=== design 1 ===
--- src/rtl/minterm_pkg.sv ---
// rtl/minterm_pkg.sv - shared types and sizes for the minterm scanner
package minterm_pkg;

  localparam int NIN  = 4;
  localparam int NMIN = 16;
  localparam int CW   = 5;

  typedef enum logic [1:0] {
    IDLE = 2'd0,
    SCAN = 2'd1,
    EMIT = 2'd2
  } state_e;

endpackage

--- src/rtl/minterm_scan_prio_enc16.sv ---
// rtl/minterm_scan_prio_enc16.sv - lowest-set-bit index of a 16-bit vector
module prio_enc16 (
  input  logic [15:0] vec_i,
  output logic [3:0]  idx_o,
  output logic        any_o
);

  // Descending scan so the lowest set bit is the last one written
  always_comb begin
    idx_o = '0;
    any_o = |vec_i;
    for (int k = 15; k >= 0; k--) begin
      if (vec_i[k]) idx_o = 4'(k);
    end
  end

endmodule

--- src/rtl/minterm_scan.sv ---
// rtl/minterm_scan.sv - probes a 4-input function, builds its minterm mask, streams set indices
module minterm_scan
  import minterm_pkg::*;
#(
  parameter int SETTLE = 1
) (
  input  logic            clk,
  input  logic            rst_n,
  input  logic            start,
  output logic [NIN-1:0]  probe,
  input  logic            f_in,
  output logic            busy,
  output logic [NMIN-1:0] mask,
  output logic            mask_valid,
  output logic [CW-1:0]   count,
  output logic            m_valid,
  output logic [NIN-1:0]  m_index,
  input  logic            m_ready,
  output logic            done
);

  localparam int HW = $clog2(SETTLE + 1);
  localparam logic [HW-1:0] HOLD_LAST = HW'(SETTLE - 1);

  state_e          state_q, state_d;
  logic [HW-1:0]   hold_q, hold_d;
  logic [NIN-1:0]  probe_q, probe_d;
  logic [NMIN-1:0] mask_q, mask_d;
  logic [NMIN-1:0] rem_q, rem_d;
  logic [CW-1:0]   count_q, count_d;
  logic            mask_valid_q, mask_valid_d;
  logic            done_q, done_d;

  logic            sample;
  logic            xfer;
  logic            rem_any;
  logic [NIN-1:0]  low_idx;
  logic [NMIN-1:0] rem_clr;

  prio_enc16 u_enc (
    .vec_i (rem_q),
    .idx_o (low_idx),
    .any_o (rem_any)
  );

  assign sample  = (state_q == SCAN) && (hold_q == HOLD_LAST);
  assign xfer    = (state_q == EMIT) && m_ready;
  assign rem_clr = rem_q & ~(NMIN'(1) << low_idx);

  always_ff @(posedge clk) begin
    if (!rst_n) state_q <= IDLE;
    else        state_q <= state_d;
  end

  always_comb begin
    state_d = state_q;
    case (state_q)
      IDLE: if (start) state_d = SCAN;
      SCAN: if (sample && probe_q == 4'hF) state_d = (|mask_d) ? EMIT : IDLE;
      EMIT: if (xfer && rem_clr == '0) state_d = IDLE;
      default: state_d = IDLE;
    endcase
  end

  always_comb begin
    busy    = (state_q != IDLE);
    m_valid = (state_q == EMIT) && rem_any;
    m_index = m_valid ? low_idx : '0;
  end

  // Datapath next-state; mask_d carries the final sample into rem on the last edge
  always_comb begin
    hold_d       = hold_q;
    probe_d      = probe_q;
    mask_d       = mask_q;
    rem_d        = rem_q;
    count_d      = count_q;
    mask_valid_d = mask_valid_q;
    done_d       = 1'b0;
    case (state_q)
      IDLE: begin
        if (start) begin
          mask_d       = '0;
          count_d      = '0;
          mask_valid_d = 1'b0;
          probe_d      = '0;
          hold_d       = '0;
        end
      end
      SCAN: begin
        if (sample) begin
          mask_d[probe_q] = f_in;
          count_d         = count_q + CW'(f_in);
          probe_d         = probe_q + 1'b1;
          hold_d          = '0;
          if (probe_q == 4'hF) begin
            rem_d        = mask_d;
            mask_valid_d = 1'b1;
            done_d       = ~|mask_d;
          end
        end else begin
          hold_d = hold_q + 1'b1;
        end
      end
      EMIT: begin
        if (xfer) begin
          rem_d  = rem_clr;
          done_d = (rem_clr == '0);
        end
      end
      default: ;
    endcase
  end

  always_ff @(posedge clk) begin
    if (!rst_n) begin
      hold_q       <= '0;
      probe_q      <= '0;
      mask_q       <= '0;
      rem_q        <= '0;
      count_q      <= '0;
      mask_valid_q <= 1'b0;
      done_q       <= 1'b0;
    end else begin
      hold_q       <= hold_d;
      probe_q      <= probe_d;
      mask_q       <= mask_d;
      rem_q        <= rem_d;
      count_q      <= count_d;
      mask_valid_q <= mask_valid_d;
      done_q       <= done_d;
    end
  end

  assign probe      = probe_q;
  assign mask       = mask_q;
  assign count      = count_q;
  assign mask_valid = mask_valid_q;
  assign done       = done_q;

endmodule

--- config.mk ---
export PLATFORM = sky130hd
export DESIGN_NAME = minterm_scan
export DESIGN_NICKNAME = d
export VERILOG_FILES = /design/src/rtl/minterm_pkg.sv /design/src/rtl/minterm_scan_prio_enc16.sv /design/src/rtl/minterm_scan.sv
export SDC_FILE = /design/constraint.sdc
export NUM_CORES = 1
export LEC_CHECK = 0
export CAP_MARGIN = 0
export CORE_MARGIN = 3
export CORE_UTILIZATION = 45
export CTS_BUF_LIST = sky130_fd_sc_hd__clkbuf_8
export DETAILED_ROUTE_END_ITERATION = 7
export PLACE_DENSITY_LB_ADDON = 0.2
export RECOVER_POWER = 25
export SETUP_SLACK_MARGIN = 0.1
export SYNTH_ARGS = -nofsm -noshare
export SYNTH_HDL_FRONTEND = slang
export SYNTH_SLANG_ARGS = --single-unit
--- constraint.sdc ---
create_clock -name clk -period 2.9 [get_ports clk]
set_input_delay 0.58 -clock clk [delete_from_list [all_inputs] [get_ports clk]]
set_output_delay 0.58 -clock clk [all_outputs]
set_load 0.005 [all_outputs]
==> summary.txt <==
fresh numbers from the pnr run: CP Buf/Inv Count=1, core box area=6100 sq um, CLK BUF=6, Top cell excl fill/tap=dfxtp_1, die span in y=86.7 um, minimum clock period=2.66 ns, status=completed, largest net degree at the start of global routing=19, critical path required time=2.32 ns, CTS root buffer=clkbuf_8, # Taps=75, Post-synth EDFFs=0, Vias/cell=6.01, RSZ-0062 raised after global routing=yes, H-tree Lvls=2, flop share of the area=26.0%, grt ovf=0, CTS clk-pin slew, worst paths=0.09 ns, DR DRC count=0, adder share=3.84%, Critical Path Stages=5, Worst Setup EP=m_index[1], Power Density=467 nW/um^2, area post-placement=3420 sq um, Synth flops=46, Comb area=1940 sq um, P&R area growth vs syn=21.3%, Cell Int Power=1.06 mW, Largest logic family=simple AND/OR/NAND/NOR gates, fmax=0.375 GHz
### Signal wires by layer, design 1

(6 px per um) Only two layers are drawn.
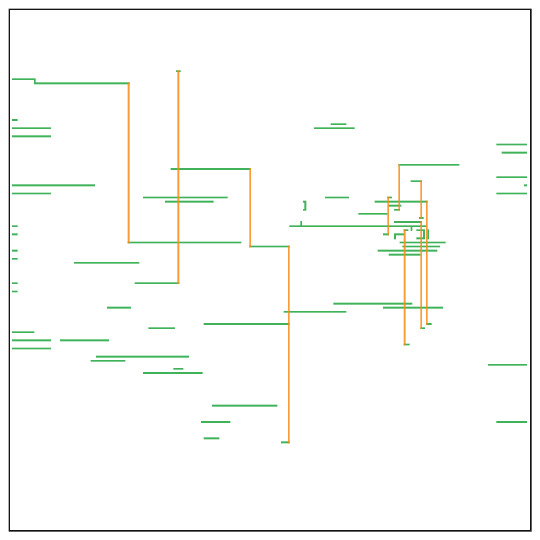
- M3: green (wire length 401 um)
- M4: orange (wire length 184 um)

### Congestion heat map, design 1

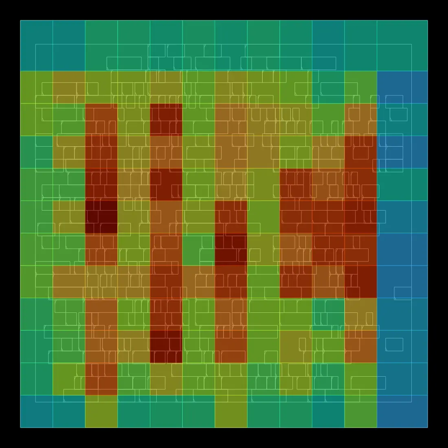
GR Util met3: 4.09%
GRT Total Usage: 22.9%
GRT busiest layer: met2
M2 GR Usage: 36.8%


=== design 2 ===
### config.mk
export PLATFORM = sky130hd
export DESIGN_NAME = i2s_tx
export DESIGN_NICKNAME = d
export VERILOG_FILES = /design/src/rtl/i2s_tx.sv
export SDC_FILE = /design/constraint.sdc
export NUM_CORES = 1
export LEC_CHECK = 0
export CAP_MARGIN = 20
export CORE_MARGIN = 2
export CORE_UTILIZATION = 50
export CTS_CLUSTER_SIZE = 24
export DETAILED_ROUTE_END_ITERATION = 12
export PLACE_DENSITY = 0.72
export REMOVE_ABC_BUFFERS = 1
export SYNTH_ARGS = -nofsm -noshare
export SYNTH_HDL_FRONTEND = slang
export SYNTH_SLANG_ARGS = --single-unit
### constraint.sdc
create_clock -name clk -period 4.3 [get_ports clk]
set_clock_uncertainty 0.05 [all_clocks]
set_input_delay 0.43 -clock clk [delete_from_list [all_inputs] [get_ports clk]]
set_output_delay 0.43 -clock clk [all_outputs]
set_load 0.05 [all_outputs]
### src/rtl/i2s_tx.sv
// I2S transmitter: generates bclk/lrc and shifts out stereo PCM frames
// MSB first with a one-bit delay after each lrc edge; one-frame buffer.
module i2s_tx #(
  parameter int DATA_W = 16,
  parameter int SLOT_W = 32,
  parameter int DIV    = 2
) (
  input  logic              clk,
  input  logic              reset,
  input  logic              en,
  input  logic              in_valid,
  output logic              in_ready,
  input  logic [DATA_W-1:0] in_left,
  input  logic [DATA_W-1:0] in_right,
  output logic              bclk,
  output logic              lrc,
  output logic              dat,
  output logic              frame_start,
  output logic              underrun
);

  localparam int FRAME_W = 2 * SLOT_W;
  localparam int BW = $clog2(FRAME_W);
  localparam int DW = (DIV > 1) ? $clog2(DIV) : 1;
  localparam logic [BW-1:0] LAST = BW'(FRAME_W - 1);
  localparam logic [BW-1:0] SLOT = BW'(SLOT_W);
  localparam logic [BW-1:0] DLEN = BW'(DATA_W);
  localparam logic [DW-1:0] DTOP = DW'(DIV - 1);

  logic [DW-1:0]     div_cnt;
  logic [BW-1:0]     bit_cnt;
  logic [BW-1:0]     nxt_bit;
  logic [BW-1:0]     pos;
  logic              buf_full;
  logic [DATA_W-1:0] buf_l;
  logic [DATA_W-1:0] buf_r;
  logic [DATA_W-1:0] sh_l;
  logic [DATA_W-1:0] sh_r;
  logic              wrap;
  logic              fall;
  logic              load;
  logic              right;
  logic              data_bit;
  logic              xfer;

  assign in_ready = ~buf_full;

  always_comb begin
    wrap     = en && (div_cnt == DTOP);
    fall     = wrap && bclk;
    nxt_bit  = (bit_cnt == LAST) ? '0 : bit_cnt + 1'b1;
    load     = fall && (nxt_bit == '0);
    right    = (nxt_bit >= SLOT);
    pos      = right ? nxt_bit - SLOT : nxt_bit;
    data_bit = (pos != '0) && (pos <= DLEN);
    xfer     = in_valid && !buf_full;
  end

  // a transfer colliding with a load of an empty buffer waits a frame
  always_ff @(posedge clk or negedge reset) begin
    if (!reset) begin
      buf_full <= 1'b0;
      buf_l    <= '0;
      buf_r    <= '0;
    end else if (xfer) begin
      buf_full <= 1'b1;
      buf_l    <= in_left;
      buf_r    <= in_right;
    end else if (load && buf_full) begin
      buf_full <= 1'b0;
    end
  end

  always_ff @(posedge clk or negedge reset) begin
    if (!reset) begin
      div_cnt     <= '0;
      bit_cnt     <= LAST;
      bclk        <= 1'b0;
      lrc         <= 1'b1;
      dat         <= 1'b0;
      sh_l        <= '0;
      sh_r        <= '0;
      frame_start <= 1'b0;
      underrun    <= 1'b0;
    end else if (!en) begin
      div_cnt     <= '0;
      bit_cnt     <= LAST;
      bclk        <= 1'b0;
      lrc         <= 1'b1;
      dat         <= 1'b0;
      sh_l        <= '0;
      sh_r        <= '0;
      frame_start <= 1'b0;
      underrun    <= 1'b0;
    end else begin
      frame_start <= 1'b0;
      underrun    <= 1'b0;
      div_cnt     <= wrap ? '0 : div_cnt + 1'b1;
      if (wrap) begin
        bclk <= ~bclk;
      end
      if (fall) begin
        bit_cnt <= nxt_bit;
        lrc     <= right;
        dat     <= 1'b0;
        if (load) begin
          frame_start <= 1'b1;
          underrun    <= ~buf_full;
          sh_l        <= buf_full ? buf_l : '0;
          sh_r        <= buf_full ? buf_r : '0;
        end else if (data_bit && right) begin
          dat  <= sh_r[DATA_W-1];
          sh_r <= sh_r << 1;
        end else if (data_bit) begin
          dat  <= sh_l[DATA_W-1];
          sh_l <= sh_l << 1;
        end
      end
    end
  end

endmodule

### Register map, names as in the netlist, design 2

(4 px per um) Other sequential cells in the stronger grey, the rest of the logic in the fainter grey.
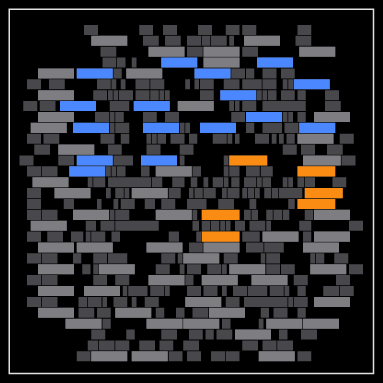
- `sh_l`: blue (placed flops 16)
- `bit_cnt`: orange (placed flops 6; where east)
- not coloured: 55

### Signal wires on met1, design 2

(6 px per um) Supply wires on this layer in grey.
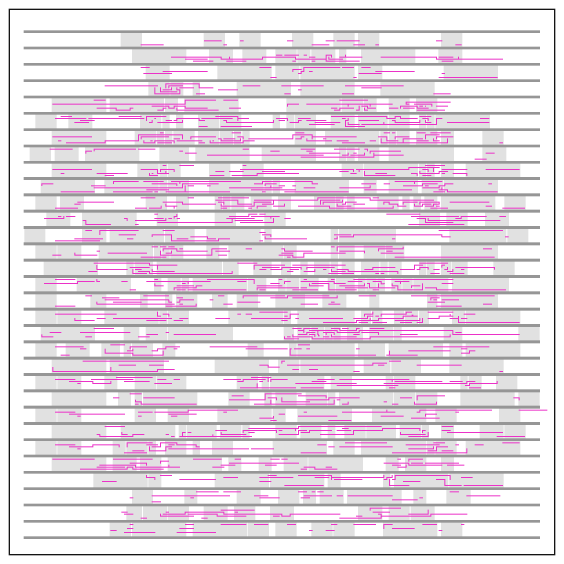
- wire length on this layer: 3220 um
- nets with wire on the layer: 354
- longest straight run: 22.1 um
- share of all routed wire: 48%

### Met3 routing, design 2

(4 px per um)
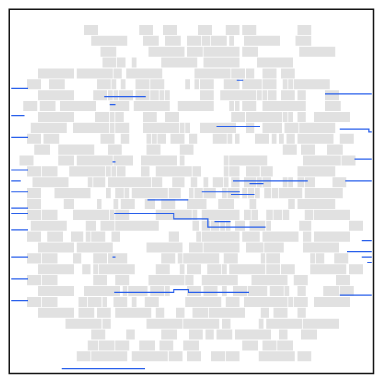
- nets with wire on the layer: 29
- main direction: horizontal
- share of all routed wire: 3.9%
- wire length on this layer: 263 um
- longest straight run: 20.5 um

==> summary.txt <==
fresh numbers from the pnr run: status=completed, die span in y=90.7 um, Comb area=1700 sq um, fmax=0.321 GHz, Util after Layout=61.6%, P_leak=1.82 nW, ant diodes=0, aoi share=11.0%, antenna-violating nets left=0, ys async rst share=100%, WL met2=3.15 mm, Total Power=2.17 mW, CTS Buffer Depth=2, CP max-delay cell=or3_1, Seq share, synth=51.5%, R2R depth=8, CLK BUF=12, largest cell class by area=registers, Fillers=591, Arr. time, crit path=3.32 ns, switching part of the total=25.3%, DRT Pass-1 Iters=4, Clock Power Share=32.2%, Die X=90.7 um, Synth warnings=0, Post-Layout Inst Area=4470 sq um

=== design 3 ===
### I/O pins on the die edge, design 3

(8 px per um) Pins as bars across the die edge, other pins in grey.
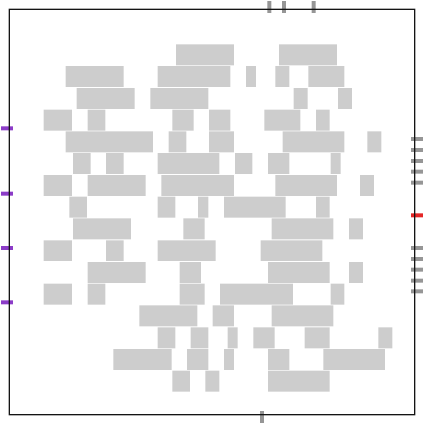
### Signal wires by layer, design 3

(10 px per um) Only two layers are drawn.
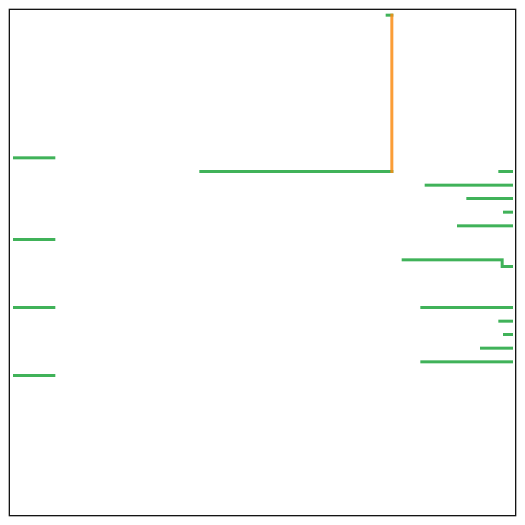
### Congestion heat map, design 3

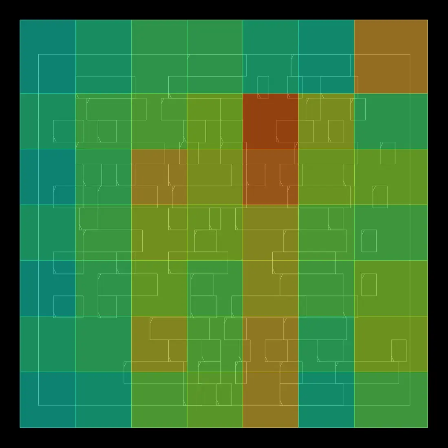
$ cat src/rtl/sync_debounce_bank.sv
// sync_debounce_bank
//   Multi-channel input conditioner placed between board pins (buttons,
//   switches, external strobes) and clk-domain logic. Each channel runs
//   async_in -> SYNC_STAGES flop chain -> optional debounce filter -> level_out.
//   Single-cycle rise and fall pulses are registered and line up with the
//   cycle in which level_out changes.
//
//   Build option: define SYNC_DEBOUNCE_EN to include the per-channel debounce
//   counters. Without it the block acts as if DEBOUNCE_CYCLES == 1, and
//   level_out follows the synchronized input every cycle.
//
// Ports
//   clk         in   1         clock, all flops posedge
//   reset_n     in   1         synchronous active-low reset
//   async_in    in   CHANNELS  asynchronous raw inputs
//   level_out   out  CHANNELS  synchronized (and debounced) level, registered
//   rise_pulse  out  CHANNELS  one-cycle pulse in the first cycle level_out[i] reads 1
//   fall_pulse  out  CHANNELS  one-cycle pulse in the first cycle level_out[i] reads 0
//   any_change  out  1         OR of all rise/fall pulses, combinational from registers
module sync_debounce_bank #(
  parameter int unsigned CHANNELS        = 4,
  parameter int unsigned SYNC_STAGES     = 2,
  parameter int unsigned DEBOUNCE_CYCLES = 4
) (
  input  logic                clk,
  input  logic                reset_n,
  input  logic [CHANNELS-1:0] async_in,
  output logic [CHANNELS-1:0] level_out,
  output logic [CHANNELS-1:0] rise_pulse,
  output logic [CHANNELS-1:0] fall_pulse,
  output logic                any_change
);

  // Reject parameter sets the structure below cannot build.
  if (CHANNELS < 1 || SYNC_STAGES < 2 || DEBOUNCE_CYCLES < 1) begin : g_cfg_check
    $error("sync_debounce_bank: illegal parameter set");
  end

  logic [SYNC_STAGES-1:0][CHANNELS-1:0] sync_q, sync_d;
  logic [CHANNELS-1:0]                  s;
  logic [CHANNELS-1:0]                  level_q, level_d;
  logic [CHANNELS-1:0]                  rise_q, rise_d;
  logic [CHANNELS-1:0]                  fall_q, fall_d;
  logic [CHANNELS-1:0]                  update;

  // Synchronizer chain: stage 0 samples the pin, the last stage is s.
  always_comb begin
    sync_d = {sync_q[SYNC_STAGES-2:0], async_in};
  end

  assign s = sync_q[SYNC_STAGES-1];

`ifdef SYNC_DEBOUNCE_EN
  localparam int unsigned   CNT_W    = $clog2(DEBOUNCE_CYCLES + 1);
  localparam logic [CNT_W-1:0] CNT_LAST = CNT_W'(DEBOUNCE_CYCLES - 1);

  logic [CHANNELS-1:0][CNT_W-1:0] cnt_q, cnt_d;

  // Accept a new level only after DEBOUNCE_CYCLES consecutive mismatching samples.
  always_comb begin
    cnt_d   = cnt_q;
    level_d = level_q;
    update  = '0;
    for (int i = 0; i < int'(CHANNELS); i++) begin
      if (s[i] == level_q[i]) begin
        cnt_d[i] = '0;
      end else if (cnt_q[i] == CNT_LAST) begin
        level_d[i] = s[i];
        cnt_d[i]   = '0;
        update[i]  = 1'b1;
      end else begin
        cnt_d[i] = cnt_q[i] + CNT_W'(1);
      end
    end
  end

  // Debounce counters.
  always_ff @(posedge clk) begin
    if (!reset_n) begin
      cnt_q <= '0;
    end else begin
      cnt_q <= cnt_d;
    end
  end
`else
  // No filtering: the level tracks s one cycle later.
  always_comb begin
    level_d = s;
    update  = s ^ level_q;
  end
`endif

  // Pulses are derived from the same accept decision as the level update.
  always_comb begin
    rise_d = update & s;
    fall_d = update & ~s;
  end

  // Synchronizer, level and pulse registers.
  always_ff @(posedge clk) begin
    if (!reset_n) begin
      sync_q  <= '0;
      level_q <= '0;
      rise_q  <= '0;
      fall_q  <= '0;
    end else begin
      sync_q  <= sync_d;
      level_q <= level_d;
      rise_q  <= rise_d;
      fall_q  <= fall_d;
    end
  end

  assign level_out  = level_q;
  assign rise_pulse = rise_q;
  assign fall_pulse = fall_q;
  assign any_change = |(rise_q | fall_q);

endmodule

$ cat config.mk
export PLATFORM = sky130hd
export DESIGN_NAME = sync_debounce_bank
export DESIGN_NICKNAME = d
export VERILOG_FILES = /design/src/rtl/sync_debounce_bank.sv
export SDC_FILE = /design/constraint.sdc
export NUM_CORES = 1
export LEC_CHECK = 0
export CELL_PAD_IN_SITES_DETAIL_PLACEMENT = 2
export CELL_PAD_IN_SITES_GLOBAL_PLACEMENT = 2
export CORE_MARGIN = 2
export CORE_UTILIZATION = 26
export CTS_BUF_LIST = sky130_fd_sc_hd__clkbuf_16
export DETAILED_ROUTE_END_ITERATION = 10
export PLACE_DENSITY = 0.77
export SLEW_MARGIN = 20
export SYNTH_ARGS = -nofsm -noshare
export SYNTH_HDL_FRONTEND = slang
export SYNTH_SLANG_ARGS = --single-unit
$ cat constraint.sdc
create_clock -name clk -period 1.1 [get_ports clk]
set_clock_uncertainty 0.2 [all_clocks]
set_input_delay 0.11 -clock clk [delete_from_list [all_inputs] [get_ports clk]]
set_output_delay 0.11 -clock clk [all_outputs]
set_load 0.01 [all_outputs]
==> summary.txt <==
fresh numbers from the pnr run: num ports=19, Post-CTS Repair Setup Buffers=0, buffers outside the clock class=23, area post-placement=806 sq um, final worst slack=-0.271 ns, Worst Hold Depth=3, via count=404, initial core utilization=28.1%, XOR Share, Synth=0%, most used flip-flop cell=dfxtp_1, # rows=16, # setup viols final=2, CLK BUF=3, Detail Route met3 WL=89 um, status=finished, violations left, Critical Path Fanout Max=2, WL met2=649 um, failing checks=setup timing, cell type with the largest total area=dfxtp_1, DIE AREA=2550 sq um, Synth Instances=46, initial antenna violation count=0
About 'I/O pins on the die edge' of design 3:
- `async_in`: purple (pins 4; direction input; edge west)
- `any_change`: red (pins 1; direction output; edge east)

About 'Signal wires by layer' of design 3:
- M4: orange (wire length 15.6 um)
- M3: green (wire length 89.2 um)

About 'Congestion heat map' of design 3:
GR Util met1: 9.77%
WL per Instance: 12.4 um
GRT Total Usage: 11.3%


=== design 4 ===
### I/O pins on the die edge, design 4

(3 px per um) Pins as bars across the die edge, other pins in grey.
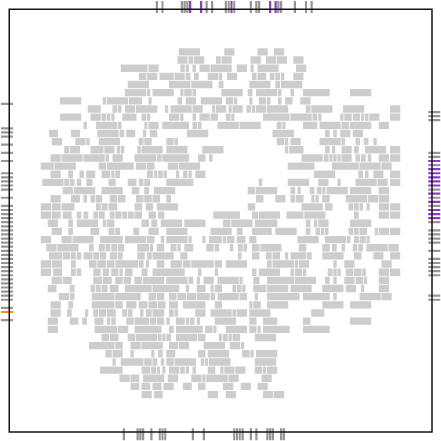
### Congestion heat map, design 4

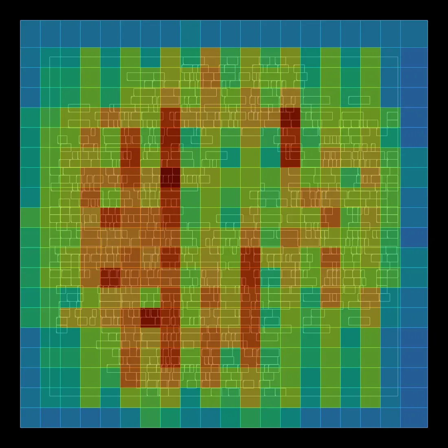
File: src/rtl/risc_pkg.sv
`default_nettype none
// ============================================================================
//  Module      : risc_pkg
//  Description : Shared definitions for the 16-bit RISC pipeline: opcode
//                constants, fetch FSM state type, the injected interrupt
//                instruction word and the two-word opcode classifier.
//  Revision    : 1.0 - initial release
// ============================================================================
package risc_pkg;

    localparam logic [4:0] OP_LDM  = 5'b00111;
    localparam logic [4:0] OP_LDD  = 5'b01110;
    localparam logic [4:0] OP_STD  = 5'b01111;
    localparam logic [4:0] OP_CALL = 5'b11110;

    // Interrupt entry is a CALL with an all-zero operand field
    localparam logic [15:0] INT_INSTR = {OP_CALL, 11'b0};

    typedef enum logic [0:0] {
        FETCH     = 1'b0,
        FETCH_IMM = 1'b1
    } fetch_state_t;

    // Opcodes followed by an immediate / effective-address word
    function automatic logic is_two_word(input logic [4:0] opcode);
        return (opcode == OP_LDM) || (opcode == OP_LDD) || (opcode == OP_STD);
    endfunction

endpackage
`default_nettype wire

File: src/rtl/pc_register.sv
`default_nettype none
// ============================================================================
//  Module      : pc_register
//  Description : Program counter register. Priority: reset > load > hold >
//                increment. Increment wraps modulo 2^PC_W.
//  Ports       : clk, rst_n (sync, active-low)
//                load / load_pc : redirect target load
//                hold           : keep current value
//                inc            : advance by one word
//                pc             : current program counter
//  Revision    : 1.0 - initial release
// ============================================================================
module pc_register #(
    parameter int              PC_W     = 16,
    parameter logic [PC_W-1:0] RESET_PC = '0
) (
    input  logic            clk,
    input  logic            rst_n,
    input  logic            load,
    input  logic [PC_W-1:0] load_pc,
    input  logic            hold,
    input  logic            inc,
    output logic [PC_W-1:0] pc
);

    logic [PC_W-1:0] r_pc;

    always_ff @(posedge clk) begin
        if (!rst_n) begin
            r_pc <= RESET_PC;
        end else if (load) begin
            r_pc <= load_pc;
        end else if (!hold && inc) begin
            r_pc <= r_pc + 1'b1;
        end
    end

    assign pc = r_pc;

endmodule
`default_nettype wire

File: src/rtl/fetch_unit.sv
`default_nettype none
// ============================================================================
//  Module      : fetch_unit
//  Description : Instruction fetch stage. Drives the instruction memory from
//                the PC, assembles two-word instructions (LDM/LDD/STD) and
//                presents one complete instruction per valid cycle in the
//                registered IF/ID outputs.
//  Ports       : clk, rst_n (sync, active-low)
//                imem_addr/imem_rdata : async-read instruction memory
//                stall                : freeze PC, state and IF/ID
//                redirect_valid/pc    : taken control transfer
//                if_valid/instr/imm/pc/next_pc : IF/ID register
//                int_req, if_int      : interrupt injection (FETCH_INT_EN)
//  Config      : `define FETCH_INT_EN adds the interrupt injection logic
//  Revision    : 1.0 - initial release
// ============================================================================
module fetch_unit
    import risc_pkg::*;
#(
    parameter int              PC_W     = 16,
    parameter logic [PC_W-1:0] RESET_PC = '0
) (
    input  logic            clk,
    input  logic            rst_n,
    output logic [PC_W-1:0] imem_addr,
    input  logic [15:0]     imem_rdata,
    input  logic            stall,
    input  logic            redirect_valid,
    input  logic [PC_W-1:0] redirect_pc,
    output logic            if_valid,
    output logic [15:0]     if_instr,
    output logic [15:0]     if_imm,
    output logic [PC_W-1:0] if_pc,
    output logic [PC_W-1:0] if_next_pc
`ifdef FETCH_INT_EN
    ,
    input  logic            int_req,
    output logic            if_int
`endif
);

    fetch_state_t    r_state, w_state_nxt;
    logic [15:0]     r_hold, w_hold_nxt;
    logic [PC_W-1:0] r_hold_pc, w_hold_pc_nxt;
    logic            w_valid_nxt;
    logic [15:0]     w_instr_nxt, w_imm_nxt;
    logic [PC_W-1:0] w_if_pc_nxt, w_if_next_pc_nxt;
    logic [PC_W-1:0] w_pc, w_pc_plus1;
    logic            w_int_take;

    pc_register #(
        .PC_W     (PC_W),
        .RESET_PC (RESET_PC)
    ) u_pc (
        .clk     (clk),
        .rst_n   (rst_n),
        .load    (redirect_valid),
        .load_pc (redirect_pc),
        .hold    (stall),
        .inc     (!w_int_take),
        .pc      (w_pc)
    );

    assign imem_addr  = w_pc;
    assign w_pc_plus1 = w_pc + 1'b1;

`ifdef FETCH_INT_EN
    logic r_int_pend;
    logic w_int_pend;

    // A request is serviceable in the same cycle it arrives; otherwise it
    // waits in r_int_pend until the FSM is back in FETCH without stall/redirect.
    assign w_int_pend = r_int_pend | int_req;
    assign w_int_take = w_int_pend && (r_state == FETCH) && !redirect_valid && !stall;

    always_ff @(posedge clk) begin
        if (!rst_n) begin
            r_int_pend <= 1'b0;
            if_int     <= 1'b0;
        end else begin
            r_int_pend <= w_int_pend && !w_int_take;
            if (redirect_valid) begin
                if_int <= 1'b0;
            end else if (!stall) begin
                if_int <= w_int_take;
            end
        end
    end
`else
    assign w_int_take = 1'b0;
`endif

    always_comb begin
        w_state_nxt      = r_state;
        w_hold_nxt       = r_hold;
        w_hold_pc_nxt    = r_hold_pc;
        w_valid_nxt      = if_valid;
        w_instr_nxt      = if_instr;
        w_imm_nxt        = if_imm;
        w_if_pc_nxt      = if_pc;
        w_if_next_pc_nxt = if_next_pc;

        if (redirect_valid) begin
            // Any half-assembled instruction is dropped here
            w_state_nxt = FETCH;
            w_valid_nxt = 1'b0;
        end else if (!stall) begin
            unique case (r_state)
                FETCH: begin
                    if (w_int_take) begin
                        // Return address is the un-fetched PC itself
                        w_instr_nxt      = INT_INSTR;
                        w_imm_nxt        = '0;
                        w_if_pc_nxt      = w_pc;
                        w_if_next_pc_nxt = w_pc;
                        w_valid_nxt      = 1'b1;
                    end else if (is_two_word(imem_rdata[15:11])) begin
                        w_hold_nxt    = imem_rdata;
                        w_hold_pc_nxt = w_pc;
                        w_valid_nxt   = 1'b0;
                        w_state_nxt   = FETCH_IMM;
                    end else begin
                        w_instr_nxt      = imem_rdata;
                        w_imm_nxt        = '0;
                        w_if_pc_nxt      = w_pc;
                        w_if_next_pc_nxt = w_pc_plus1;
                        w_valid_nxt      = 1'b1;
                    end
                end
                FETCH_IMM: begin
                    w_instr_nxt      = r_hold;
                    w_imm_nxt        = imem_rdata;
                    w_if_pc_nxt      = r_hold_pc;
                    w_if_next_pc_nxt = w_pc_plus1;
                    w_valid_nxt      = 1'b1;
                    w_state_nxt      = FETCH;
                end
                default: w_state_nxt = FETCH;
            endcase
        end
    end

    always_ff @(posedge clk) begin
        if (!rst_n) begin
            r_state    <= FETCH;
            r_hold     <= '0;
            r_hold_pc  <= '0;
            if_valid   <= 1'b0;
            if_instr   <= '0;
            if_imm     <= '0;
            if_pc      <= '0;
            if_next_pc <= '0;
        end else begin
            r_state    <= w_state_nxt;
            r_hold     <= w_hold_nxt;
            r_hold_pc  <= w_hold_pc_nxt;
            if_valid   <= w_valid_nxt;
            if_instr   <= w_instr_nxt;
            if_imm     <= w_imm_nxt;
            if_pc      <= w_if_pc_nxt;
            if_next_pc <= w_if_next_pc_nxt;
        end
    end

endmodule
`default_nettype wire

File: config.mk
export PLATFORM = sky130hd
export DESIGN_NAME = fetch_unit
export DESIGN_NICKNAME = d
export VERILOG_FILES = /design/src/rtl/risc_pkg.sv /design/src/rtl/pc_register.sv /design/src/rtl/fetch_unit.sv
export SDC_FILE = /design/constraint.sdc
export NUM_CORES = 1
export LEC_CHECK = 0
export ABC_CLOCK_PERIOD_IN_PS = 1700
export CELL_PAD_IN_SITES_DETAIL_PLACEMENT = 0
export CELL_PAD_IN_SITES_GLOBAL_PLACEMENT = 1
export CORE_MARGIN = 10
export CORE_UTILIZATION = 33
export CTS_BUF_LIST = sky130_fd_sc_hd__clkbuf_4 sky130_fd_sc_hd__clkbuf_8 sky130_fd_sc_hd__clkbuf_16
export DETAILED_ROUTE_END_ITERATION = 7
export GPL_ROUTABILITY_DRIVEN = 0
export GPL_TIMING_DRIVEN = 1
export PLACE_DENSITY = 0.86
export SYNTH_ARGS = -nofsm -noshare
export SYNTH_HDL_FRONTEND = slang
export SYNTH_SLANG_ARGS = --single-unit
File: constraint.sdc
create_clock -name clk -period 1.7 [get_ports clk]
set_clock_uncertainty 0.1 [all_clocks]
set_input_delay 0.17 -clock clk [delete_from_list [all_inputs] [get_ports clk]]
set_output_delay 0.17 -clock clk [all_outputs]
set_load 0.02 [all_outputs]
==> summary.txt <==
fresh numbers from the pnr run: initial antenna violation count=0, relative slew slack=75.2%, logic share of the area=32.1%, Tool Warnings=26, CTS sink cnt=114, Power Density=1040 nW/um^2, XOR Share, Synth=3.66%, FF-to-FF setup slack=0.08 ns, aoi share=17.3%, status=completed, Largest logic family=simple AND/OR/NAND/NOR gates, Hold Path Sink=r_hold[0], startpoint class of the critical path=flop, logic gate share of total power=12.9%, Top Layer Used=met4, largest cell class by area=registers, cells in synth_stat.txt=562, Seq pwr share=39.0%, Critical Path End Type=output pin, clk pwr=3.54 mW, TritonCTS Buffers=17, Cell Int Power=5.62 mW, minimum clock period=1.65 ns
Notes on 'I/O pins on the die edge' of design 4 above:
- `stall`: orange (pins 1; direction input; edge west)
- `if_imm`: purple (pins 16; direction output; edge 11 east, 5 north)
- all pins by edge: 40 west, 33 east, 23 north, 21 south

Notes on 'Congestion heat map' of design 4 above:
GR Util met3: 6.80%
WL per Instance: 17.1 um
GRT Total Usage: 15.1%
M2 GR Usage: 23.8%


=== design 5 ===
### Met4 routing, design 5

(2 px per um) Supply wires on this layer in grey.
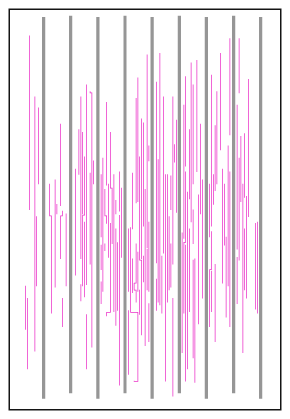
### Signal wires by layer, design 5

(2 px per um) Only two layers are drawn.
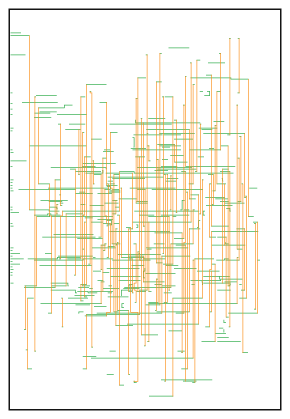
### Signal wires on met1, design 5

(3 px per um) Supply wires on this layer in grey.
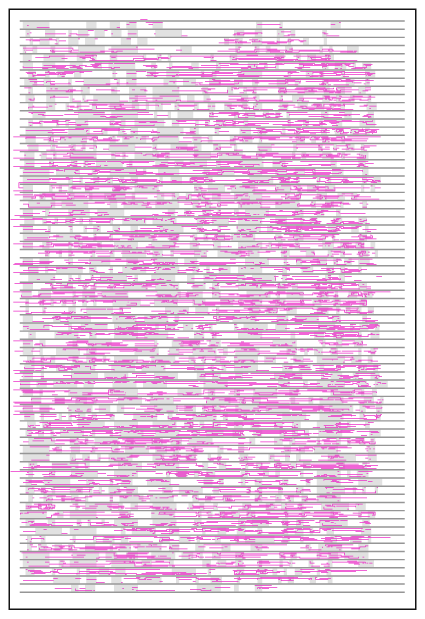
### src/rtl/slot_alloc.sv
// Circular round-robin slot allocator: offers the first free slot below the last
// grant over valid/ready, takes slots back on a release port, and supports drain.
module slot_alloc #(
  parameter  int W  = 32,
  localparam int IW = $clog2(W)
) (
  input  logic          clk,
  input  logic          arst_n,
  output logic          alloc_vld_o,
  input  logic          alloc_rdy_i,
  output logic [IW-1:0] alloc_id_o,
  input  logic          free_vld_i,
  input  logic [IW-1:0] free_id_i,
  input  logic          drain_i,
  output logic          drain_done_o,
  output logic [W-1:0]  busy_o,
  output logic [IW:0]   count_o,
  output logic          full_o,
  output logic          empty_o,
  output logic          err_o
);

  localparam logic [IW:0] CNT_ONE = (IW+1)'(1);
  localparam logic [IW:0] CNT_W   = (IW+1)'(W);

  typedef enum logic {RUN, DRAIN} state_e;

  state_e        state_q;
  logic          drain_done_q;
  logic [W-1:0]  busy_q, busy_d;
  logic [IW-1:0] ptr_q, ptr_d;
  logic [IW:0]   count_q, count_d;
  logic          err_q, err_d;

  logic [IW-1:0] cand;
  logic [IW-1:0] idx;
  logic          full;
  logic          grant;
  logic          free_ok;
  logic          free_bad;

  // Scan ptr-1 down to ptr (with wrap); later iterations are nearer ptr-1 and win.
  always_comb begin
    // NOTE: every combinational output gets a default first so no latch is inferred.
    cand = ptr_q - 1'b1;
    idx  = '0;
    for (int k = W; k >= 1; k--) begin
      idx = ptr_q - IW'(k);
      if (!busy_q[idx]) cand = idx;
    end
  end

  assign full        = (count_q == CNT_W);
  assign alloc_vld_o = arst_n & (state_q == RUN) & ~full;
  assign grant       = alloc_vld_o & alloc_rdy_i;
  assign free_ok     = free_vld_i &  busy_q[free_id_i];
  assign free_bad    = free_vld_i & ~busy_q[free_id_i];

  always_comb begin
    busy_d  = busy_q;
    ptr_d   = ptr_q;
    count_d = count_q;
    err_d   = err_q | free_bad;
    if (grant) begin
      busy_d[cand] = 1'b1;
      ptr_d        = cand;
    end
    // A grant id is always free and a valid release id is always busy, so no overlap.
    if (free_ok) busy_d[free_id_i] = 1'b0;
    case ({grant, free_ok})
      2'b10:   count_d = count_q + CNT_ONE;
      2'b01:   count_d = count_q - CNT_ONE;
      default: count_d = count_q;
    endcase
  end

  always_ff @(posedge clk or negedge arst_n) begin
    if (!arst_n) begin
      busy_q  <= '0;
      ptr_q   <= '0;
      count_q <= '0;
      err_q   <= 1'b0;
    end else begin
      // NOTE: sequential state uses non-blocking assignments so every register
      // samples pre-edge values regardless of statement order.
      busy_q  <= busy_d;
      ptr_q   <= ptr_d;
      count_q <= count_d;
      err_q   <= err_d;
    end
  end

  always_ff @(posedge clk or negedge arst_n) begin
    if (!arst_n) begin
      state_q      <= RUN;
      drain_done_q <= 1'b0;
    end else begin
      drain_done_q <= 1'b0;
      case (state_q)
        RUN:   if (drain_i) state_q <= DRAIN;
        DRAIN: if (count_q == '0) begin
          state_q      <= RUN;
          drain_done_q <= 1'b1;
        end
        default: state_q <= RUN;
      endcase
    end
  end

  assign alloc_id_o   = cand;
  assign drain_done_o = drain_done_q;
  assign busy_o       = busy_q;
  assign count_o      = count_q;
  assign full_o       = full;
  assign empty_o      = (count_q == '0);
  assign err_o        = err_q;

endmodule

### config.mk
export PLATFORM = sky130hd
export DESIGN_NAME = slot_alloc
export DESIGN_NICKNAME = d
export VERILOG_FILES = /design/src/rtl/slot_alloc.sv
export SDC_FILE = /design/constraint.sdc
export NUM_CORES = 1
export LEC_CHECK = 0
export ABC_CLOCK_PERIOD_IN_PS = 9300
export CELL_PAD_IN_SITES_DETAIL_PLACEMENT = 2
export CELL_PAD_IN_SITES_GLOBAL_PLACEMENT = 2
export CORE_ASPECT_RATIO = 1.5
export CORE_MARGIN = 3
export CORE_UTILIZATION = 39
export DETAILED_ROUTE_END_ITERATION = 7
export GPL_TIMING_DRIVEN = 0
export PLACE_DENSITY_LB_ADDON = 0.2
export SYNTH_ARGS = -nofsm -noshare
export SYNTH_HDL_FRONTEND = slang
export SYNTH_SLANG_ARGS = --single-unit
### constraint.sdc
create_clock -name clk -period 9.3 [get_ports clk]
set_input_delay 2.325 -clock clk [delete_from_list [all_inputs] [get_ports clk]]
set_output_delay 2.325 -clock clk [all_outputs]
set_load 0.02 [all_outputs]
==> summary.txt <==
fresh numbers from the pnr run: status=completed, largest net degree at the start of global routing=33, combinational logic power=4.39 mW, flop share of the area=10.5%, Period Utilization, post-route=98.5%, Top cell excl fill/tap=mux4_2, layout cell share with drive strength beyond 1=24.6%, vias in the first global route=11100, XOR Share, Synth=4.45%, Comb area=8000 sq um, Least-Margin Pin Slew=1.32 ns, Power Density=451 nW/um^2, buffers outside the clock class=150, flip-flops=46, P_sw=3.03 mW, RSZ-0062 raised after global routing=no, Reg2Reg Capture Point=busy_o[23], # setup viols final=0, simple share=13.3%, Setup WS pre-CTS=-0.395 ns, CP Cell Sequence=buf_2 > inv_1 > ha_1 > clkbuf_1 > mux4_2 > mux2i_1 > o2bb2a_1 > o311ai_2 > nor3_1 > o211a_1 > a2111o_1 > xnor2_4 > inv_2 > buf_6 > clkdlybuf4s50_1, VDD IR max=0.225 mV, antenna-violating nets left=0, Hold Path Sink=err_o, Final Hold Violating Endpoints=0, setup_tns=0 ns, inverter count=42
About 'Met4 routing' of design 5:
- nets with wire on the layer: 97
- longest straight run: 127 um

About 'Signal wires by layer' of design 5:
- M3: green (wire length 2830 um)
- M4: orange (wire length 5710 um)

About 'Signal wires on met1' of design 5:
- main direction: horizontal
- longest straight run: 54.7 um
- nets with wire on the layer: 1039
- wire length on this layer: 16200 um


=== design 6 ===
### Signal wires by layer, design 6

(4 px per um) Only two layers are drawn.
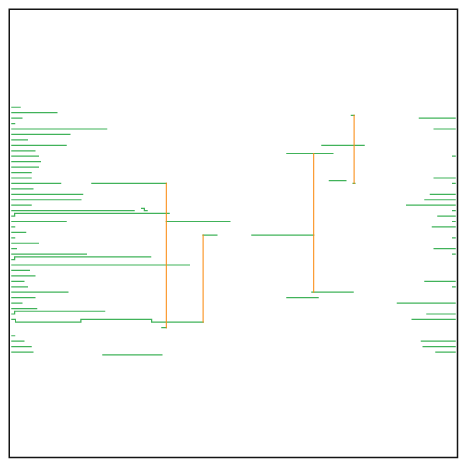
### Met3 routing, design 6

(3 px per um)
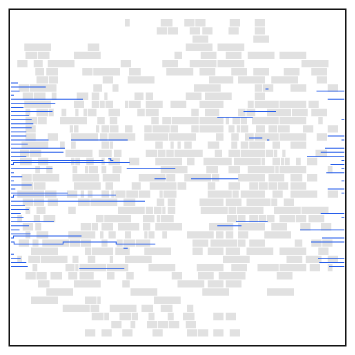
### config.mk
export PLATFORM = sky130hd
export DESIGN_NAME = jtframe_obj_draw
export DESIGN_NICKNAME = d
export VERILOG_FILES = /design/src/rtl/jtframe_gfx_pkg.sv /design/src/rtl/jtframe_obj_unpack.sv /design/src/rtl/jtframe_obj_draw.sv
export SDC_FILE = /design/constraint.sdc
export NUM_CORES = 1
export LEC_CHECK = 0
export CORE_MARGIN = 2
export CORE_UTILIZATION = 30
export CTS_BUF_LIST = sky130_fd_sc_hd__clkbuf_4 sky130_fd_sc_hd__clkbuf_8 sky130_fd_sc_hd__clkbuf_16
export CTS_CLUSTER_SIZE = 14
export DETAILED_ROUTE_END_ITERATION = 12
export PLACE_DENSITY = 0.55
export SLEW_MARGIN = 20
export SYNTH_ARGS = -nofsm -noshare
export SYNTH_HDL_FRONTEND = slang
export SYNTH_SLANG_ARGS = --single-unit
export TNS_END_PERCENT = 100
### constraint.sdc
create_clock -name clk -period 1.8 [get_ports clk]
set_clock_uncertainty 0.1 [all_clocks]
set_input_delay 0.27 -clock clk [delete_from_list [all_inputs] [get_ports clk]]
set_output_delay 0.27 -clock clk [all_outputs]
set_load 0.01 [all_outputs]
### src/rtl/jtframe_gfx_pkg.sv
// Shared definitions for the object drawing blocks.
//   obj_state_t : encoding of the object draw FSM (IDLE / FETCH / DRAW)
//   obj_plane() : extracts one 8-pixel bit plane from a 32-bit ROM word
package jtframe_gfx_pkg;

  typedef enum logic [1:0] {
    ST_IDLE  = 2'd0,
    ST_FETCH = 2'd1,
    ST_DRAW  = 2'd2
  } obj_state_t;

  // Plane p (0..3) is built from two nibbles of the ROM word: nibble p of
  // the low half gives bits [3:0] and nibble p of the high half gives bits
  // [7:4]. Bit j of the plane belongs to pixel column j.
  function automatic logic [7:0] obj_plane(input logic [31:0] d, input int p);
    obj_plane = {d[16+4*p +: 4], d[4*p +: 4]};
  endfunction

endpackage

### src/rtl/jtframe_obj_unpack.sv
// Combinational unpack of one 32-bit object ROM word into eight 4-bit pixels.
//   data   : ROM word, four interleaved bit planes
//   hflip  : mirror the row (pixel k takes column 7-k)
//   pixels : pixels[k] is the pen for output position k, plane 0 as MSB
module jtframe_obj_unpack
  import jtframe_gfx_pkg::*;
(
  input  logic [31:0]     data,
  input  logic            hflip,
  output logic [7:0][3:0] pixels
);

  logic [7:0] p0, p1, p2, p3;

  assign p0 = obj_plane(data, 0);
  assign p1 = obj_plane(data, 1);
  assign p2 = obj_plane(data, 2);
  assign p3 = obj_plane(data, 3);

  always_comb begin
    pixels = '0;
    for (int k = 0; k < 8; k++) begin
      pixels[k] = hflip ? {p0[7-k], p1[7-k], p2[7-k], p3[7-k]}
                        : {p0[k],   p1[k],   p2[k],   p3[k]};
    end
  end

endmodule

### src/rtl/jtframe_obj_draw.sv
// Object line drawer: fetches one row of an 8- or 16-pixel-wide object from
// ROM and writes its pixels into an external line buffer.
//   LHBL, start, code, xpos, ysub, pal, hflip, vflip : draw request inputs
//   busy, done                 : request status, done is a 1-cycle pulse
//   rom_addr, rom_cs, rom_ok, rom_data : ROM word port
//   buf_addr, buf_din, buf_we  : line buffer write port
//
// ROM handshake: rom_cs is held high for the whole FETCH state together with
// a stable rom_addr. rom_ok is not looked at on the first FETCH cycle (it may
// still belong to an older request); the first rom_ok=1 after that is the
// data strobe: rom_data is captured on that edge and rom_cs drops next cycle.
module jtframe_obj_draw
  import jtframe_gfx_pkg::*;
#(
  parameter int          CW        = 10,
  parameter int          PALW      = 4,
  parameter int          AW        = 9,
  parameter int          SIZE16    = 0,
  parameter logic [3:0]  TRANSP    = 4'hF,
  parameter int          TRANSP_EN = 1
) (
  input  logic                 clk,
  input  logic                 rst_n,
  input  logic                 LHBL,
  input  logic                 start,
  input  logic [CW-1:0]        code,
  input  logic [AW-1:0]        xpos,
  input  logic [2:0]           ysub,
  input  logic [PALW-1:0]      pal,
  input  logic                 hflip,
  input  logic                 vflip,
  output logic                 busy,
  output logic                 done,
  output logic [CW+SIZE16+2:0] rom_addr,
  output logic                 rom_cs,
  input  logic                 rom_ok,
  input  logic [31:0]          rom_data,
  output logic [AW-1:0]        buf_addr,
  output logic [PALW+3:0]      buf_din,
  output logic                 buf_we
);

  obj_state_t state, state_nx;

  logic [CW-1:0]        code_r;
  logic [AW-1:0]        xpos_r;
  logic [2:0]           ysub_r;
  logic [PALW-1:0]      pal_r;
  logic                 hflip_r, vflip_r;
  logic                 h;            // which 8-pixel half is being drawn
  logic                 fetch_first;  // high on the first cycle of FETCH
  logic [2:0]           cnt;
  logic [31:0]          data_r;
  logic                 done_r;
  logic [7:0][3:0]      pixels;
  logic [3:0]           pix;
  logic [2:0]           row;
  logic [CW+SIZE16+2:0] fetch_addr;

  logic accept, take, last, more;

  assign accept = (state == ST_IDLE)  && LHBL && start;
  assign take   = (state == ST_FETCH) && LHBL && !fetch_first && rom_ok;
  assign last   = (state == ST_DRAW)  && LHBL && (cnt == 3'd7);
  assign more   = last && (SIZE16 != 0) && !h;

  // State register
  always_ff @(posedge clk or negedge rst_n) begin
    if (!rst_n) state <= ST_IDLE;
    else        state <= state_nx;
  end

  // Next-state logic; a low LHBL overrides everything
  always_comb begin
    state_nx = state;
    if (!LHBL) begin
      state_nx = ST_IDLE;
    end else begin
      case (state)
        ST_IDLE:  if (accept) state_nx = ST_FETCH;
        ST_FETCH: if (take)   state_nx = ST_DRAW;
        ST_DRAW:  if (last)   state_nx = more ? ST_FETCH : ST_IDLE;
        default:  state_nx = ST_IDLE;
      endcase
    end
  end

  // Request latch, ROM word capture and pixel counter
  always_ff @(posedge clk or negedge rst_n) begin
    if (!rst_n) begin
      code_r      <= '0;
      xpos_r      <= '0;
      ysub_r      <= '0;
      pal_r       <= '0;
      hflip_r     <= 1'b0;
      vflip_r     <= 1'b0;
      h           <= 1'b0;
      fetch_first <= 1'b0;
      cnt         <= '0;
      data_r      <= '0;
      done_r      <= 1'b0;
    end else begin
      fetch_first <= accept || more;
      done_r      <= last && !more;
      if (accept) begin
        code_r  <= code;
        xpos_r  <= xpos;
        ysub_r  <= ysub;
        pal_r   <= pal;
        hflip_r <= hflip;
        vflip_r <= vflip;
        h       <= 1'b0;
      end
      if (more) h <= 1'b1;
      if (take) begin
        data_r <= rom_data;
        cnt    <= '0;
      end else if (state == ST_DRAW) begin
        cnt <= cnt + 3'd1;
      end
    end
  end

  jtframe_obj_unpack u_unpack (
    .data   (data_r),
    .hflip  (hflip_r),
    .pixels (pixels)
  );

  assign pix = pixels[cnt];
  assign row = ysub_r ^ {3{vflip_r}};

  // The half bit selects the left or right 8 pixels of a 16-wide object;
  // with hflip the right half is fetched first.
  if (SIZE16 != 0) begin : g_half
    assign fetch_addr = {code_r, hflip_r ^ h, row};
  end else begin : g_nohalf
    assign fetch_addr = {code_r, row};
  end

  // Output logic
  always_comb begin
    busy     = (state != ST_IDLE);
    done     = done_r;
    rom_cs   = (state == ST_FETCH);
    rom_addr = '0;
    buf_addr = '0;
    buf_din  = '0;
    buf_we   = 1'b0;
    if (state == ST_FETCH) rom_addr = fetch_addr;
    if (state == ST_DRAW) begin
      // address wraps silently at the buffer size
      buf_addr = xpos_r + AW'({h, cnt});
      buf_din  = {pal_r, pix};
      buf_we   = !((TRANSP_EN != 0) && (pix == TRANSP));
    end
  end

endmodule

==> summary.txt <==
fresh numbers from the pnr run: status=finished, violations left, failing checks=setup timing, P_sw=2.25 mW, initial core utilization=30.6%, dominant logic cell types in the final layout=dfrtp_1, clkdlybuf4s50_1, buf_4, fmax=0.399 GHz, top cells, area=dfrtp_1, mux2_2, mux4_2, and2_1, mux4_1, GR Util met3=6.21%, # setup viols final=44, Synth Instances=268, Inst Count DP=545, VDD IR max=0.595 mV, Port Buffers=98, grt ovf=0, Largest regs=data_r x32, code_r x10, xpos_r x9, Seq share, synth=48.2%, Final Hold Violating Endpoints=0, core box area=11400 sq um, # hold bufs at CTS=1, final worst slack=-0.705 ns, Power Density=1310 nW/um^2, Util after Layout=49.6%, most used flip-flop cell=dfrtp_1, TritonCTS Buffers=9, Area leader share=48.2%, Comb area=1930 sq um, RSZ-0062 raised after global routing=yes, GRT busiest layer=met2
Notes on 'Signal wires by layer' of design 6 above:
- M4: orange (wire length 110 um)
- M3: green (wire length 736 um)

Notes on 'Met3 routing' of design 6 above:
- longest straight run: 44.4 um
- main direction: horizontal
- nets with wire on the layer: 73
- share of all routed wire: 7.5%


=== design 7 ===
[config.mk]
export PLATFORM = sky130hd
export DESIGN_NAME = radar_scan_ctrl
export DESIGN_NICKNAME = d
export VERILOG_FILES = /design/src/rtl/radar_scan_ctrl.sv
export SDC_FILE = /design/constraint.sdc
export NUM_CORES = 1
export LEC_CHECK = 0
export ABC_AREA = 1
export CAP_MARGIN = 20
export CORE_UTILIZATION = 63
export DETAILED_ROUTE_END_ITERATION = 8
export PLACE_DENSITY = 0.95
export SETUP_SLACK_MARGIN = 0.4
export SYNTH_ARGS = -nofsm -noshare
export SYNTH_HDL_FRONTEND = slang
export SYNTH_SLANG_ARGS = --single-unit
export TNS_END_PERCENT = 1
[constraint.sdc]
create_clock -name clk -period 3.8 [get_ports clk]
set_clock_uncertainty 0.1 [all_clocks]
set_input_delay 0.76 -clock clk [delete_from_list [all_inputs] [get_ports clk]]
set_output_delay 0.76 -clock clk [all_outputs]
set_load 0.01 [all_outputs]
[src/rtl/radar_scan_ctrl.sv]
`default_nettype none
// ============================================================================
// Module   : radar_scan_ctrl
// Purpose  : Sequences a 4-position servo sweep. For each position it moves
//            the servo, waits for it to settle, triggers one ultrasonic
//            measurement, waits for the result (or a timeout) and presents
//            the result on a valid/ready interface.
// Ports    : clk          - system clock, all registers on rising edge
//            reset        - synchronous, active-low
//            enable       - 1: continuous scan, 0: park after current position
//            angle        - servo position select (0..3)
//            meas_start   - one-cycle measurement trigger
//            meas_done    - one-cycle completion pulse, qualifies distance_in
//            distance_in  - measured distance
//            res_valid    - result available, held until accepted
//            res_ready    - consumer accept
//            res_angle    - position the result was taken at
//            res_distance - distance, 16'hFFFF on timeout
//            res_timeout  - result came from a timeout
//            busy         - controller is not idle
// Options  : RADAR_MIN_TRACK_EN adds min_distance, min_angle and sweep_done,
//            reporting the nearest echo of each completed 0..3 sweep.
// Revision : 1.0 - initial release
// ============================================================================
module radar_scan_ctrl #(
    parameter int unsigned SETTLE_CYC  = 50000000,
    parameter int unsigned TIMEOUT_CYC = 3000000
) (
    input  logic        clk,
    input  logic        reset,
    input  logic        enable,
    output logic [1:0]  angle,
    output logic        meas_start,
    input  logic        meas_done,
    input  logic [15:0] distance_in,
    output logic        res_valid,
    input  logic        res_ready,
    output logic [1:0]  res_angle,
    output logic [15:0] res_distance,
    output logic        res_timeout,
    output logic        busy
`ifdef RADAR_MIN_TRACK_EN
    ,
    output logic [15:0] min_distance,
    output logic [1:0]  min_angle,
    output logic        sweep_done
`endif
);

    localparam logic [2:0] c_ST_IDLE   = 3'd0;
    localparam logic [2:0] c_ST_MOVE   = 3'd1;
    localparam logic [2:0] c_ST_SETTLE = 3'd2;
    localparam logic [2:0] c_ST_TRIG   = 3'd3;
    localparam logic [2:0] c_ST_WAIT   = 3'd4;
    localparam logic [2:0] c_ST_RESULT = 3'd5;

    localparam logic [31:0] c_SETTLE_CYC  = 32'(SETTLE_CYC);
    localparam logic [31:0] c_TIMEOUT_CYC = 32'(TIMEOUT_CYC);
    localparam logic [31:0] c_CNT_MAX     = 32'hFFFF_FFFF;
    localparam logic [15:0] c_NO_ECHO     = 16'hFFFF;

    logic [2:0]  r_state;
    logic [2:0]  w_state_nxt;
    logic [31:0] r_settle_cnt;
    logic [31:0] r_timeout_cnt;
    logic [1:0]  r_angle;
    logic [1:0]  r_next_pos;
    logic [1:0]  r_res_angle;
    logic [15:0] r_res_distance;
    logic        r_res_timeout;
    logic        w_settle_done;
    logic        w_timeout;
    logic        w_accept;

    // Counters start at 0 on the first cycle of their state, so the last
    // cycle of an N-cycle stay is count N-1. A zero setting still spends one
    // cycle in the state.
    assign w_settle_done = (c_SETTLE_CYC == 32'd0) ||
                           (r_settle_cnt >= (c_SETTLE_CYC - 32'd1));
    assign w_timeout     = (c_TIMEOUT_CYC == 32'd0) ||
                           (r_timeout_cnt >= (c_TIMEOUT_CYC - 32'd1));
    assign w_accept      = (r_state == c_ST_RESULT) && res_ready;

    // State register
    always_ff @(posedge clk) begin
        if (!reset) begin
            r_state <= c_ST_IDLE;
        end else begin
            r_state <= w_state_nxt;
        end
    end

    // Next state and state-decoded outputs
    always_comb begin
        w_state_nxt = r_state;
        meas_start  = 1'b0;
        res_valid   = 1'b0;
        busy        = (r_state != c_ST_IDLE);
        case (r_state)
            c_ST_IDLE: begin
                if (enable) w_state_nxt = c_ST_MOVE;
            end
            c_ST_MOVE: begin
                w_state_nxt = c_ST_SETTLE;
            end
            c_ST_SETTLE: begin
                if (w_settle_done) w_state_nxt = c_ST_TRIG;
            end
            c_ST_TRIG: begin
                meas_start  = 1'b1;
                w_state_nxt = c_ST_WAIT;
            end
            c_ST_WAIT: begin
                if (meas_done || w_timeout) w_state_nxt = c_ST_RESULT;
            end
            c_ST_RESULT: begin
                res_valid = 1'b1;
                // enable is only consulted here and in IDLE, so dropping it
                // mid-position never aborts the measurement in flight.
                if (res_ready) w_state_nxt = enable ? c_ST_MOVE : c_ST_IDLE;
            end
            default: begin
                w_state_nxt = c_ST_IDLE;
            end
        endcase
    end

    // Position, counters and result capture
    always_ff @(posedge clk) begin
        if (!reset) begin
            r_angle        <= 2'd0;
            r_next_pos     <= 2'd0;
            r_settle_cnt   <= 32'd0;
            r_timeout_cnt  <= 32'd0;
            r_res_angle    <= 2'd0;
            r_res_distance <= 16'd0;
            r_res_timeout  <= 1'b0;
        end else begin
            case (r_state)
                c_ST_MOVE: begin
                    // r_next_pos keeps the first position after reset at 0;
                    // the 2-bit increment wraps 3 -> 0.
                    r_angle      <= r_next_pos;
                    r_next_pos   <= r_next_pos + 2'd1;
                    r_settle_cnt <= 32'd0;
                end
                c_ST_SETTLE: begin
                    if (r_settle_cnt != c_CNT_MAX) r_settle_cnt <= r_settle_cnt + 32'd1;
                end
                c_ST_TRIG: begin
                    r_timeout_cnt <= 32'd0;
                end
                c_ST_WAIT: begin
                    // meas_done is tested first so it wins a tie with expiry.
                    if (meas_done) begin
                        r_res_distance <= distance_in;
                        r_res_timeout  <= 1'b0;
                        r_res_angle    <= r_angle;
                    end else if (w_timeout) begin
                        r_res_distance <= c_NO_ECHO;
                        r_res_timeout  <= 1'b1;
                        r_res_angle    <= r_angle;
                    end else if (r_timeout_cnt != c_CNT_MAX) begin
                        r_timeout_cnt <= r_timeout_cnt + 32'd1;
                    end
                end
                default: begin
                end
            endcase
        end
    end

    assign angle        = r_angle;
    assign res_angle    = r_res_angle;
    assign res_distance = r_res_distance;
    assign res_timeout  = r_res_timeout;

`ifdef RADAR_MIN_TRACK_EN
    logic [15:0] r_run_min;
    logic [1:0]  r_run_angle;
    logic [15:0] r_min_distance;
    logic [1:0]  r_min_angle;
    logic        r_sweep_done;
    logic        w_min_upd;
    logic [15:0] w_min_d;
    logic [1:0]  w_min_a;

    // Strictly-less keeps the earlier angle on ties; timeouts never count.
    assign w_min_upd = !r_res_timeout && (r_res_distance < r_run_min);
    assign w_min_d   = w_min_upd ? r_res_distance : r_run_min;
    assign w_min_a   = w_min_upd ? r_res_angle    : r_run_angle;

    always_ff @(posedge clk) begin
        if (!reset) begin
            r_run_min      <= c_NO_ECHO;
            r_run_angle    <= 2'd0;
            r_min_distance <= c_NO_ECHO;
            r_min_angle    <= 2'd0;
            r_sweep_done   <= 1'b0;
        end else begin
            r_sweep_done <= 1'b0;
            if (w_accept) begin
                if (r_res_angle == 2'd3) begin
                    // Sweep closes on the position-3 result, which is folded
                    // into the latched minimum before the tracker restarts.
                    r_min_distance <= w_min_d;
                    r_min_angle    <= w_min_a;
                    r_sweep_done   <= 1'b1;
                    r_run_min      <= c_NO_ECHO;
                    r_run_angle    <= 2'd0;
                end else begin
                    r_run_min   <= w_min_d;
                    r_run_angle <= w_min_a;
                end
            end
        end
    end

    assign min_distance = r_min_distance;
    assign min_angle    = r_min_angle;
    assign sweep_done   = r_sweep_done;
`endif

endmodule
`default_nettype wire

### Signal wires by layer, design 7

(4 px per um) Only two layers are drawn.
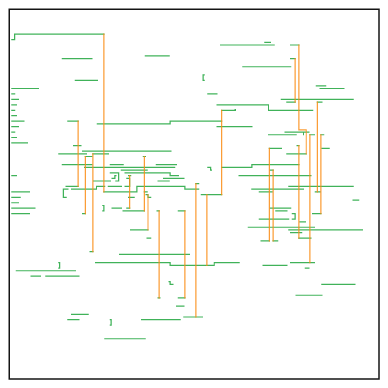
- M4: orange (wire length 419 um)
- M3: green (wire length 724 um)

==> summary.txt <==
fresh numbers from the pnr run: Critical Path Fanout Max=4, sequential power=1.13 mW, DP HPWL=9.43 mm, P&R area growth vs syn=13.1%, max incr delay on CP=0.56 ns, ant diodes=0, Period Utilization, post-route=66.7%, startpoint class of the critical path=flop, Starting DRT DRC Count=315, status=completed, Synth Cell Area=5110 sq um, CP top delay family=buffers and inverters, Fillers=597, most used flip-flop cell=dfxtp_1, P_leak=2.04 nW, Hold Slack=0.365 ns, die span in y=92.1 um, Tool Warnings=26, layout net count=857, area post-placement=5570 sq um, Seq share, synth=35.3%, Worst Path Class, Setup=flop to output pin
### Signal wires on met1, design 7

(6 px per um) Supply wires on this layer in grey.
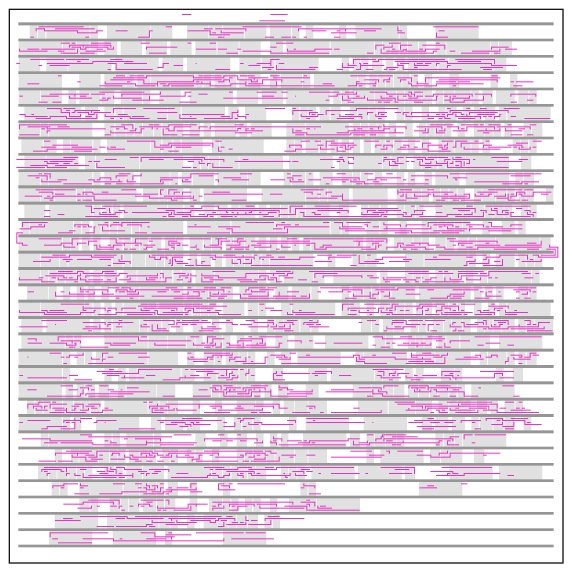
- nets with wire on the layer: 806
- longest straight run: 23.0 um
- wire length on this layer: 5220 um


=== design 8 ===
### Signal wires by layer, design 8

(4 px per um) Only two layers are drawn.
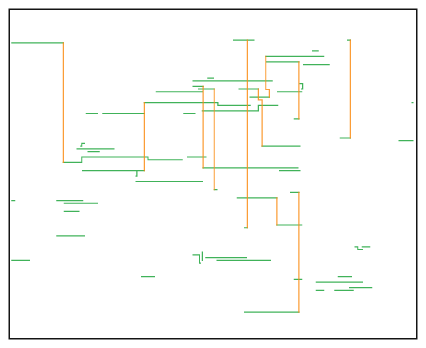
### Signal wires on met1, design 8

(6 px per um) Supply wires on this layer in grey.
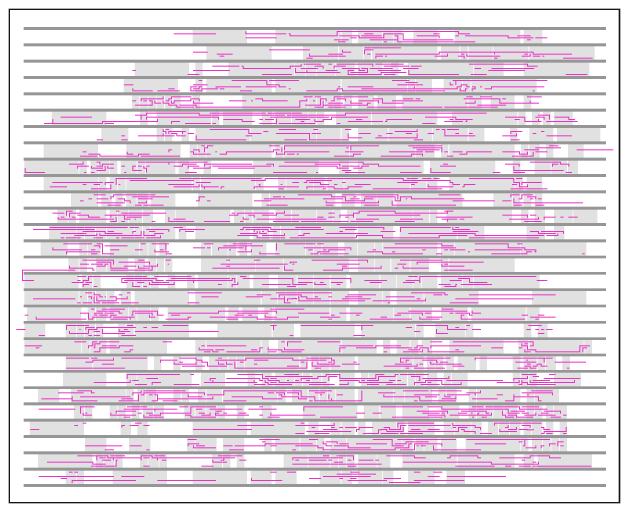
==> src/rtl/cdp1802_uart_pkg.sv <==
// Shared types and constants for the cdp1802 N-line UART peripheral.
package cdp1802_uart_pkg;

    typedef enum logic [1:0] {TX_IDLE, TX_START, TX_DATA, TX_STOP} tx_state_t;
    typedef enum logic [1:0] {RX_IDLE, RX_START, RX_DATA, RX_STOP} rx_state_t;

    localparam logic [2:0] DEF_TX_PORT   = 3'd1;
    localparam logic [2:0] DEF_RX_PORT   = 3'd2;
    localparam int         NUM_DATA_BITS = 8;

endpackage

==> src/rtl/cdp1802_uart_if.sv <==
// CPU-side N-line I/O bus between the cdp1802 core (master) and the UART (slave).
interface cdp1802_uart_if;

    logic [2:0] n;
    logic [7:0] cpu_bus_out;
    logic [7:0] cpu_bus_in;
    logic [3:0] EF;

    modport master (output n, output cpu_bus_out, input cpu_bus_in, input EF);
    modport slave  (input n, input cpu_bus_out, output cpu_bus_in, output EF);

endinterface

==> src/rtl/uart_fifo.sv <==
// Byte FIFO with wrap-bit pointers; a pop and push in the same clock on a full
// FIFO both succeed.
module uart_fifo #(
    parameter int DEPTH = 4
) (
    input  logic       clock,
    input  logic       resetq,
    input  logic       push,
    input  logic       pop,
    input  logic [7:0] din,
    output logic [7:0] dout,
    output logic       full,
    output logic       empty
);

    localparam int AW = $clog2(DEPTH);

    logic [7:0]  r_mem [DEPTH];
    logic [AW:0] r_wr_ptr;
    logic [AW:0] r_rd_ptr;
    logic        w_do_push;
    logic        w_do_pop;

    assign empty     = (r_wr_ptr == r_rd_ptr);
    assign full      = (r_wr_ptr[AW] != r_rd_ptr[AW]) &&
                       (r_wr_ptr[AW-1:0] == r_rd_ptr[AW-1:0]);
    assign w_do_pop  = pop && !empty;
    assign w_do_push = push && (!full || w_do_pop);
    assign dout      = r_mem[r_rd_ptr[AW-1:0]];

    always_ff @(posedge clock or negedge resetq) begin
        if (!resetq) begin
            r_wr_ptr <= '0;
            r_rd_ptr <= '0;
        end else begin
            if (w_do_push) r_wr_ptr <= r_wr_ptr + (AW+1)'(1);
            if (w_do_pop)  r_rd_ptr <= r_rd_ptr + (AW+1)'(1);
        end
    end

    always_ff @(posedge clock) begin
        if (w_do_push) r_mem[r_wr_ptr[AW-1:0]] <= din;
    end

endmodule

==> src/rtl/cdp1802_uart.sv <==
// 8N1 UART on the cdp1802 N-line bus: OUT TX_PORT queues a byte, INP RX_PORT pops one.
// Optional 4-entry TX FIFO with CDP1802_UART_TXFIFO_EN; default is a single holding register.
//
// TX state | meaning
//  IDLE    | line high, waiting for a queued byte
//  START   | driving the start bit
//  DATA    | shifting 8 data bits LSB first
//  STOP    | driving the stop bit, then chain to next byte or idle
// RX state | meaning
//  IDLE    | waiting for a falling edge
//  START   | half-bit wait, reject false starts
//  DATA    | mid-bit sampling of 8 data bits
//  STOP    | mid-stop sample: push or flag framing error
module cdp1802_uart
    import cdp1802_uart_pkg::*;
#(
    parameter int         CLKS_PER_BIT = 16,
    parameter logic [2:0] TX_PORT      = DEF_TX_PORT,
    parameter logic [2:0] RX_PORT      = DEF_RX_PORT,
    parameter int         RX_DEPTH     = 4
) (
    input  logic                 clock,
    input  logic                 resetq,
    cdp1802_uart_if.slave        bus,
    input  logic                 uart_rx,
    output logic                 uart_tx
);

    localparam int              CNT_W     = $clog2(CLKS_PER_BIT);
    localparam logic [CNT_W-1:0] BIT_LAST  = CNT_W'(CLKS_PER_BIT - 1);
    localparam logic [CNT_W-1:0] HALF_LAST = CNT_W'(CLKS_PER_BIT / 2 - 1);
    localparam logic [2:0]       LAST_BIT  = 3'(NUM_DATA_BITS - 1);

    logic w_tx_strobe;
    logic w_rx_strobe;

    assign w_tx_strobe = (bus.n == TX_PORT);
    assign w_rx_strobe = (bus.n == RX_PORT);

    tx_state_t        r_tx_state;
    logic [CNT_W-1:0] r_tx_cnt;
    logic [2:0]       r_tx_bit;
    logic [7:0]       r_tx_shift;
    logic             r_tx;

    logic       w_txq_pop;
    logic       w_txq_empty;
    logic       w_txq_full;
    logic [7:0] w_txq_head;
    logic       w_tx_load;

    assign w_tx_load = !w_txq_empty &&
                       ((r_tx_state == TX_IDLE) ||
                        (r_tx_state == TX_STOP && r_tx_cnt == '0));

`ifdef CDP1802_UART_TXFIFO_EN
    // The head stays queued through START so a full queue holds four bytes plus the one on the wire.
    assign w_txq_pop = (r_tx_state == TX_START) && (r_tx_cnt == '0);

    uart_fifo #(.DEPTH(4)) u_tx_fifo (
        .clock  (clock),
        .resetq (resetq),
        .push   (w_tx_strobe && !w_txq_full),
        .pop    (w_txq_pop),
        .din    (bus.cpu_bus_out),
        .dout   (w_txq_head),
        .full   (w_txq_full),
        .empty  (w_txq_empty)
    );
`else
    logic       r_hold_valid;
    logic [7:0] r_hold;

    assign w_txq_pop   = w_tx_load;
    assign w_txq_head  = r_hold;
    assign w_txq_empty = !r_hold_valid;
    assign w_txq_full  = r_hold_valid;

    always_ff @(posedge clock or negedge resetq) begin
        if (!resetq) begin
            r_hold_valid <= 1'b0;
            r_hold       <= 8'h00;
        end else if (w_tx_strobe && !r_hold_valid) begin
            r_hold_valid <= 1'b1;
            r_hold       <= bus.cpu_bus_out;
        end else if (w_txq_pop) begin
            r_hold_valid <= 1'b0;
        end
    end
`endif

    always_ff @(posedge clock or negedge resetq) begin
        if (!resetq) begin
            r_tx_state <= TX_IDLE;
            r_tx_cnt   <= '0;
            r_tx_bit   <= '0;
            r_tx_shift <= 8'h00;
            r_tx       <= 1'b1;
        end else begin
            case (r_tx_state)
                TX_IDLE: begin
                    if (w_tx_load) begin
                        r_tx_state <= TX_START;
                        r_tx_cnt   <= BIT_LAST;
                        r_tx_shift <= w_txq_head;
                        r_tx       <= 1'b0;
                    end
                end
                TX_START: begin
                    if (r_tx_cnt == '0) begin
                        r_tx_state <= TX_DATA;
                        r_tx_cnt   <= BIT_LAST;
                        r_tx_bit   <= '0;
                        r_tx       <= r_tx_shift[0];
                    end else begin
                        r_tx_cnt <= r_tx_cnt - CNT_W'(1);
                    end
                end
                TX_DATA: begin
                    if (r_tx_cnt == '0) begin
                        r_tx_cnt <= BIT_LAST;
                        if (r_tx_bit == LAST_BIT) begin
                            r_tx_state <= TX_STOP;
                            r_tx       <= 1'b1;
                        end else begin
                            r_tx_bit   <= r_tx_bit + 3'd1;
                            r_tx_shift <= r_tx_shift >> 1;
                            r_tx       <= r_tx_shift[1];
                        end
                    end else begin
                        r_tx_cnt <= r_tx_cnt - CNT_W'(1);
                    end
                end
                TX_STOP: begin
                    if (r_tx_cnt == '0) begin
                        if (w_tx_load) begin
                            r_tx_state <= TX_START;
                            r_tx_cnt   <= BIT_LAST;
                            r_tx_shift <= w_txq_head;
                            r_tx       <= 1'b0;
                        end else begin
                            r_tx_state <= TX_IDLE;
                        end
                    end else begin
                        r_tx_cnt <= r_tx_cnt - CNT_W'(1);
                    end
                end
                default: r_tx_state <= TX_IDLE;
            endcase
        end
    end

    assign uart_tx = r_tx;

    rx_state_t        r_rx_state;
    logic [CNT_W-1:0] r_rx_cnt;
    logic [2:0]       r_rx_bit;
    logic [7:0]       r_rx_shift;
    logic             r_rx_meta;
    logic             r_rx_sync;
    logic             r_rx_prev;
    logic             r_rx_err;

    logic       w_rx_fall;
    logic       w_rx_stop_smp;
    logic       w_rx_push;
    logic       w_rx_ferr;
    logic       w_rx_ovr;
    logic       w_rx_full;
    logic       w_rx_empty;
    logic [7:0] w_rx_head;

    assign w_rx_fall     = r_rx_prev && !r_rx_sync;
    assign w_rx_stop_smp = (r_rx_state == RX_STOP) && (r_rx_cnt == '0);
    assign w_rx_push     = w_rx_stop_smp && r_rx_sync;
    assign w_rx_ferr     = w_rx_stop_smp && !r_rx_sync;
    // A same-clock pop frees a slot in a full FIFO, so that case is not an overrun.
    assign w_rx_ovr      = w_rx_push && w_rx_full && !w_rx_strobe;

    always_ff @(posedge clock or negedge resetq) begin
        if (!resetq) begin
            r_rx_meta <= 1'b1;
            r_rx_sync <= 1'b1;
            r_rx_prev <= 1'b1;
        end else begin
            r_rx_meta <= uart_rx;
            r_rx_sync <= r_rx_meta;
            r_rx_prev <= r_rx_sync;
        end
    end

    always_ff @(posedge clock or negedge resetq) begin
        if (!resetq) begin
            r_rx_state <= RX_IDLE;
            r_rx_cnt   <= '0;
            r_rx_bit   <= '0;
            r_rx_shift <= 8'h00;
        end else begin
            case (r_rx_state)
                RX_IDLE: begin
                    if (w_rx_fall) begin
                        r_rx_state <= RX_START;
                        r_rx_cnt   <= HALF_LAST;
                    end
                end
                RX_START: begin
                    if (r_rx_cnt == '0) begin
                        if (r_rx_sync) begin
                            r_rx_state <= RX_IDLE;
                        end else begin
                            r_rx_state <= RX_DATA;
                            r_rx_cnt   <= BIT_LAST;
                            r_rx_bit   <= '0;
                        end
                    end else begin
                        r_rx_cnt <= r_rx_cnt - CNT_W'(1);
                    end
                end
                RX_DATA: begin
                    if (r_rx_cnt == '0) begin
                        r_rx_shift <= {r_rx_sync, r_rx_shift[7:1]};
                        r_rx_cnt   <= BIT_LAST;
                        if (r_rx_bit == LAST_BIT) r_rx_state <= RX_STOP;
                        else                      r_rx_bit   <= r_rx_bit + 3'd1;
                    end else begin
                        r_rx_cnt <= r_rx_cnt - CNT_W'(1);
                    end
                end
                RX_STOP: begin
                    if (r_rx_cnt == '0) r_rx_state <= RX_IDLE;
                    else                r_rx_cnt   <= r_rx_cnt - CNT_W'(1);
                end
                default: r_rx_state <= RX_IDLE;
            endcase
        end
    end

    always_ff @(posedge clock or negedge resetq) begin
        if (!resetq)                    r_rx_err <= 1'b0;
        else if (w_rx_ferr || w_rx_ovr) r_rx_err <= 1'b1;
        else if (w_rx_strobe)           r_rx_err <= 1'b0;
    end

    uart_fifo #(.DEPTH(RX_DEPTH)) u_rx_fifo (
        .clock  (clock),
        .resetq (resetq),
        .push   (w_rx_push),
        .pop    (w_rx_strobe),
        .din    (r_rx_shift),
        .dout   (w_rx_head),
        .full   (w_rx_full),
        .empty  (w_rx_empty)
    );

    assign bus.cpu_bus_in = (w_rx_strobe && !w_rx_empty) ? w_rx_head : 8'h00;
    assign bus.EF = {(r_tx_state != TX_IDLE) || !w_txq_empty,
                     r_rx_err,
                     !w_txq_full,
                     !w_rx_empty};

endmodule

==> src/flat_wrapper.sv <==
// flat-port wrapper written by rule: the top's interface ports become plain ports
module cdp1802_uart_flat import cdp1802_uart_pkg::*;
#(
    parameter int         CLKS_PER_BIT = 16,
    parameter logic [2:0] TX_PORT      = DEF_TX_PORT,
    parameter logic [2:0] RX_PORT      = DEF_RX_PORT,
    parameter int         RX_DEPTH     = 4
)
  (clock, resetq, uart_rx, uart_tx, bus_n, bus_cpu_bus_out, bus_cpu_bus_in, bus_EF);
  cdp1802_uart_if bus_i ();
  input  logic clock;
  input  logic resetq;
  input  logic uart_rx;
  output logic uart_tx;
  input wire logic [$bits(bus_i.n)-1:0] bus_n;
  input wire logic [$bits(bus_i.cpu_bus_out)-1:0] bus_cpu_bus_out;
  output wire logic [$bits(bus_i.cpu_bus_in)-1:0] bus_cpu_bus_in;
  output wire logic [$bits(bus_i.EF)-1:0] bus_EF;
  assign bus_i.n = bus_n;
  assign bus_i.cpu_bus_out = bus_cpu_bus_out;
  assign bus_cpu_bus_in = bus_i.cpu_bus_in;
  assign bus_EF = bus_i.EF;
  cdp1802_uart #(.CLKS_PER_BIT(CLKS_PER_BIT), .TX_PORT(TX_PORT), .RX_PORT(RX_PORT), .RX_DEPTH(RX_DEPTH)) u_core (.clock(clock), .resetq(resetq), .bus(bus_i), .uart_rx(uart_rx), .uart_tx(uart_tx));
endmodule
==> config.mk <==
export PLATFORM = sky130hd
export DESIGN_NAME = cdp1802_uart_flat
export DESIGN_NICKNAME = d
export VERILOG_FILES = /design/src/rtl/cdp1802_uart_pkg.sv /design/src/rtl/cdp1802_uart_if.sv /design/src/rtl/uart_fifo.sv /design/src/rtl/cdp1802_uart.sv /design/src/flat_wrapper.sv
export SDC_FILE = /design/constraint.sdc
export NUM_CORES = 1
export LEC_CHECK = 0
export ABC_AREA = 1
export ABC_CLOCK_PERIOD_IN_PS = 2100
export CAP_MARGIN = 10
export CORE_ASPECT_RATIO = 0.8
export CORE_MARGIN = 2
export CORE_UTILIZATION = 55
export DETAILED_ROUTE_END_ITERATION = 8
export HOLD_SLACK_MARGIN = 0.05
export PLACE_DENSITY = 0.75
export REMOVE_ABC_BUFFERS = 1
export SYNTH_ARGS = -nofsm -noshare
export SYNTH_HDL_FRONTEND = slang
export SYNTH_SLANG_ARGS = --single-unit
==> constraint.sdc <==
create_clock -name clock -period 2.1 [get_ports clock]
set_input_delay 0.63 -clock clock [delete_from_list [all_inputs] [get_ports clock]]
set_output_delay 0.63 -clock clock [all_outputs]
set_load 0.02 [all_outputs]
==> summary.txt <==
fresh numbers from the pnr run: status=finished, violations left, failing checks=setup timing, CTS sink cnt=86, Clock Power Share=25.9%, # hold bufs at CTS=0, inverter count=55, # setup viols final=9, antenna-violating nets left=0, TritonCTS Buffers=9, # Taps=105, flop share of the area=43.6%, clk pwr=1.50 mW, Reg2Reg Capture Point=u_core.u_rx_fifo.r_mem[0][5], Post-CTS Repair Setup Buffers=14, largest cell class by area=registers, CP max-delay cell=dfrtp_1, num ports=27, Vias/cell=5.31, Post-Syn Area per Cell=9.44 sq um, Detailed Route WL=9.63 mm, final worst slack=-0.256 ns, Total Power=5.79 mW, GR Util met3=5.87%
About 'Signal wires by layer' of design 8:
- M4: orange (wire length 241 um)
- M3: green (wire length 427 um)

About 'Signal wires on met1' of design 8:
- longest straight run: 23.5 um
- share of all routed wire: 45%
- main direction: horizontal
- nets with wire on the layer: 509
- wire length on this layer: 4300 um


=== design 9 ===
### Congestion heat map, design 9

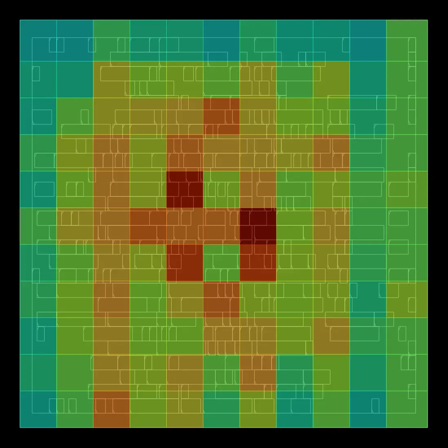
### Signal wires on met1, design 9

(8 px per um) Supply wires on this layer in grey.
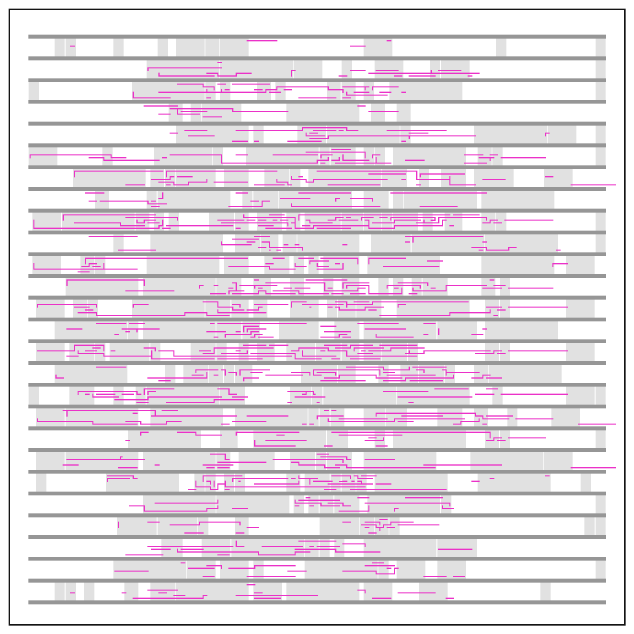
**config.mk**
```make
export PLATFORM = sky130hd
export DESIGN_NAME = period_meter
export DESIGN_NICKNAME = d
export VERILOG_FILES = /design/src/rtl/period_meter.sv
export SDC_FILE = /design/constraint.sdc
export NUM_CORES = 1
export LEC_CHECK = 0
export CAP_MARGIN = 40
export CORE_MARGIN = 2
export CORE_UTILIZATION = 50
export DETAILED_ROUTE_END_ITERATION = 7
export PLACE_DENSITY = 0.79
export SYNTH_ARGS = -nofsm -noshare
export SYNTH_HDL_FRONTEND = slang
export SYNTH_SLANG_ARGS = --single-unit
export TNS_END_PERCENT = 5
```
**constraint.sdc**
```tcl
create_clock -name clk_in -period 2.3 [get_ports clk_in]
set_input_delay 0.345 -clock clk_in [delete_from_list [all_inputs] [get_ports clk_in]]
set_output_delay 0.345 -clock clk_in [all_outputs]
set_load 0.005 [all_outputs]
```
**src/rtl/period_meter.sv**
```systemverilog
// period_meter: measures the rising-edge-to-rising-edge period of an asynchronous input in clk_in cycles.
// Optional macro PERIOD_METER_HIGH_EN adds a high-time measurement on high_out (tied to 0 otherwise).
module period_meter #(
  parameter int              SIZE    = 26,
  parameter logic [SIZE-1:0] TIMEOUT = 26'd50000000
) (
  input  logic            clk_in,
  input  logic            rst_n,
  input  logic            sig_in,
  output logic [SIZE-1:0] period_out,
  output logic            period_valid,
  output logic            timeout,
  output logic [SIZE-1:0] high_out
);

  typedef enum logic {ST_IDLE, ST_MEASURE} state_t;

  localparam logic [SIZE-1:0] LP_LAST = TIMEOUT - 1'b1;

  state_t          r_state;
  logic            r_s1, r_s2, r_s3;
  logic [SIZE-1:0] r_count;
  logic            w_rise;

  // Every edge sees the same synchroniser delay, so edge-to-edge spacing is preserved exactly.
  assign w_rise = r_s2 & ~r_s3;

  always_ff @(posedge clk_in or negedge rst_n) begin
    if (!rst_n) begin
      r_s1         <= 1'b0;
      r_s2         <= 1'b0;
      r_s3         <= 1'b0;
      r_state      <= ST_IDLE;
      r_count      <= '0;
      period_out   <= '0;
      period_valid <= 1'b0;
      timeout      <= 1'b0;
    end else begin
      r_s1         <= sig_in;
      r_s2         <= r_s1;
      r_s3         <= r_s2;
      period_valid <= 1'b0;
      case (r_state)
        ST_IDLE: begin
          r_count <= '0;
          if (w_rise) begin
            r_state <= ST_MEASURE;
          end
        end
        ST_MEASURE: begin
          // A rise on the final allowed cycle still counts as a measurement of TIMEOUT.
          if (w_rise) begin
            period_out   <= r_count + 1'b1;
            period_valid <= 1'b1;
            timeout      <= 1'b0;
            r_count      <= '0;
          end else if (r_count == LP_LAST) begin
            timeout <= 1'b1;
            r_count <= '0;
            r_state <= ST_IDLE;
          end else begin
            r_count <= r_count + 1'b1;
          end
        end
        default: begin
          r_state <= ST_IDLE;
          r_count <= '0;
        end
      endcase
    end
  end

`ifdef PERIOD_METER_HIGH_EN
  logic [SIZE-1:0] r_hcount;

  // The rise cycle itself has s2 high, so a fresh measurement restarts the high count at 1.
  always_ff @(posedge clk_in or negedge rst_n) begin
    if (!rst_n) begin
      r_hcount <= '0;
      high_out <= '0;
    end else if (w_rise) begin
      r_hcount <= {{(SIZE-1){1'b0}}, 1'b1};
      if (r_state == ST_MEASURE) begin
        high_out <= r_hcount;
      end
    end else if (r_state == ST_MEASURE) begin
      r_hcount <= r_hcount + {{(SIZE-1){1'b0}}, r_s2};
    end
  end
`else
  assign high_out = '0;
`endif

endmodule

```
==> summary.txt <==
fresh numbers from the pnr run: Synth top cells by count=dfrtp_1, nand2_1, nor2_1, buf_4, o21ai_0, status=completed, CTS Buffer Depth=2, WL met2=2.13 mm, sequential power=1.13 mW, cells in synth_stat.txt=259, CP Buf/Inv Count=0, Fillers=446, flop share of the area=47.0%, core box area=5110 sq um, die span in y=76.8 um, Total Power=2.14 mW, most used flip-flop cell=dfrtp_1, Vias/cell=4.88, startpoint class of the critical path=flop, Synth Cell Area=2650 sq um, Clock Network Area Fraction=5.52%, Die X=76.8 um, clk pwr=0.805 mW
About 'Congestion heat map' of design 9:
GR Util met3: 6.59%
M2 GR Usage: 25.0%
GRT busiest layer: met2

About 'Signal wires on met1' of design 9:
- nets with wire on the layer: 242
- wire length on this layer: 2100 um
- main direction: horizontal


=== design 10 ===
### Congestion heat map, design 10

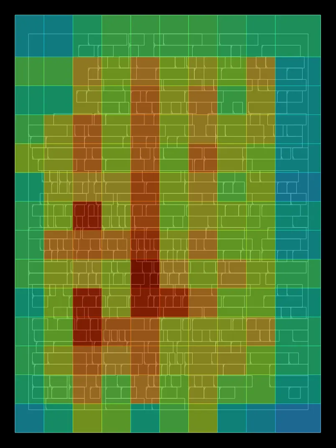
### Signal wires by layer, design 10

(4 px per um) Only two layers are drawn.
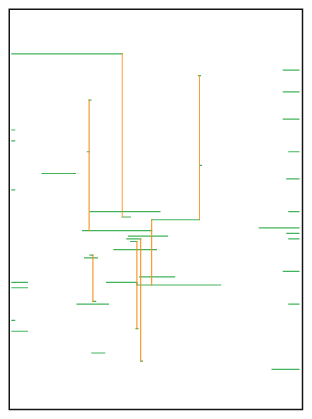
## src/rtl/systolic_ctrl_if.sv

```systemverilog
// Control/handshake bundle between a systolic array controller and its user/PE array.
interface systolic_ctrl_if #(
  parameter int unsigned NW = 2,
  parameter int unsigned VW = 8
);
  logic          start;
  logic          abort;
  logic [VW-1:0] num_vec;
  logic          busy;
  logic          done;
  logic          wwrite;
  logic [NW-1:0] w_addr;
  logic          active;
  logic [VW-1:0] d_addr;
  logic          out_valid;
  logic [VW-1:0] out_idx;

  modport master (
    output start, abort, num_vec,
    input  busy, done, wwrite, w_addr, active, d_addr, out_valid, out_idx
  );

  modport slave (
    input  start, abort, num_vec,
    output busy, done, wwrite, w_addr, active, d_addr, out_valid, out_idx
  );
endinterface

```

## src/rtl/systolic_ctrl.sv

```systemverilog
// Job sequencer for an NxN systolic array: weight load, activation stream,
// pipeline flush and completion pulse. All outputs are registered.
module systolic_ctrl #(
  parameter int unsigned N  = 4,
  parameter int unsigned NW = 2,
  parameter int unsigned VW = 8
) (
  input logic            clk,
  input logic            rst_n,
  systolic_ctrl_if.slave bus
);

  localparam int unsigned LAT = 2 * N - 1;
  // One shared counter wide enough for weight rows, vector index and flush length.
  localparam int unsigned CW0 = (VW > 5) ? VW : 5;
  localparam int unsigned CW  = (NW > CW0) ? NW : CW0;

  typedef enum logic [2:0] {StIdle, StLoadw, StStream, StFlush, StDone} state_e;

  state_e            r_state, w_state_d;
  logic [CW-1:0]     r_cnt, w_cnt_d;
  logic [VW-1:0]     r_nv, w_nv_d;
  logic              r_busy, r_done, r_wwrite, r_active;
  logic [NW-1:0]     r_w_addr;
  logic [VW-1:0]     r_d_addr;
  // Result delay line: entry LAT-1 is what appears at the array bottom now.
  logic [LAT-1:0]          r_dly_v;
  logic [LAT-1:0][VW-1:0]  r_dly_i;
  logic              w_kill;

  assign w_kill = bus.abort && (r_state != StIdle);

  // Next-state and counter sequencing; abort overrides every active state.
  always_comb begin
    w_state_d = r_state;
    w_cnt_d   = r_cnt;
    w_nv_d    = r_nv;
    unique case (r_state)
      StIdle: begin
        if (bus.start && !bus.abort) begin
          w_state_d = StLoadw;
          w_cnt_d   = '0;
          w_nv_d    = bus.num_vec;
        end
      end
      StLoadw: begin
        if (r_cnt == CW'(N - 1)) begin
          w_cnt_d   = '0;
          w_state_d = (r_nv != '0) ? StStream : StDone;
        end else begin
          w_cnt_d = r_cnt + CW'(1);
        end
      end
      StStream: begin
        // r_nv is non-zero here, so the compare never underflows.
        if (r_cnt == CW'(r_nv) - CW'(1)) begin
          w_cnt_d   = '0;
          w_state_d = StFlush;
        end else begin
          w_cnt_d = r_cnt + CW'(1);
        end
      end
      StFlush: begin
        if (r_cnt == CW'(LAT - 1)) begin
          w_cnt_d   = '0;
          w_state_d = StDone;
        end else begin
          w_cnt_d = r_cnt + CW'(1);
        end
      end
      StDone: begin
        w_state_d = StIdle;
      end
      default: begin
        w_state_d = StIdle;
        w_cnt_d   = '0;
      end
    endcase
    if (w_kill) begin
      w_state_d = StIdle;
      w_cnt_d   = '0;
    end
  end

  // State, job length and registered Moore outputs decoded from the next state.
  always_ff @(posedge clk or negedge rst_n) begin
    if (!rst_n) begin
      r_state  <= StIdle;
      r_cnt    <= '0;
      r_nv     <= '0;
      r_busy   <= 1'b0;
      r_done   <= 1'b0;
      r_wwrite <= 1'b0;
      r_w_addr <= '0;
      r_active <= 1'b0;
      r_d_addr <= '0;
    end else begin
      r_state  <= w_state_d;
      r_cnt    <= w_cnt_d;
      r_nv     <= w_nv_d;
      r_busy   <= (w_state_d != StIdle);
      r_done   <= (w_state_d == StDone);
      r_wwrite <= (w_state_d == StLoadw);
      r_w_addr <= (w_state_d == StLoadw) ? w_cnt_d[NW-1:0] : '0;
      r_active <= (w_state_d == StStream);
      r_d_addr <= (w_state_d == StStream) ? w_cnt_d[VW-1:0] : '0;
    end
  end

  // Delay active/d_addr by LAT cycles; d_addr is 0 when idle so out_idx is 0 when invalid.
  always_ff @(posedge clk or negedge rst_n) begin
    if (!rst_n) begin
      r_dly_v <= '0;
      r_dly_i <= '0;
    end else if (w_kill) begin
      r_dly_v <= '0;
      r_dly_i <= '0;
    end else begin
      r_dly_v <= {r_dly_v[LAT-2:0], r_active};
      r_dly_i <= {r_dly_i[LAT-2:0], r_d_addr};
    end
  end

  assign bus.busy      = r_busy;
  assign bus.done      = r_done;
  assign bus.wwrite    = r_wwrite;
  assign bus.w_addr    = r_w_addr;
  assign bus.active    = r_active;
  assign bus.d_addr    = r_d_addr;
  assign bus.out_valid = r_dly_v[LAT-1];
  assign bus.out_idx   = r_dly_i[LAT-1];

endmodule

```

## src/flat_wrapper.sv

```systemverilog
// flat-port wrapper written by rule: the top's interface ports become plain ports
module systolic_ctrl_flat 
#(
  parameter int unsigned N  = 4,
  parameter int unsigned NW = 2,
  parameter int unsigned VW = 8
)
  (clk, rst_n, bus_start, bus_abort, bus_num_vec, bus_busy, bus_done, bus_wwrite, bus_w_addr, bus_active, bus_d_addr, bus_out_valid, bus_out_idx);
  systolic_ctrl_if #(.NW(NW), .VW(VW)) bus_i ();
  input logic clk;
  input logic rst_n;
  input wire logic [$bits(bus_i.start)-1:0] bus_start;
  input wire logic [$bits(bus_i.abort)-1:0] bus_abort;
  input wire logic [$bits(bus_i.num_vec)-1:0] bus_num_vec;
  output wire logic [$bits(bus_i.busy)-1:0] bus_busy;
  output wire logic [$bits(bus_i.done)-1:0] bus_done;
  output wire logic [$bits(bus_i.wwrite)-1:0] bus_wwrite;
  output wire logic [$bits(bus_i.w_addr)-1:0] bus_w_addr;
  output wire logic [$bits(bus_i.active)-1:0] bus_active;
  output wire logic [$bits(bus_i.d_addr)-1:0] bus_d_addr;
  output wire logic [$bits(bus_i.out_valid)-1:0] bus_out_valid;
  output wire logic [$bits(bus_i.out_idx)-1:0] bus_out_idx;
  assign bus_i.start = bus_start;
  assign bus_i.abort = bus_abort;
  assign bus_i.num_vec = bus_num_vec;
  assign bus_busy = bus_i.busy;
  assign bus_done = bus_i.done;
  assign bus_wwrite = bus_i.wwrite;
  assign bus_w_addr = bus_i.w_addr;
  assign bus_active = bus_i.active;
  assign bus_d_addr = bus_i.d_addr;
  assign bus_out_valid = bus_i.out_valid;
  assign bus_out_idx = bus_i.out_idx;
  systolic_ctrl #(.N(N), .NW(NW), .VW(VW)) u_core (.clk(clk), .rst_n(rst_n), .bus(bus_i));
endmodule
```

## config.mk

```make
export PLATFORM = sky130hd
export DESIGN_NAME = systolic_ctrl_flat
export DESIGN_NICKNAME = d
export VERILOG_FILES = /design/src/rtl/systolic_ctrl_if.sv /design/src/rtl/systolic_ctrl.sv /design/src/flat_wrapper.sv
export SDC_FILE = /design/constraint.sdc
export NUM_CORES = 1
export LEC_CHECK = 0
export CAP_MARGIN = 20
export CORE_ASPECT_RATIO = 1.4
export CORE_MARGIN = 3
export CORE_UTILIZATION = 61
export DETAILED_ROUTE_END_ITERATION = 10
export MAX_ROUTING_LAYER = met4
export PLACE_DENSITY = 0.85
export SLEW_MARGIN = 20
export SYNTH_ARGS = -nofsm -noshare
export SYNTH_HDL_FRONTEND = slang
export SYNTH_SLANG_ARGS = --single-unit
export TNS_END_PERCENT = 5
```

## constraint.sdc

```tcl
create_clock -name clk -period 4.6 [get_ports clk]
set_clock_uncertainty 0.1 [all_clocks]
set_input_delay 0.92 -clock clk [delete_from_list [all_inputs] [get_ports clk]]
set_output_delay 0.92 -clock clk [all_outputs]
set_load 0.05 [all_outputs]
```

==> summary.txt <==
fresh numbers from the pnr run: buffers outside the clock class=36, max-cap violations=0, Largest logic family=simple AND/OR/NAND/NOR gates, TritonCTS clock tree=built, CP Cell Sequence=clkdlybuf4s50_1, Setup WS pre-CTS=1.66 ns, Worst R2R Start=u_core.r_nv[0], status=completed, P_leak=2.10 nW, switching part of the total=37.1%, antenna-violating nets left=0, GR Util met3=3.64%, DRT Pass-1 Iters=4, relative slew slack=42.2%, leading power group=sequential cells, Reg2Reg Capture Point=u_core.r_cnt[3], Fillers=413, inverter count=9, DR DRC count=0
About 'Congestion heat map' of design 10:
M2 GR Usage: 31.8%
GRT busiest layer: met2
Util after Layout: 73.0%
GR Util met1: 23.7%
WL per Instance: 14.7 um

About 'Signal wires by layer' of design 10:
- M4: orange (wire length 190 um)
- M3: green (wire length 228 um)


=== design 11 ===
==> config.mk <==
export PLATFORM = sky130hd
export DESIGN_NAME = mul_div_unit
export DESIGN_NICKNAME = d
export VERILOG_FILES = /design/src/rtl/mul_div_unit_pkg.sv /design/src/rtl/mul_div_step.sv /design/src/rtl/mul_div_unit.sv
export SDC_FILE = /design/constraint.sdc
export NUM_CORES = 1
export LEC_CHECK = 0
export CAP_MARGIN = 30
export CORE_ASPECT_RATIO = 1.1
export CORE_UTILIZATION = 25
export CTS_CLUSTER_SIZE = 25
export DETAILED_ROUTE_END_ITERATION = 8
export GPL_ROUTABILITY_DRIVEN = 0
export PLACE_DENSITY = 0.39
export SLEW_MARGIN = 25
export SYNTH_ARGS = -nofsm -noshare
export SYNTH_HDL_FRONTEND = slang
export SYNTH_SLANG_ARGS = --single-unit
==> constraint.sdc <==
create_clock -name clk -period 4.7 [get_ports clk]
set_input_delay 1.41 -clock clk [delete_from_list [all_inputs] [get_ports clk]]
set_output_delay 1.41 -clock clk [all_outputs]
set_load 0.02 [all_outputs]
==> src/rtl/mul_div_unit_pkg.sv <==
// Shared op-type package for the iterative multiply/divide unit.
// Holds the operation encoding, FSM state enum and width constants.
package mul_div_unit_pkg;

  typedef enum logic [2:0] {
    MDT_MUL    = 3'd0,
    MDT_MULH   = 3'd1,
    MDT_MULHSU = 3'd2,
    MDT_MULHU  = 3'd3,
    MDT_DIV    = 3'd4,
    MDT_DIVU   = 3'd5,
    MDT_REM    = 3'd6,
    MDT_REMU   = 3'd7
  } MulDivType;

  typedef enum logic [2:0] {
    IDLE,
    PREP,
    CALC,
    FIXUP,
    DONE
  } MulDivState;

  localparam int W32 = 32;

  function automatic logic is_div_op(input MulDivType t);
    return t[2];
  endfunction

  function automatic logic is_rem_op(input MulDivType t);
    return t[2] & t[1];
  endfunction

  function automatic logic src1_signed(input MulDivType t);
    return (t == MDT_MULH) || (t == MDT_MULHSU) ||
           (t == MDT_DIV)  || (t == MDT_REM);
  endfunction

  function automatic logic src2_signed(input MulDivType t);
    return (t == MDT_MULH) || (t == MDT_DIV) ||
           (t == MDT_REM);
  endfunction

endpackage

==> src/rtl/mul_div_step.sv <==
// One combinational iteration: shift-add multiply or restoring divide.
// Ports: is_div selects op, opnd = multiplicand/divisor, acc_i -> acc_o.
module mul_div_step
  import mul_div_unit_pkg::*;
#(
  parameter int XLEN = 32
) (
  input  logic              is_div,
  input  logic [XLEN-1:0]   opnd,
  input  logic [2*XLEN-1:0] acc_i,
  output logic [2*XLEN-1:0] acc_o
);

  logic [XLEN:0] sum;
  logic [XLEN:0] rem_sh;
  logic [XLEN:0] diff;

  always_comb begin
    sum    = {1'b0, acc_i[2*XLEN-1:XLEN]} +
             (acc_i[0] ? {1'b0, opnd} : '0);
    // the shifted partial remainder needs one extra bit
    rem_sh = acc_i[2*XLEN-1:XLEN-1];
    diff   = rem_sh - {1'b0, opnd};
    if (is_div) begin
      if (diff[XLEN]) begin
        acc_o = {rem_sh[XLEN-1:0], acc_i[XLEN-2:0], 1'b0};
      end else begin
        acc_o = {diff[XLEN-1:0], acc_i[XLEN-2:0], 1'b1};
      end
    end else begin
      acc_o = {sum, acc_i[XLEN-1:1]};
    end
  end

endmodule

==> src/rtl/mul_div_unit.sv <==
// Iterative RISC-V M-extension mul/div unit, STEP_BITS bits per cycle.
// Ports: inValid/inReady request, src1/src2/mulDivType/isWord operands,
// flush abort, outValid/outReady/result response; async rstN.
module mul_div_unit
  import mul_div_unit_pkg::*;
#(
  parameter int XLEN      = 32,
  parameter int STEP_BITS = 1
) (
  input  logic            clk,
  input  logic            rstN,
  input  logic            inValid,
  output logic            inReady,
  input  MulDivType       mulDivType,
  input  logic            isWord,
  input  logic [XLEN-1:0] src1,
  input  logic [XLEN-1:0] src2,
  input  logic            flush,
  output logic            outValid,
  input  logic            outReady,
  output logic [XLEN-1:0] result
);

  localparam int CNT_W = $clog2(XLEN);
  localparam int SHW   = XLEN - W32;
  localparam logic [CNT_W-1:0] LAST_X =
    CNT_W'(XLEN / STEP_BITS - 1);
  localparam logic [CNT_W-1:0] LAST_W =
    CNT_W'(W32 / STEP_BITS - 1);

  MulDivState        state_q, state_d;
  MulDivType         op_q, op_d;
  logic              w_q, w_d;
  logic              res_neg_q, res_neg_d;
  logic [CNT_W-1:0]  cnt_q, cnt_d;
  logic [2*XLEN-1:0] acc_q, acc_d;
  logic [XLEN-1:0]   opnd_q, opnd_d;
  logic [XLEN-1:0]   result_q, result_d;

  logic              accept;
  logic              is_div;
  logic              is_rem;
  logic              calc_last;
  logic              neg_a, neg_b;
  logic              b_zero, ovf, fast;
  logic [XLEN-1:0]   a_ext, b_ext;
  logic [XLEN-1:0]   mag_a, mag_b;
  logic [XLEN-1:0]   min_neg;
  logic [XLEN-1:0]   fast_val, fix_val;
  logic [2*XLEN-1:0] prod;
  logic [XLEN-1:0]   quo, rem;
  logic [2*XLEN-1:0] chain [STEP_BITS+1];

  function automatic logic [XLEN-1:0] fmt(
    input logic [XLEN-1:0] v,
    input logic            w
  );
    return w ? XLEN'($signed(v[W32-1:0])) : v;
  endfunction

  assign accept    = inValid && inReady && !flush;
  assign is_div    = is_div_op(op_q);
  assign is_rem    = is_rem_op(op_q);
  assign calc_last = cnt_q == (w_q ? LAST_W : LAST_X);

  assign chain[0] = acc_q;
  for (genvar g = 0; g < STEP_BITS; g++) begin : g_step
    mul_div_step #(
      .XLEN(XLEN)
    ) u_step (
      .is_div(is_div),
      .opnd  (opnd_q),
      .acc_i (chain[g]),
      .acc_o (chain[g+1])
    );
  end

  // operand conditioning used in PREP
  always_comb begin
    a_ext = acc_q[XLEN-1:0];
    b_ext = opnd_q;
    if (w_q) begin
      a_ext = src1_signed(op_q)
            ? XLEN'($signed(acc_q[W32-1:0]))
            : XLEN'(acc_q[W32-1:0]);
      b_ext = src2_signed(op_q)
            ? XLEN'($signed(opnd_q[W32-1:0]))
            : XLEN'(opnd_q[W32-1:0]);
    end
    neg_a   = src1_signed(op_q) && a_ext[XLEN-1];
    neg_b   = src2_signed(op_q) && b_ext[XLEN-1];
    mag_a   = neg_a ? -a_ext : a_ext;
    mag_b   = neg_b ? -b_ext : b_ext;
    min_neg = ~((XLEN'(1) << (w_q ? W32 - 1 : XLEN - 1))
              - XLEN'(1));
    b_zero  = is_div && (b_ext == '0);
    ovf     = ((op_q == MDT_DIV) || (op_q == MDT_REM)) &&
              (a_ext == min_neg) && (&b_ext);
    fast    = b_zero || ovf;
    if (b_zero) begin
      fast_val = is_rem ? a_ext : '1;
    end else begin
      fast_val = is_rem ? '0 : a_ext;
    end
  end

  // sign fixup used in FIXUP
  always_comb begin
    prod = res_neg_q ? (~acc_q + 1'b1) : acc_q;
    quo  = acc_q[XLEN-1:0];
    rem  = acc_q[2*XLEN-1:XLEN];
    unique case (op_q)
      MDT_MUL: begin
        // a W-mode product sits XLEN-32 bits up
        fix_val = w_q ? prod[SHW +: XLEN] : prod[XLEN-1:0];
      end
      MDT_MULH, MDT_MULHSU, MDT_MULHU: begin
        fix_val = prod[XLEN +: XLEN];
      end
      MDT_DIV, MDT_DIVU: begin
        fix_val = res_neg_q ? -quo : quo;
      end
      default: begin
        fix_val = res_neg_q ? -rem : rem;
      end
    endcase
  end

  always_ff @(posedge clk or negedge rstN) begin
    if (!rstN) begin
      state_q   <= IDLE;
      op_q      <= MDT_MUL;
      w_q       <= 1'b0;
      res_neg_q <= 1'b0;
      cnt_q     <= '0;
      acc_q     <= '0;
      opnd_q    <= '0;
      result_q  <= '0;
    end else begin
      state_q   <= state_d;
      op_q      <= op_d;
      w_q       <= w_d;
      res_neg_q <= res_neg_d;
      cnt_q     <= cnt_d;
      acc_q     <= acc_d;
      opnd_q    <= opnd_d;
      result_q  <= result_d;
    end
  end

  always_comb begin
    state_d = state_q;
    if (flush) begin
      state_d = IDLE;
    end else begin
      unique case (state_q)
        IDLE:    if (accept) state_d = PREP;
        PREP:    state_d = fast ? DONE : CALC;
        CALC:    if (calc_last) state_d = FIXUP;
        FIXUP:   state_d = DONE;
        DONE:    if (outReady) state_d = IDLE;
        default: state_d = IDLE;
      endcase
    end
  end

  always_comb begin
    inReady  = state_q == IDLE;
    outValid = state_q == DONE;
    result   = result_q;
  end

  always_comb begin
    op_d      = op_q;
    w_d       = w_q;
    res_neg_d = res_neg_q;
    cnt_d     = cnt_q;
    acc_d     = acc_q;
    opnd_d    = opnd_q;
    result_d  = result_q;
    unique case (state_q)
      IDLE: begin
        if (accept) begin
          op_d   = mulDivType;
          w_d    = isWord && (XLEN == 64);
          acc_d  = {XLEN'(0), src1};
          opnd_d = src2;
        end
      end
      PREP: begin
        res_neg_d = is_rem ? neg_a : (neg_a ^ neg_b);
        cnt_d     = '0;
        if (fast) begin
          result_d = fmt(fast_val, w_q);
        end else if (is_div) begin
          // W-mode dividend is left-aligned so W steps consume it
          acc_d  = {XLEN'(0), w_q ? (mag_a << SHW) : mag_a};
          opnd_d = mag_b;
        end else begin
          acc_d  = {XLEN'(0), mag_b};
          opnd_d = mag_a;
        end
      end
      CALC: begin
        acc_d = chain[STEP_BITS];
        cnt_d = calc_last ? '0 : cnt_q + 1'b1;
      end
      FIXUP: begin
        result_d = fmt(fix_val, w_q);
      end
      default: ;
    endcase
    if (flush) cnt_d = '0;
  end

endmodule

### Met4 routing, design 11

(2 px per um) Supply wires on this layer in grey.
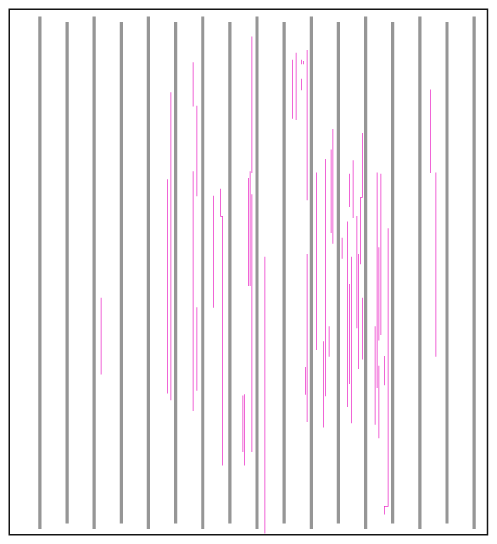
- longest straight run: 154 um
- main direction: vertical
- share of all routed wire: 4.0%
- nets with wire on the layer: 42
- wire length on this layer: 2940 um

==> summary.txt <==
fresh numbers from the pnr run: CTS clk-pin slew, worst paths=0.08 ns, area reported by Yosys stat=15400 sq um, GRT busiest layer=met2, Data buffer area share=9.63%, CP max-delay cell=or4_4, DIE AREA=62400 sq um, relative slew slack=34.2%, inverter count=68, ant diodes=1, CP top delay family=simple AND/OR/NAND/NOR gates, MUX share of area=4.54%, GRT Total Usage=23.7%, DRT Pass-1 Iters=8, area post-placement=17500 sq um, # rows=94, Clock Power Share=17.5%, GR Util met3=3.09%, Tool Warnings=28, Inst Count DP=2908, status=completed

=== design 12 ===
### Signal wires by layer, design 12

(8 px per um) Only two layers are drawn.
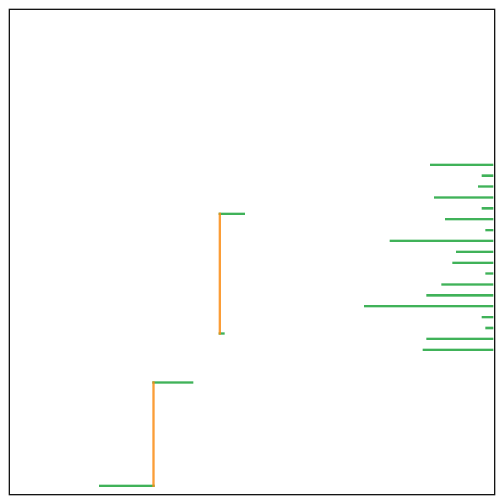
### Register map, names as in the netlist, design 12

(8 px per um) Other sequential cells in the stronger grey, the rest of the logic in the fainter grey.
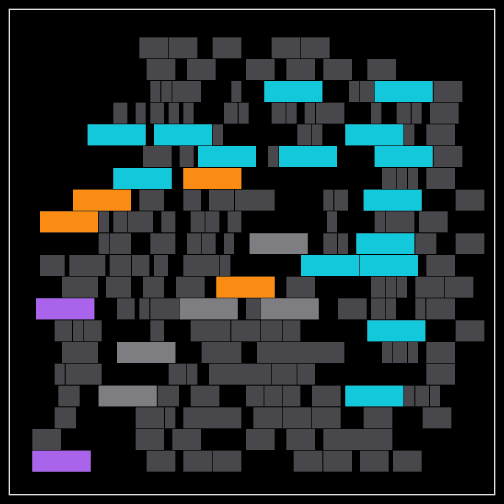
<file path="config.mk">
export PLATFORM = sky130hd
export DESIGN_NAME = work_ram_ctrl
export DESIGN_NICKNAME = d
export VERILOG_FILES = /design/src/rtl/work_ram_ctrl_pkg.sv /design/src/rtl/work_ram_ctrl_wait_counter.sv /design/src/rtl/work_ram_ctrl.sv
export SDC_FILE = /design/constraint.sdc
export NUM_CORES = 1
export LEC_CHECK = 0
export CAP_MARGIN = 20
export CORE_UTILIZATION = 35
export CTS_BUF_LIST = sky130_fd_sc_hd__clkbuf_8
export DETAILED_ROUTE_END_ITERATION = 8
export PLACE_DENSITY = 0.66
export SYNTH_ARGS = -nofsm -noshare
export SYNTH_HDL_FRONTEND = slang
export SYNTH_SLANG_ARGS = --single-unit
</file>
<file path="constraint.sdc">
create_clock -name CLK_24M -period 3.49 [get_ports CLK_24M]
set_input_delay 0.349 -clock CLK_24M [delete_from_list [all_inputs] [get_ports CLK_24M]]
set_output_delay 0.349 -clock CLK_24M [all_outputs]
set_load 0.01 [all_outputs]
</file>
<file path="src/rtl/work_ram_ctrl_pkg.sv">
// work_ram_ctrl_pkg
// Shared definitions for the 68k work-RAM controller: FSM state encoding,
// the work-RAM base decode value and the mirror-decode value.
package work_ram_ctrl_pkg;

  typedef enum logic [1:0] {
    ST_IDLE    = 2'd0,
    ST_ACCESS  = 2'd1,
    ST_ACK     = 2'd2,
    ST_RELEASE = 2'd3
  } wram_state_e;

  // A[23:16] value of the un-mirrored 64 KiB work-RAM window (0x10xxxx).
  localparam logic [7:0] WRAM_BASE        = 8'h10;
  // A[23:20] value decoded when mirroring is enabled (0x1xxxxx).
  localparam logic [3:0] WRAM_MIRROR_MASK = 4'h1;

endpackage

</file>
<file path="src/rtl/work_ram_ctrl_wait_counter.sv">
// wram_wait_counter
// 4-bit down-counter that times the SRAM strobe window.
// Ports:
//   i_clk      clock
//   i_rst      synchronous active-high reset (count -> 0)
//   i_load     load i_load_val (has priority over i_dec)
//   i_load_val value to load
//   i_dec      decrement by one
//   o_zero     count is zero
module wram_wait_counter (
  input  logic       i_clk,
  input  logic       i_rst,
  input  logic       i_load,
  input  logic [3:0] i_load_val,
  input  logic       i_dec,
  output logic       o_zero
);

  logic [3:0] r_count;

  always_ff @(posedge i_clk) begin
    if (i_rst) begin
      r_count <= 4'd0;
    end else if (i_load) begin
      r_count <= i_load_val;
    end else if (i_dec) begin
      r_count <= r_count - 4'd1;
    end
  end

  assign o_zero = (r_count == 4'd0);

endmodule

</file>
<file path="src/rtl/work_ram_ctrl.sv">
// work_ram_ctrl
// Bridges 68k bus cycles to a pair of byte-wide asynchronous SRAMs
// (64 KiB work RAM) and generates nDTACK after a fixed wait.
// Optional feature: define WRAM_MIRROR_EN to decode 0x100000-0x1FFFFF
// (RAM mirrored every 0x10000); otherwise only 0x100000-0x10FFFF hits.
// Ports:
//   CLK_24M      clock, all logic on rising edge
//   RESET        synchronous active-high reset
//   M68K_ADDR    A[23:1]
//   nAS/nUDS/nLDS/RW  68k bus control (strobes active-low, RW 1 = read)
//   WRAM_ADDR    latched A[15:1]
//   nWRAM_CE/nWRAM_OE/nWRAM_WEU/nWRAM_WEL  SRAM strobes, active-low
//   nDTACK       data acknowledge, active-low
//
// state    | meaning
// ---------+-------------------------------------------------------------
// IDLE     | waiting for a hit; only state that accepts a new access
// ACCESS   | strobes active, wait counter running
// ACK      | nDTACK low; read keeps CE/OE low until nAS rises
// RELEASE  | all outputs inactive for one cycle before IDLE
module work_ram_ctrl
  import work_ram_ctrl_pkg::*;
#(
  parameter int WAIT_CYCLES = 3
) (
  input  logic         CLK_24M,
  input  logic         RESET,
  input  logic [23:1]  M68K_ADDR,
  input  logic         nAS,
  input  logic         nUDS,
  input  logic         nLDS,
  input  logic         RW,
  output logic [14:0]  WRAM_ADDR,
  output logic         nWRAM_CE,
  output logic         nWRAM_OE,
  output logic         nWRAM_WEU,
  output logic         nWRAM_WEL,
  output logic         nDTACK
);

  localparam logic [3:0] LP_WAIT_LOAD = 4'(WAIT_CYCLES - 1);

  wram_state_e r_state;
  logic [14:0] r_addr;
  logic        r_ce_n;
  logic        r_oe_n;
  logic        r_weu_n;
  logic        r_wel_n;
  logic        r_dtack_n;

  logic        w_region;
  logic        w_hit;
  logic        w_load;
  logic        w_dec;
  logic        w_zero;

`ifdef WRAM_MIRROR_EN
  logic w_unused_mirror_bits;
  assign w_region             = (M68K_ADDR[23:20] == WRAM_MIRROR_MASK);
  assign w_unused_mirror_bits = ^M68K_ADDR[19:16];
`else
  assign w_region = (M68K_ADDR[23:16] == WRAM_BASE);
`endif

  assign w_hit  = w_region && !nAS && (!nUDS || !nLDS);
  assign w_load = (r_state == ST_IDLE) && w_hit;
  // Stop decrementing once zero so the counter rests at 0 between accesses.
  assign w_dec  = (r_state == ST_ACCESS) && !nAS && !w_zero;

  wram_wait_counter u_wait (
    .i_clk      (CLK_24M),
    .i_rst      (RESET),
    .i_load     (w_load),
    .i_load_val (LP_WAIT_LOAD),
    .i_dec      (w_dec),
    .o_zero     (w_zero)
  );

  always_ff @(posedge CLK_24M) begin
    if (RESET) begin
      r_state   <= ST_IDLE;
      r_addr    <= 15'd0;
      r_ce_n    <= 1'b1;
      r_oe_n    <= 1'b1;
      r_weu_n   <= 1'b1;
      r_wel_n   <= 1'b1;
      r_dtack_n <= 1'b1;
    end else begin
      case (r_state)
        ST_IDLE: begin
          if (w_hit) begin
            // Bus qualifiers are captured into the strobe registers here;
            // later bus changes cannot alter them until the next IDLE.
            r_state <= ST_ACCESS;
            r_addr  <= M68K_ADDR[15:1];
            r_ce_n  <= 1'b0;
            r_oe_n  <= ~RW;
            r_weu_n <= RW | nUDS;
            r_wel_n <= RW | nLDS;
          end
        end
        ST_ACCESS: begin
          if (nAS) begin
            // Aborted cycle: release without ever acknowledging.
            r_state   <= ST_RELEASE;
            r_ce_n    <= 1'b1;
            r_oe_n    <= 1'b1;
            r_weu_n   <= 1'b1;
            r_wel_n   <= 1'b1;
            r_dtack_n <= 1'b1;
          end else if (w_zero) begin
            r_state   <= ST_ACK;
            r_weu_n   <= 1'b1;
            r_wel_n   <= 1'b1;
            r_dtack_n <= 1'b0;
          end
        end
        ST_ACK: begin
          if (nAS) begin
            r_state   <= ST_RELEASE;
            r_ce_n    <= 1'b1;
            r_oe_n    <= 1'b1;
            r_weu_n   <= 1'b1;
            r_wel_n   <= 1'b1;
            r_dtack_n <= 1'b1;
          end
        end
        ST_RELEASE: begin
          r_state   <= ST_IDLE;
          r_ce_n    <= 1'b1;
          r_oe_n    <= 1'b1;
          r_weu_n   <= 1'b1;
          r_wel_n   <= 1'b1;
          r_dtack_n <= 1'b1;
        end
        default: begin
          r_state   <= ST_IDLE;
          r_ce_n    <= 1'b1;
          r_oe_n    <= 1'b1;
          r_weu_n   <= 1'b1;
          r_wel_n   <= 1'b1;
          r_dtack_n <= 1'b1;
        end
      endcase
    end
  end

  assign WRAM_ADDR = r_addr;
  assign nWRAM_CE  = r_ce_n;
  assign nWRAM_OE  = r_oe_n;
  assign nWRAM_WEU = r_weu_n;
  assign nWRAM_WEL = r_wel_n;
  assign nDTACK    = r_dtack_n;

endmodule

</file>
==> summary.txt <==
fresh numbers from the pnr run: Hold Slack=0.457 ns, Largest logic family=simple AND/OR/NAND/NOR gates, CP max-delay cell=or4_1, initial core utilization=38.0%, Critical Path Stages=5, Power Density=331 nW/um^2, Detail Route met3 WL=110 um, Final Hold Violating Endpoints=0, Hold Startpoint=WRAM_ADDR[5], dominant logic cell types in the final layout=clkdlybuf4s50_1, nand2_1, dfxtp_1, largest net degree at the start of global routing=29, CP Buf/Inv Count=1, Post-Route M1 WL=1.30 mm, TritonCTS Buffers=3, Cell Int Power=0.483 mW, Worst Setup EP=nWRAM_WEU, max incr delay on CP=0.57 ns, fin cells=227, status=completed, Post-synth EDFFs=0, Final Max Slew Viols=0, Critical Path Fanout Max=17, first-pass GRT wire length=4.77 mm, P&R area growth vs syn=49.2%, Hold Crit Class=flop to flop, minimum clock period=2.19 ns, Area leader share=43.5%, critical path required time=3.65 ns, # Taps=44
Notes on 'Signal wires by layer' of design 12 above:
- M3: green (wire length 111 um)
- M4: orange (wire length 27.9 um)

Notes on 'Register map, names as in the netlist' of design 12 above:
- `WRAM_ADDR`: cyan (placed flops 15)
- `r_state`: purple (placed flops 2)
- `u_wait.r_count`: orange (placed flops 4)


=== design 13 ===
### Register map, names as in the netlist, design 13

(8 px per um) Other sequential cells in the stronger grey, the rest of the logic in the fainter grey.
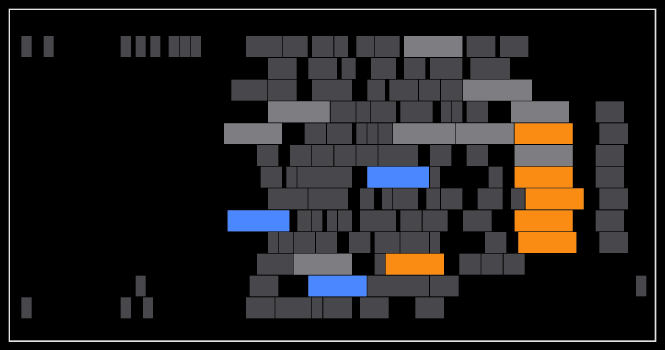
### Signal wires by layer, design 13

(8 px per um) Only two layers are drawn.
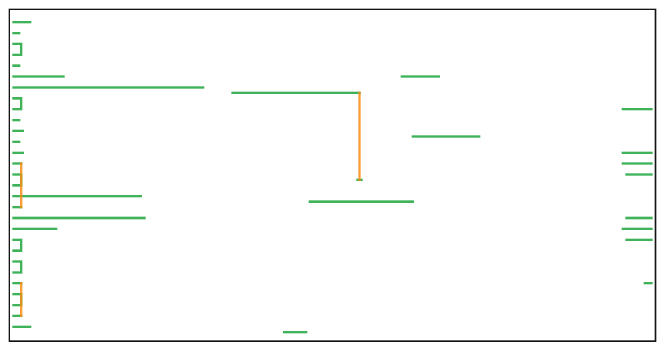
<file path="config.mk">
export PLATFORM = sky130hd
export DESIGN_NAME = tt_decode_seq
export DESIGN_NICKNAME = d
export VERILOG_FILES = /design/src/rtl/tt_decode_seq.sv
export SDC_FILE = /design/constraint.sdc
export NUM_CORES = 1
export LEC_CHECK = 0
export CORE_ASPECT_RATIO = 0.5
export CORE_UTILIZATION = 32
export DETAILED_ROUTE_END_ITERATION = 8
export PLACE_DENSITY = 0.9
export SETUP_SLACK_MARGIN = 0.1
export SYNTH_ARGS = -nofsm -noshare
export SYNTH_HDL_FRONTEND = slang
export SYNTH_SLANG_ARGS = --single-unit
export TNS_END_PERCENT = 30
</file>
<file path="constraint.sdc">
create_clock -name clk -period 1.5 [get_ports clk]
set_input_delay 0.3 -clock clk [delete_from_list [all_inputs] [get_ports clk]]
set_output_delay 0.3 -clock clk [all_outputs]
set_load 0.005 [all_outputs]
</file>
<file path="src/rtl/tt_decode_seq.sv">
// Trap-type decode and trap-entry sequencer: accepts a trap index from the
// encoder, acknowledges the source, and steps through clear-ET / save PC / save nPC / redirect.
module tt_decode_seq #(
  parameter int TBA_W = 20,
  parameter int NSRC  = 6
) (
  input  logic             clk,
  input  logic             reset_n,
  input  logic [2:0]       code_in,
  input  logic             code_valid,
  output logic             code_ready,
  input  logic             et,
  input  logic [TBA_W-1:0] tba_in,
  output logic [7:0]       tt_out,
  output logic [31:0]      tbr_out,
  output logic [NSRC-1:0]  ack_onehot,
  output logic             et_clear,
  output logic             save_pc_we,
  output logic             save_npc_we,
  output logic             redirect,
  output logic             bad_code,
  output logic             error_mode,
  output logic             trap_busy
);

  typedef enum logic [2:0] {
    IDLE,
    ENTER,
    SAVE_PC,
    SAVE_NPC,
    REDIRECT,
    ERROR
  } state_t;

  state_t           state, state_nxt;
  logic [7:0]       tt_nxt;
  logic             err_nxt;
  logic [NSRC-1:0]  ack_nxt;
  logic             et_clear_nxt;
  logic             save_pc_nxt;
  logic             save_npc_nxt;
  logic             redirect_nxt;
  logic             bad_nxt;
  logic             accept;
  logic             legal;

  // SPARC tt values for the six trap sources, in encoder priority order.
  function automatic logic [7:0] decode_tt(input logic [2:0] code);
    case (code)
      3'd0:    decode_tt = 8'h01;
      3'd1:    decode_tt = 8'h02;
      3'd2:    decode_tt = 8'h03;
      3'd3:    decode_tt = 8'h05;
      3'd4:    decode_tt = 8'h06;
      3'd5:    decode_tt = 8'h07;
      default: decode_tt = 8'h00;
    endcase
  endfunction

  assign code_ready = (state == IDLE);
  assign trap_busy  = (state == ENTER) || (state == SAVE_PC) ||
                      (state == SAVE_NPC) || (state == REDIRECT);
  assign accept     = code_valid & code_ready;
  assign legal      = (code_in <= 3'd5);
  assign tbr_out    = 32'({tba_in, tt_out, 4'b0000});

  always_comb begin
    // NOTE: every signal assigned here gets a default first, so no path
    // through the case statement can leave one unassigned and infer a latch.
    state_nxt    = state;
    tt_nxt       = tt_out;
    err_nxt      = error_mode;
    ack_nxt      = '0;
    et_clear_nxt = 1'b0;
    save_pc_nxt  = 1'b0;
    save_npc_nxt = 1'b0;
    redirect_nxt = 1'b0;
    bad_nxt      = 1'b0;

    case (state)
      IDLE: begin
        if (accept) begin
          if (!legal) begin
            bad_nxt = 1'b1;
          end else begin
            tt_nxt = decode_tt(code_in);
            if (!et) begin
              // Trap with traps disabled: the processor halts in error mode.
              state_nxt = ERROR;
              err_nxt   = 1'b1;
            end else begin
              state_nxt    = ENTER;
              et_clear_nxt = 1'b1;
              ack_nxt      = NSRC'(1) << code_in;
            end
          end
        end
      end
      ENTER: begin
        state_nxt   = SAVE_PC;
        save_pc_nxt = 1'b1;
      end
      SAVE_PC: begin
        state_nxt    = SAVE_NPC;
        save_npc_nxt = 1'b1;
      end
      SAVE_NPC: begin
        state_nxt    = REDIRECT;
        redirect_nxt = 1'b1;
      end
      REDIRECT: state_nxt = IDLE;
      ERROR:    state_nxt = ERROR;
      default:  state_nxt = IDLE;
    endcase
  end

  // Pulses are registered alongside the state so each lines up with the
  // state it belongs to and is glitch-free for the downstream write enables.
  always_ff @(posedge clk) begin
    // NOTE: sequential state uses non-blocking assignments so every register
    // samples pre-edge values regardless of statement order.
    if (!reset_n) begin
      state       <= IDLE;
      tt_out      <= 8'h00;
      error_mode  <= 1'b0;
      ack_onehot  <= '0;
      et_clear    <= 1'b0;
      save_pc_we  <= 1'b0;
      save_npc_we <= 1'b0;
      redirect    <= 1'b0;
      bad_code    <= 1'b0;
    end else begin
      state       <= state_nxt;
      tt_out      <= tt_nxt;
      error_mode  <= err_nxt;
      ack_onehot  <= ack_nxt;
      et_clear    <= et_clear_nxt;
      save_pc_we  <= save_pc_nxt;
      save_npc_we <= save_npc_nxt;
      redirect    <= redirect_nxt;
      bad_code    <= bad_nxt;
    end
  end

endmodule

</file>
==> summary.txt <==
fresh numbers from the pnr run: CTS sink cnt=18, Worst Setup EP=tt_out[1], Largest regs=ack_onehot x6, state x3, tt_out x3, Synth top cells by count=buf_4, dfxtp_1, nor2_1, nand2_1, CP Cell Sequence=buf_6 > or4b_4 > o31ai_4 > nor2_1, Area leader share=36.5%, critical path required time=1.64 ns, cells in synth_stat.txt=111, logic gate share of total power=23.2%, Comb area=395 sq um, largest cell class by area=logic gates, status=completed, worst clock skew=0.00504 ns, cell type with the largest total area=dfxtp_1, WL met2=823 um, adder share=0%, Worst Hold Depth=1, Setup WS pre-CTS=-0.245 ns, grt ovf=0, CP max-delay cell=or4b_4, Data buffer area share=30.5%, logic share of the area=31.8%, R2R depth=4
Notes on 'Register map, names as in the netlist' of design 13 above:
- `tt_out`: blue (placed flops 3)
- `ack_onehot`: orange (placed flops 6)

Notes on 'Signal wires by layer' of design 13 above:
- M3: green (wire length 169 um)
- M4: orange (wire length 20.4 um)



==> screenshots <==
Signal wires on met1.
panel A
(4 px per um) Supply wires on this layer in grey.
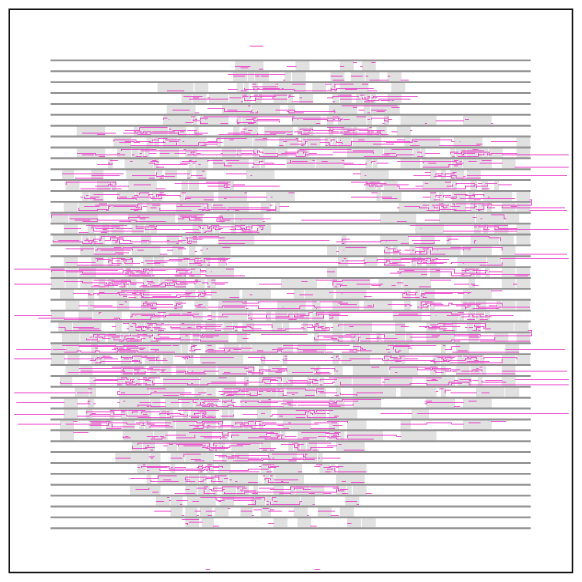
panel B
(6 px per um) Supply wires on this layer in grey.
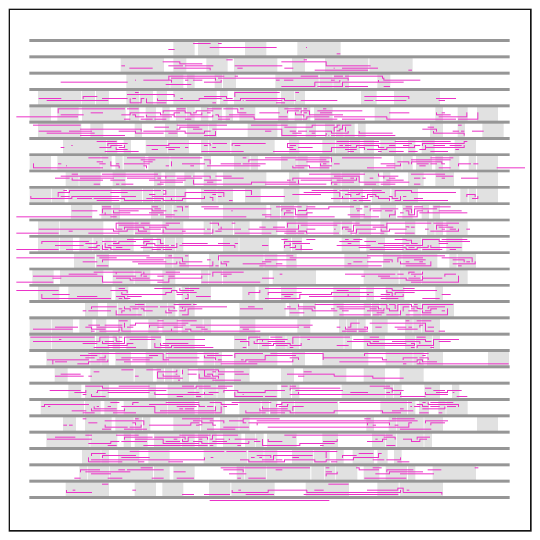
panel C
(6 px per um) Supply wires on this layer in grey.
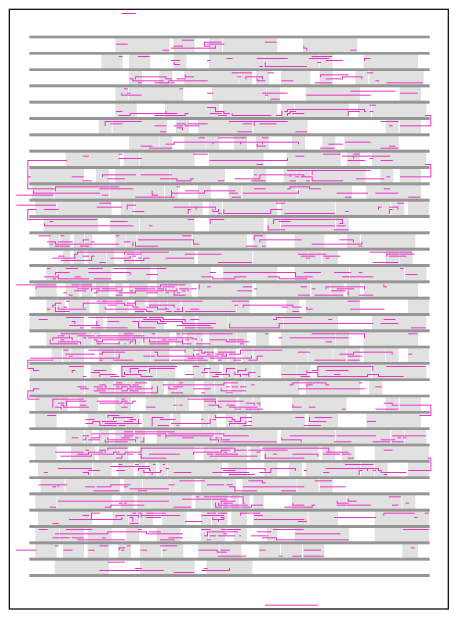
panel D
(10 px per um) Supply wires on this layer in grey.
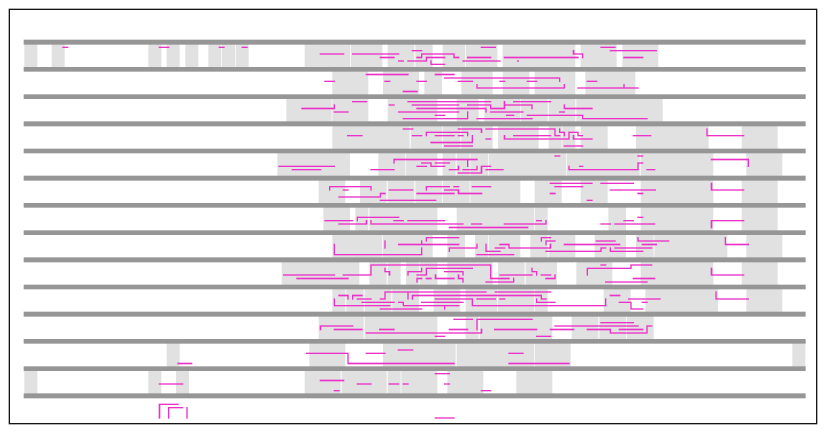
panel E
(12 px per um) Supply wires on this layer in grey.
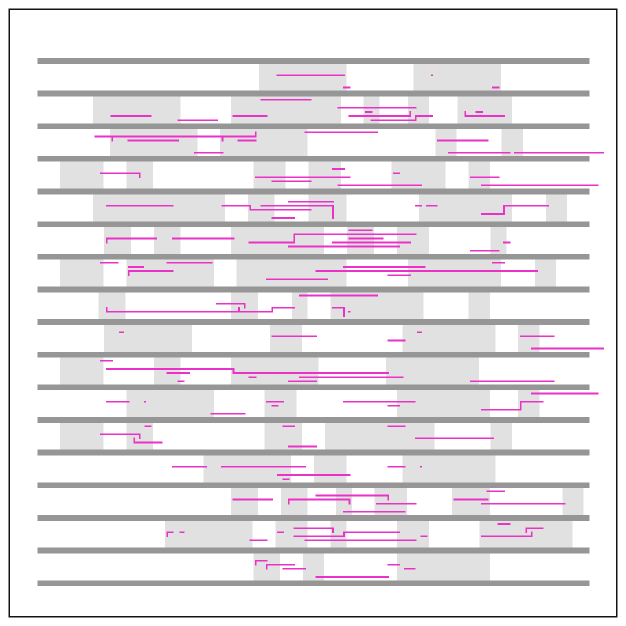
panel F
(4 px per um) Supply wires on this layer in grey.
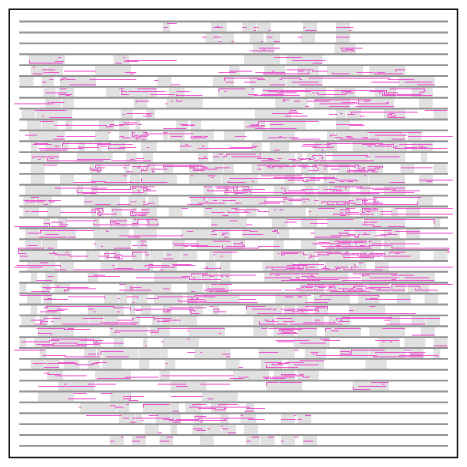
- largest die: panel A
- smallest die: panel E
Design 6 is panel F.
Design 10 is panel C.
Design 13 is panel D.
Design 1 is panel B.
Design 3 is panel E.
Design 4 is panel A.

Key to panel A:
- main direction: horizontal
- longest straight run: 38.2 um
- wire length on this layer: 6640 um
- share of all routed wire: 44%


## Gallery

Met4 routing.
Plate I
(4 px per um) Supply wires on this layer in grey.
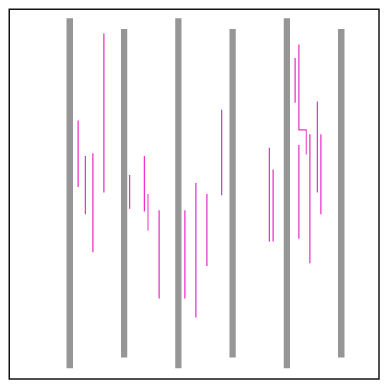
Plate II
(6 px per um) Supply wires on this layer in grey.
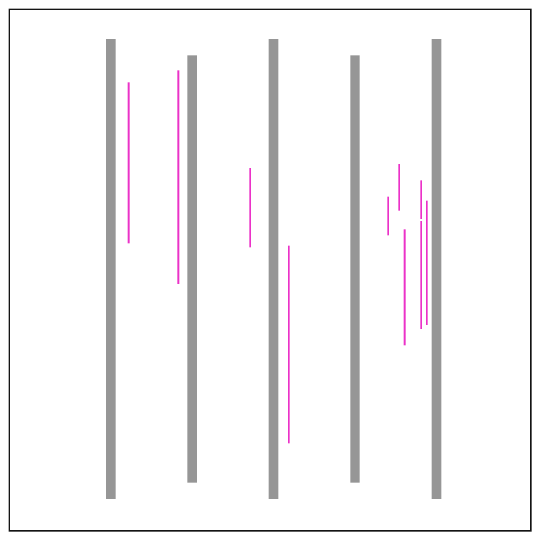
Plate III
(4 px per um) Supply wires on this layer in grey.
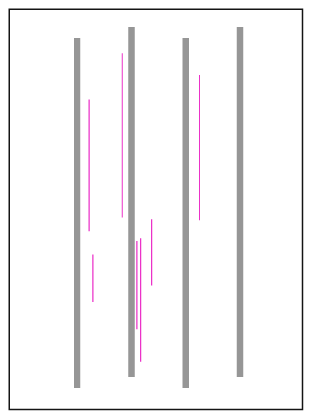
Plate IV
(4 px per um) Supply wires on this layer in grey.
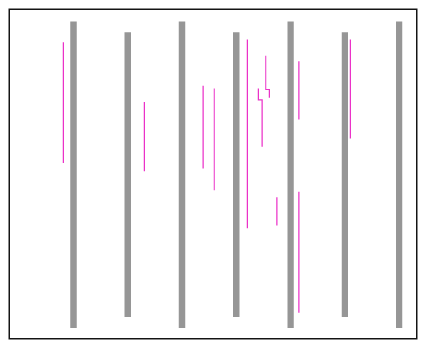
For design 1, see Plate II.
For design 8, see Plate IV.
For design 7, see Plate I.
For design 10, see Plate III.

Key to Plate I:
- longest straight run: 39.4 um
- main direction: vertical

Power figures rest on the tool's default switching activity, not on a simulated workload.
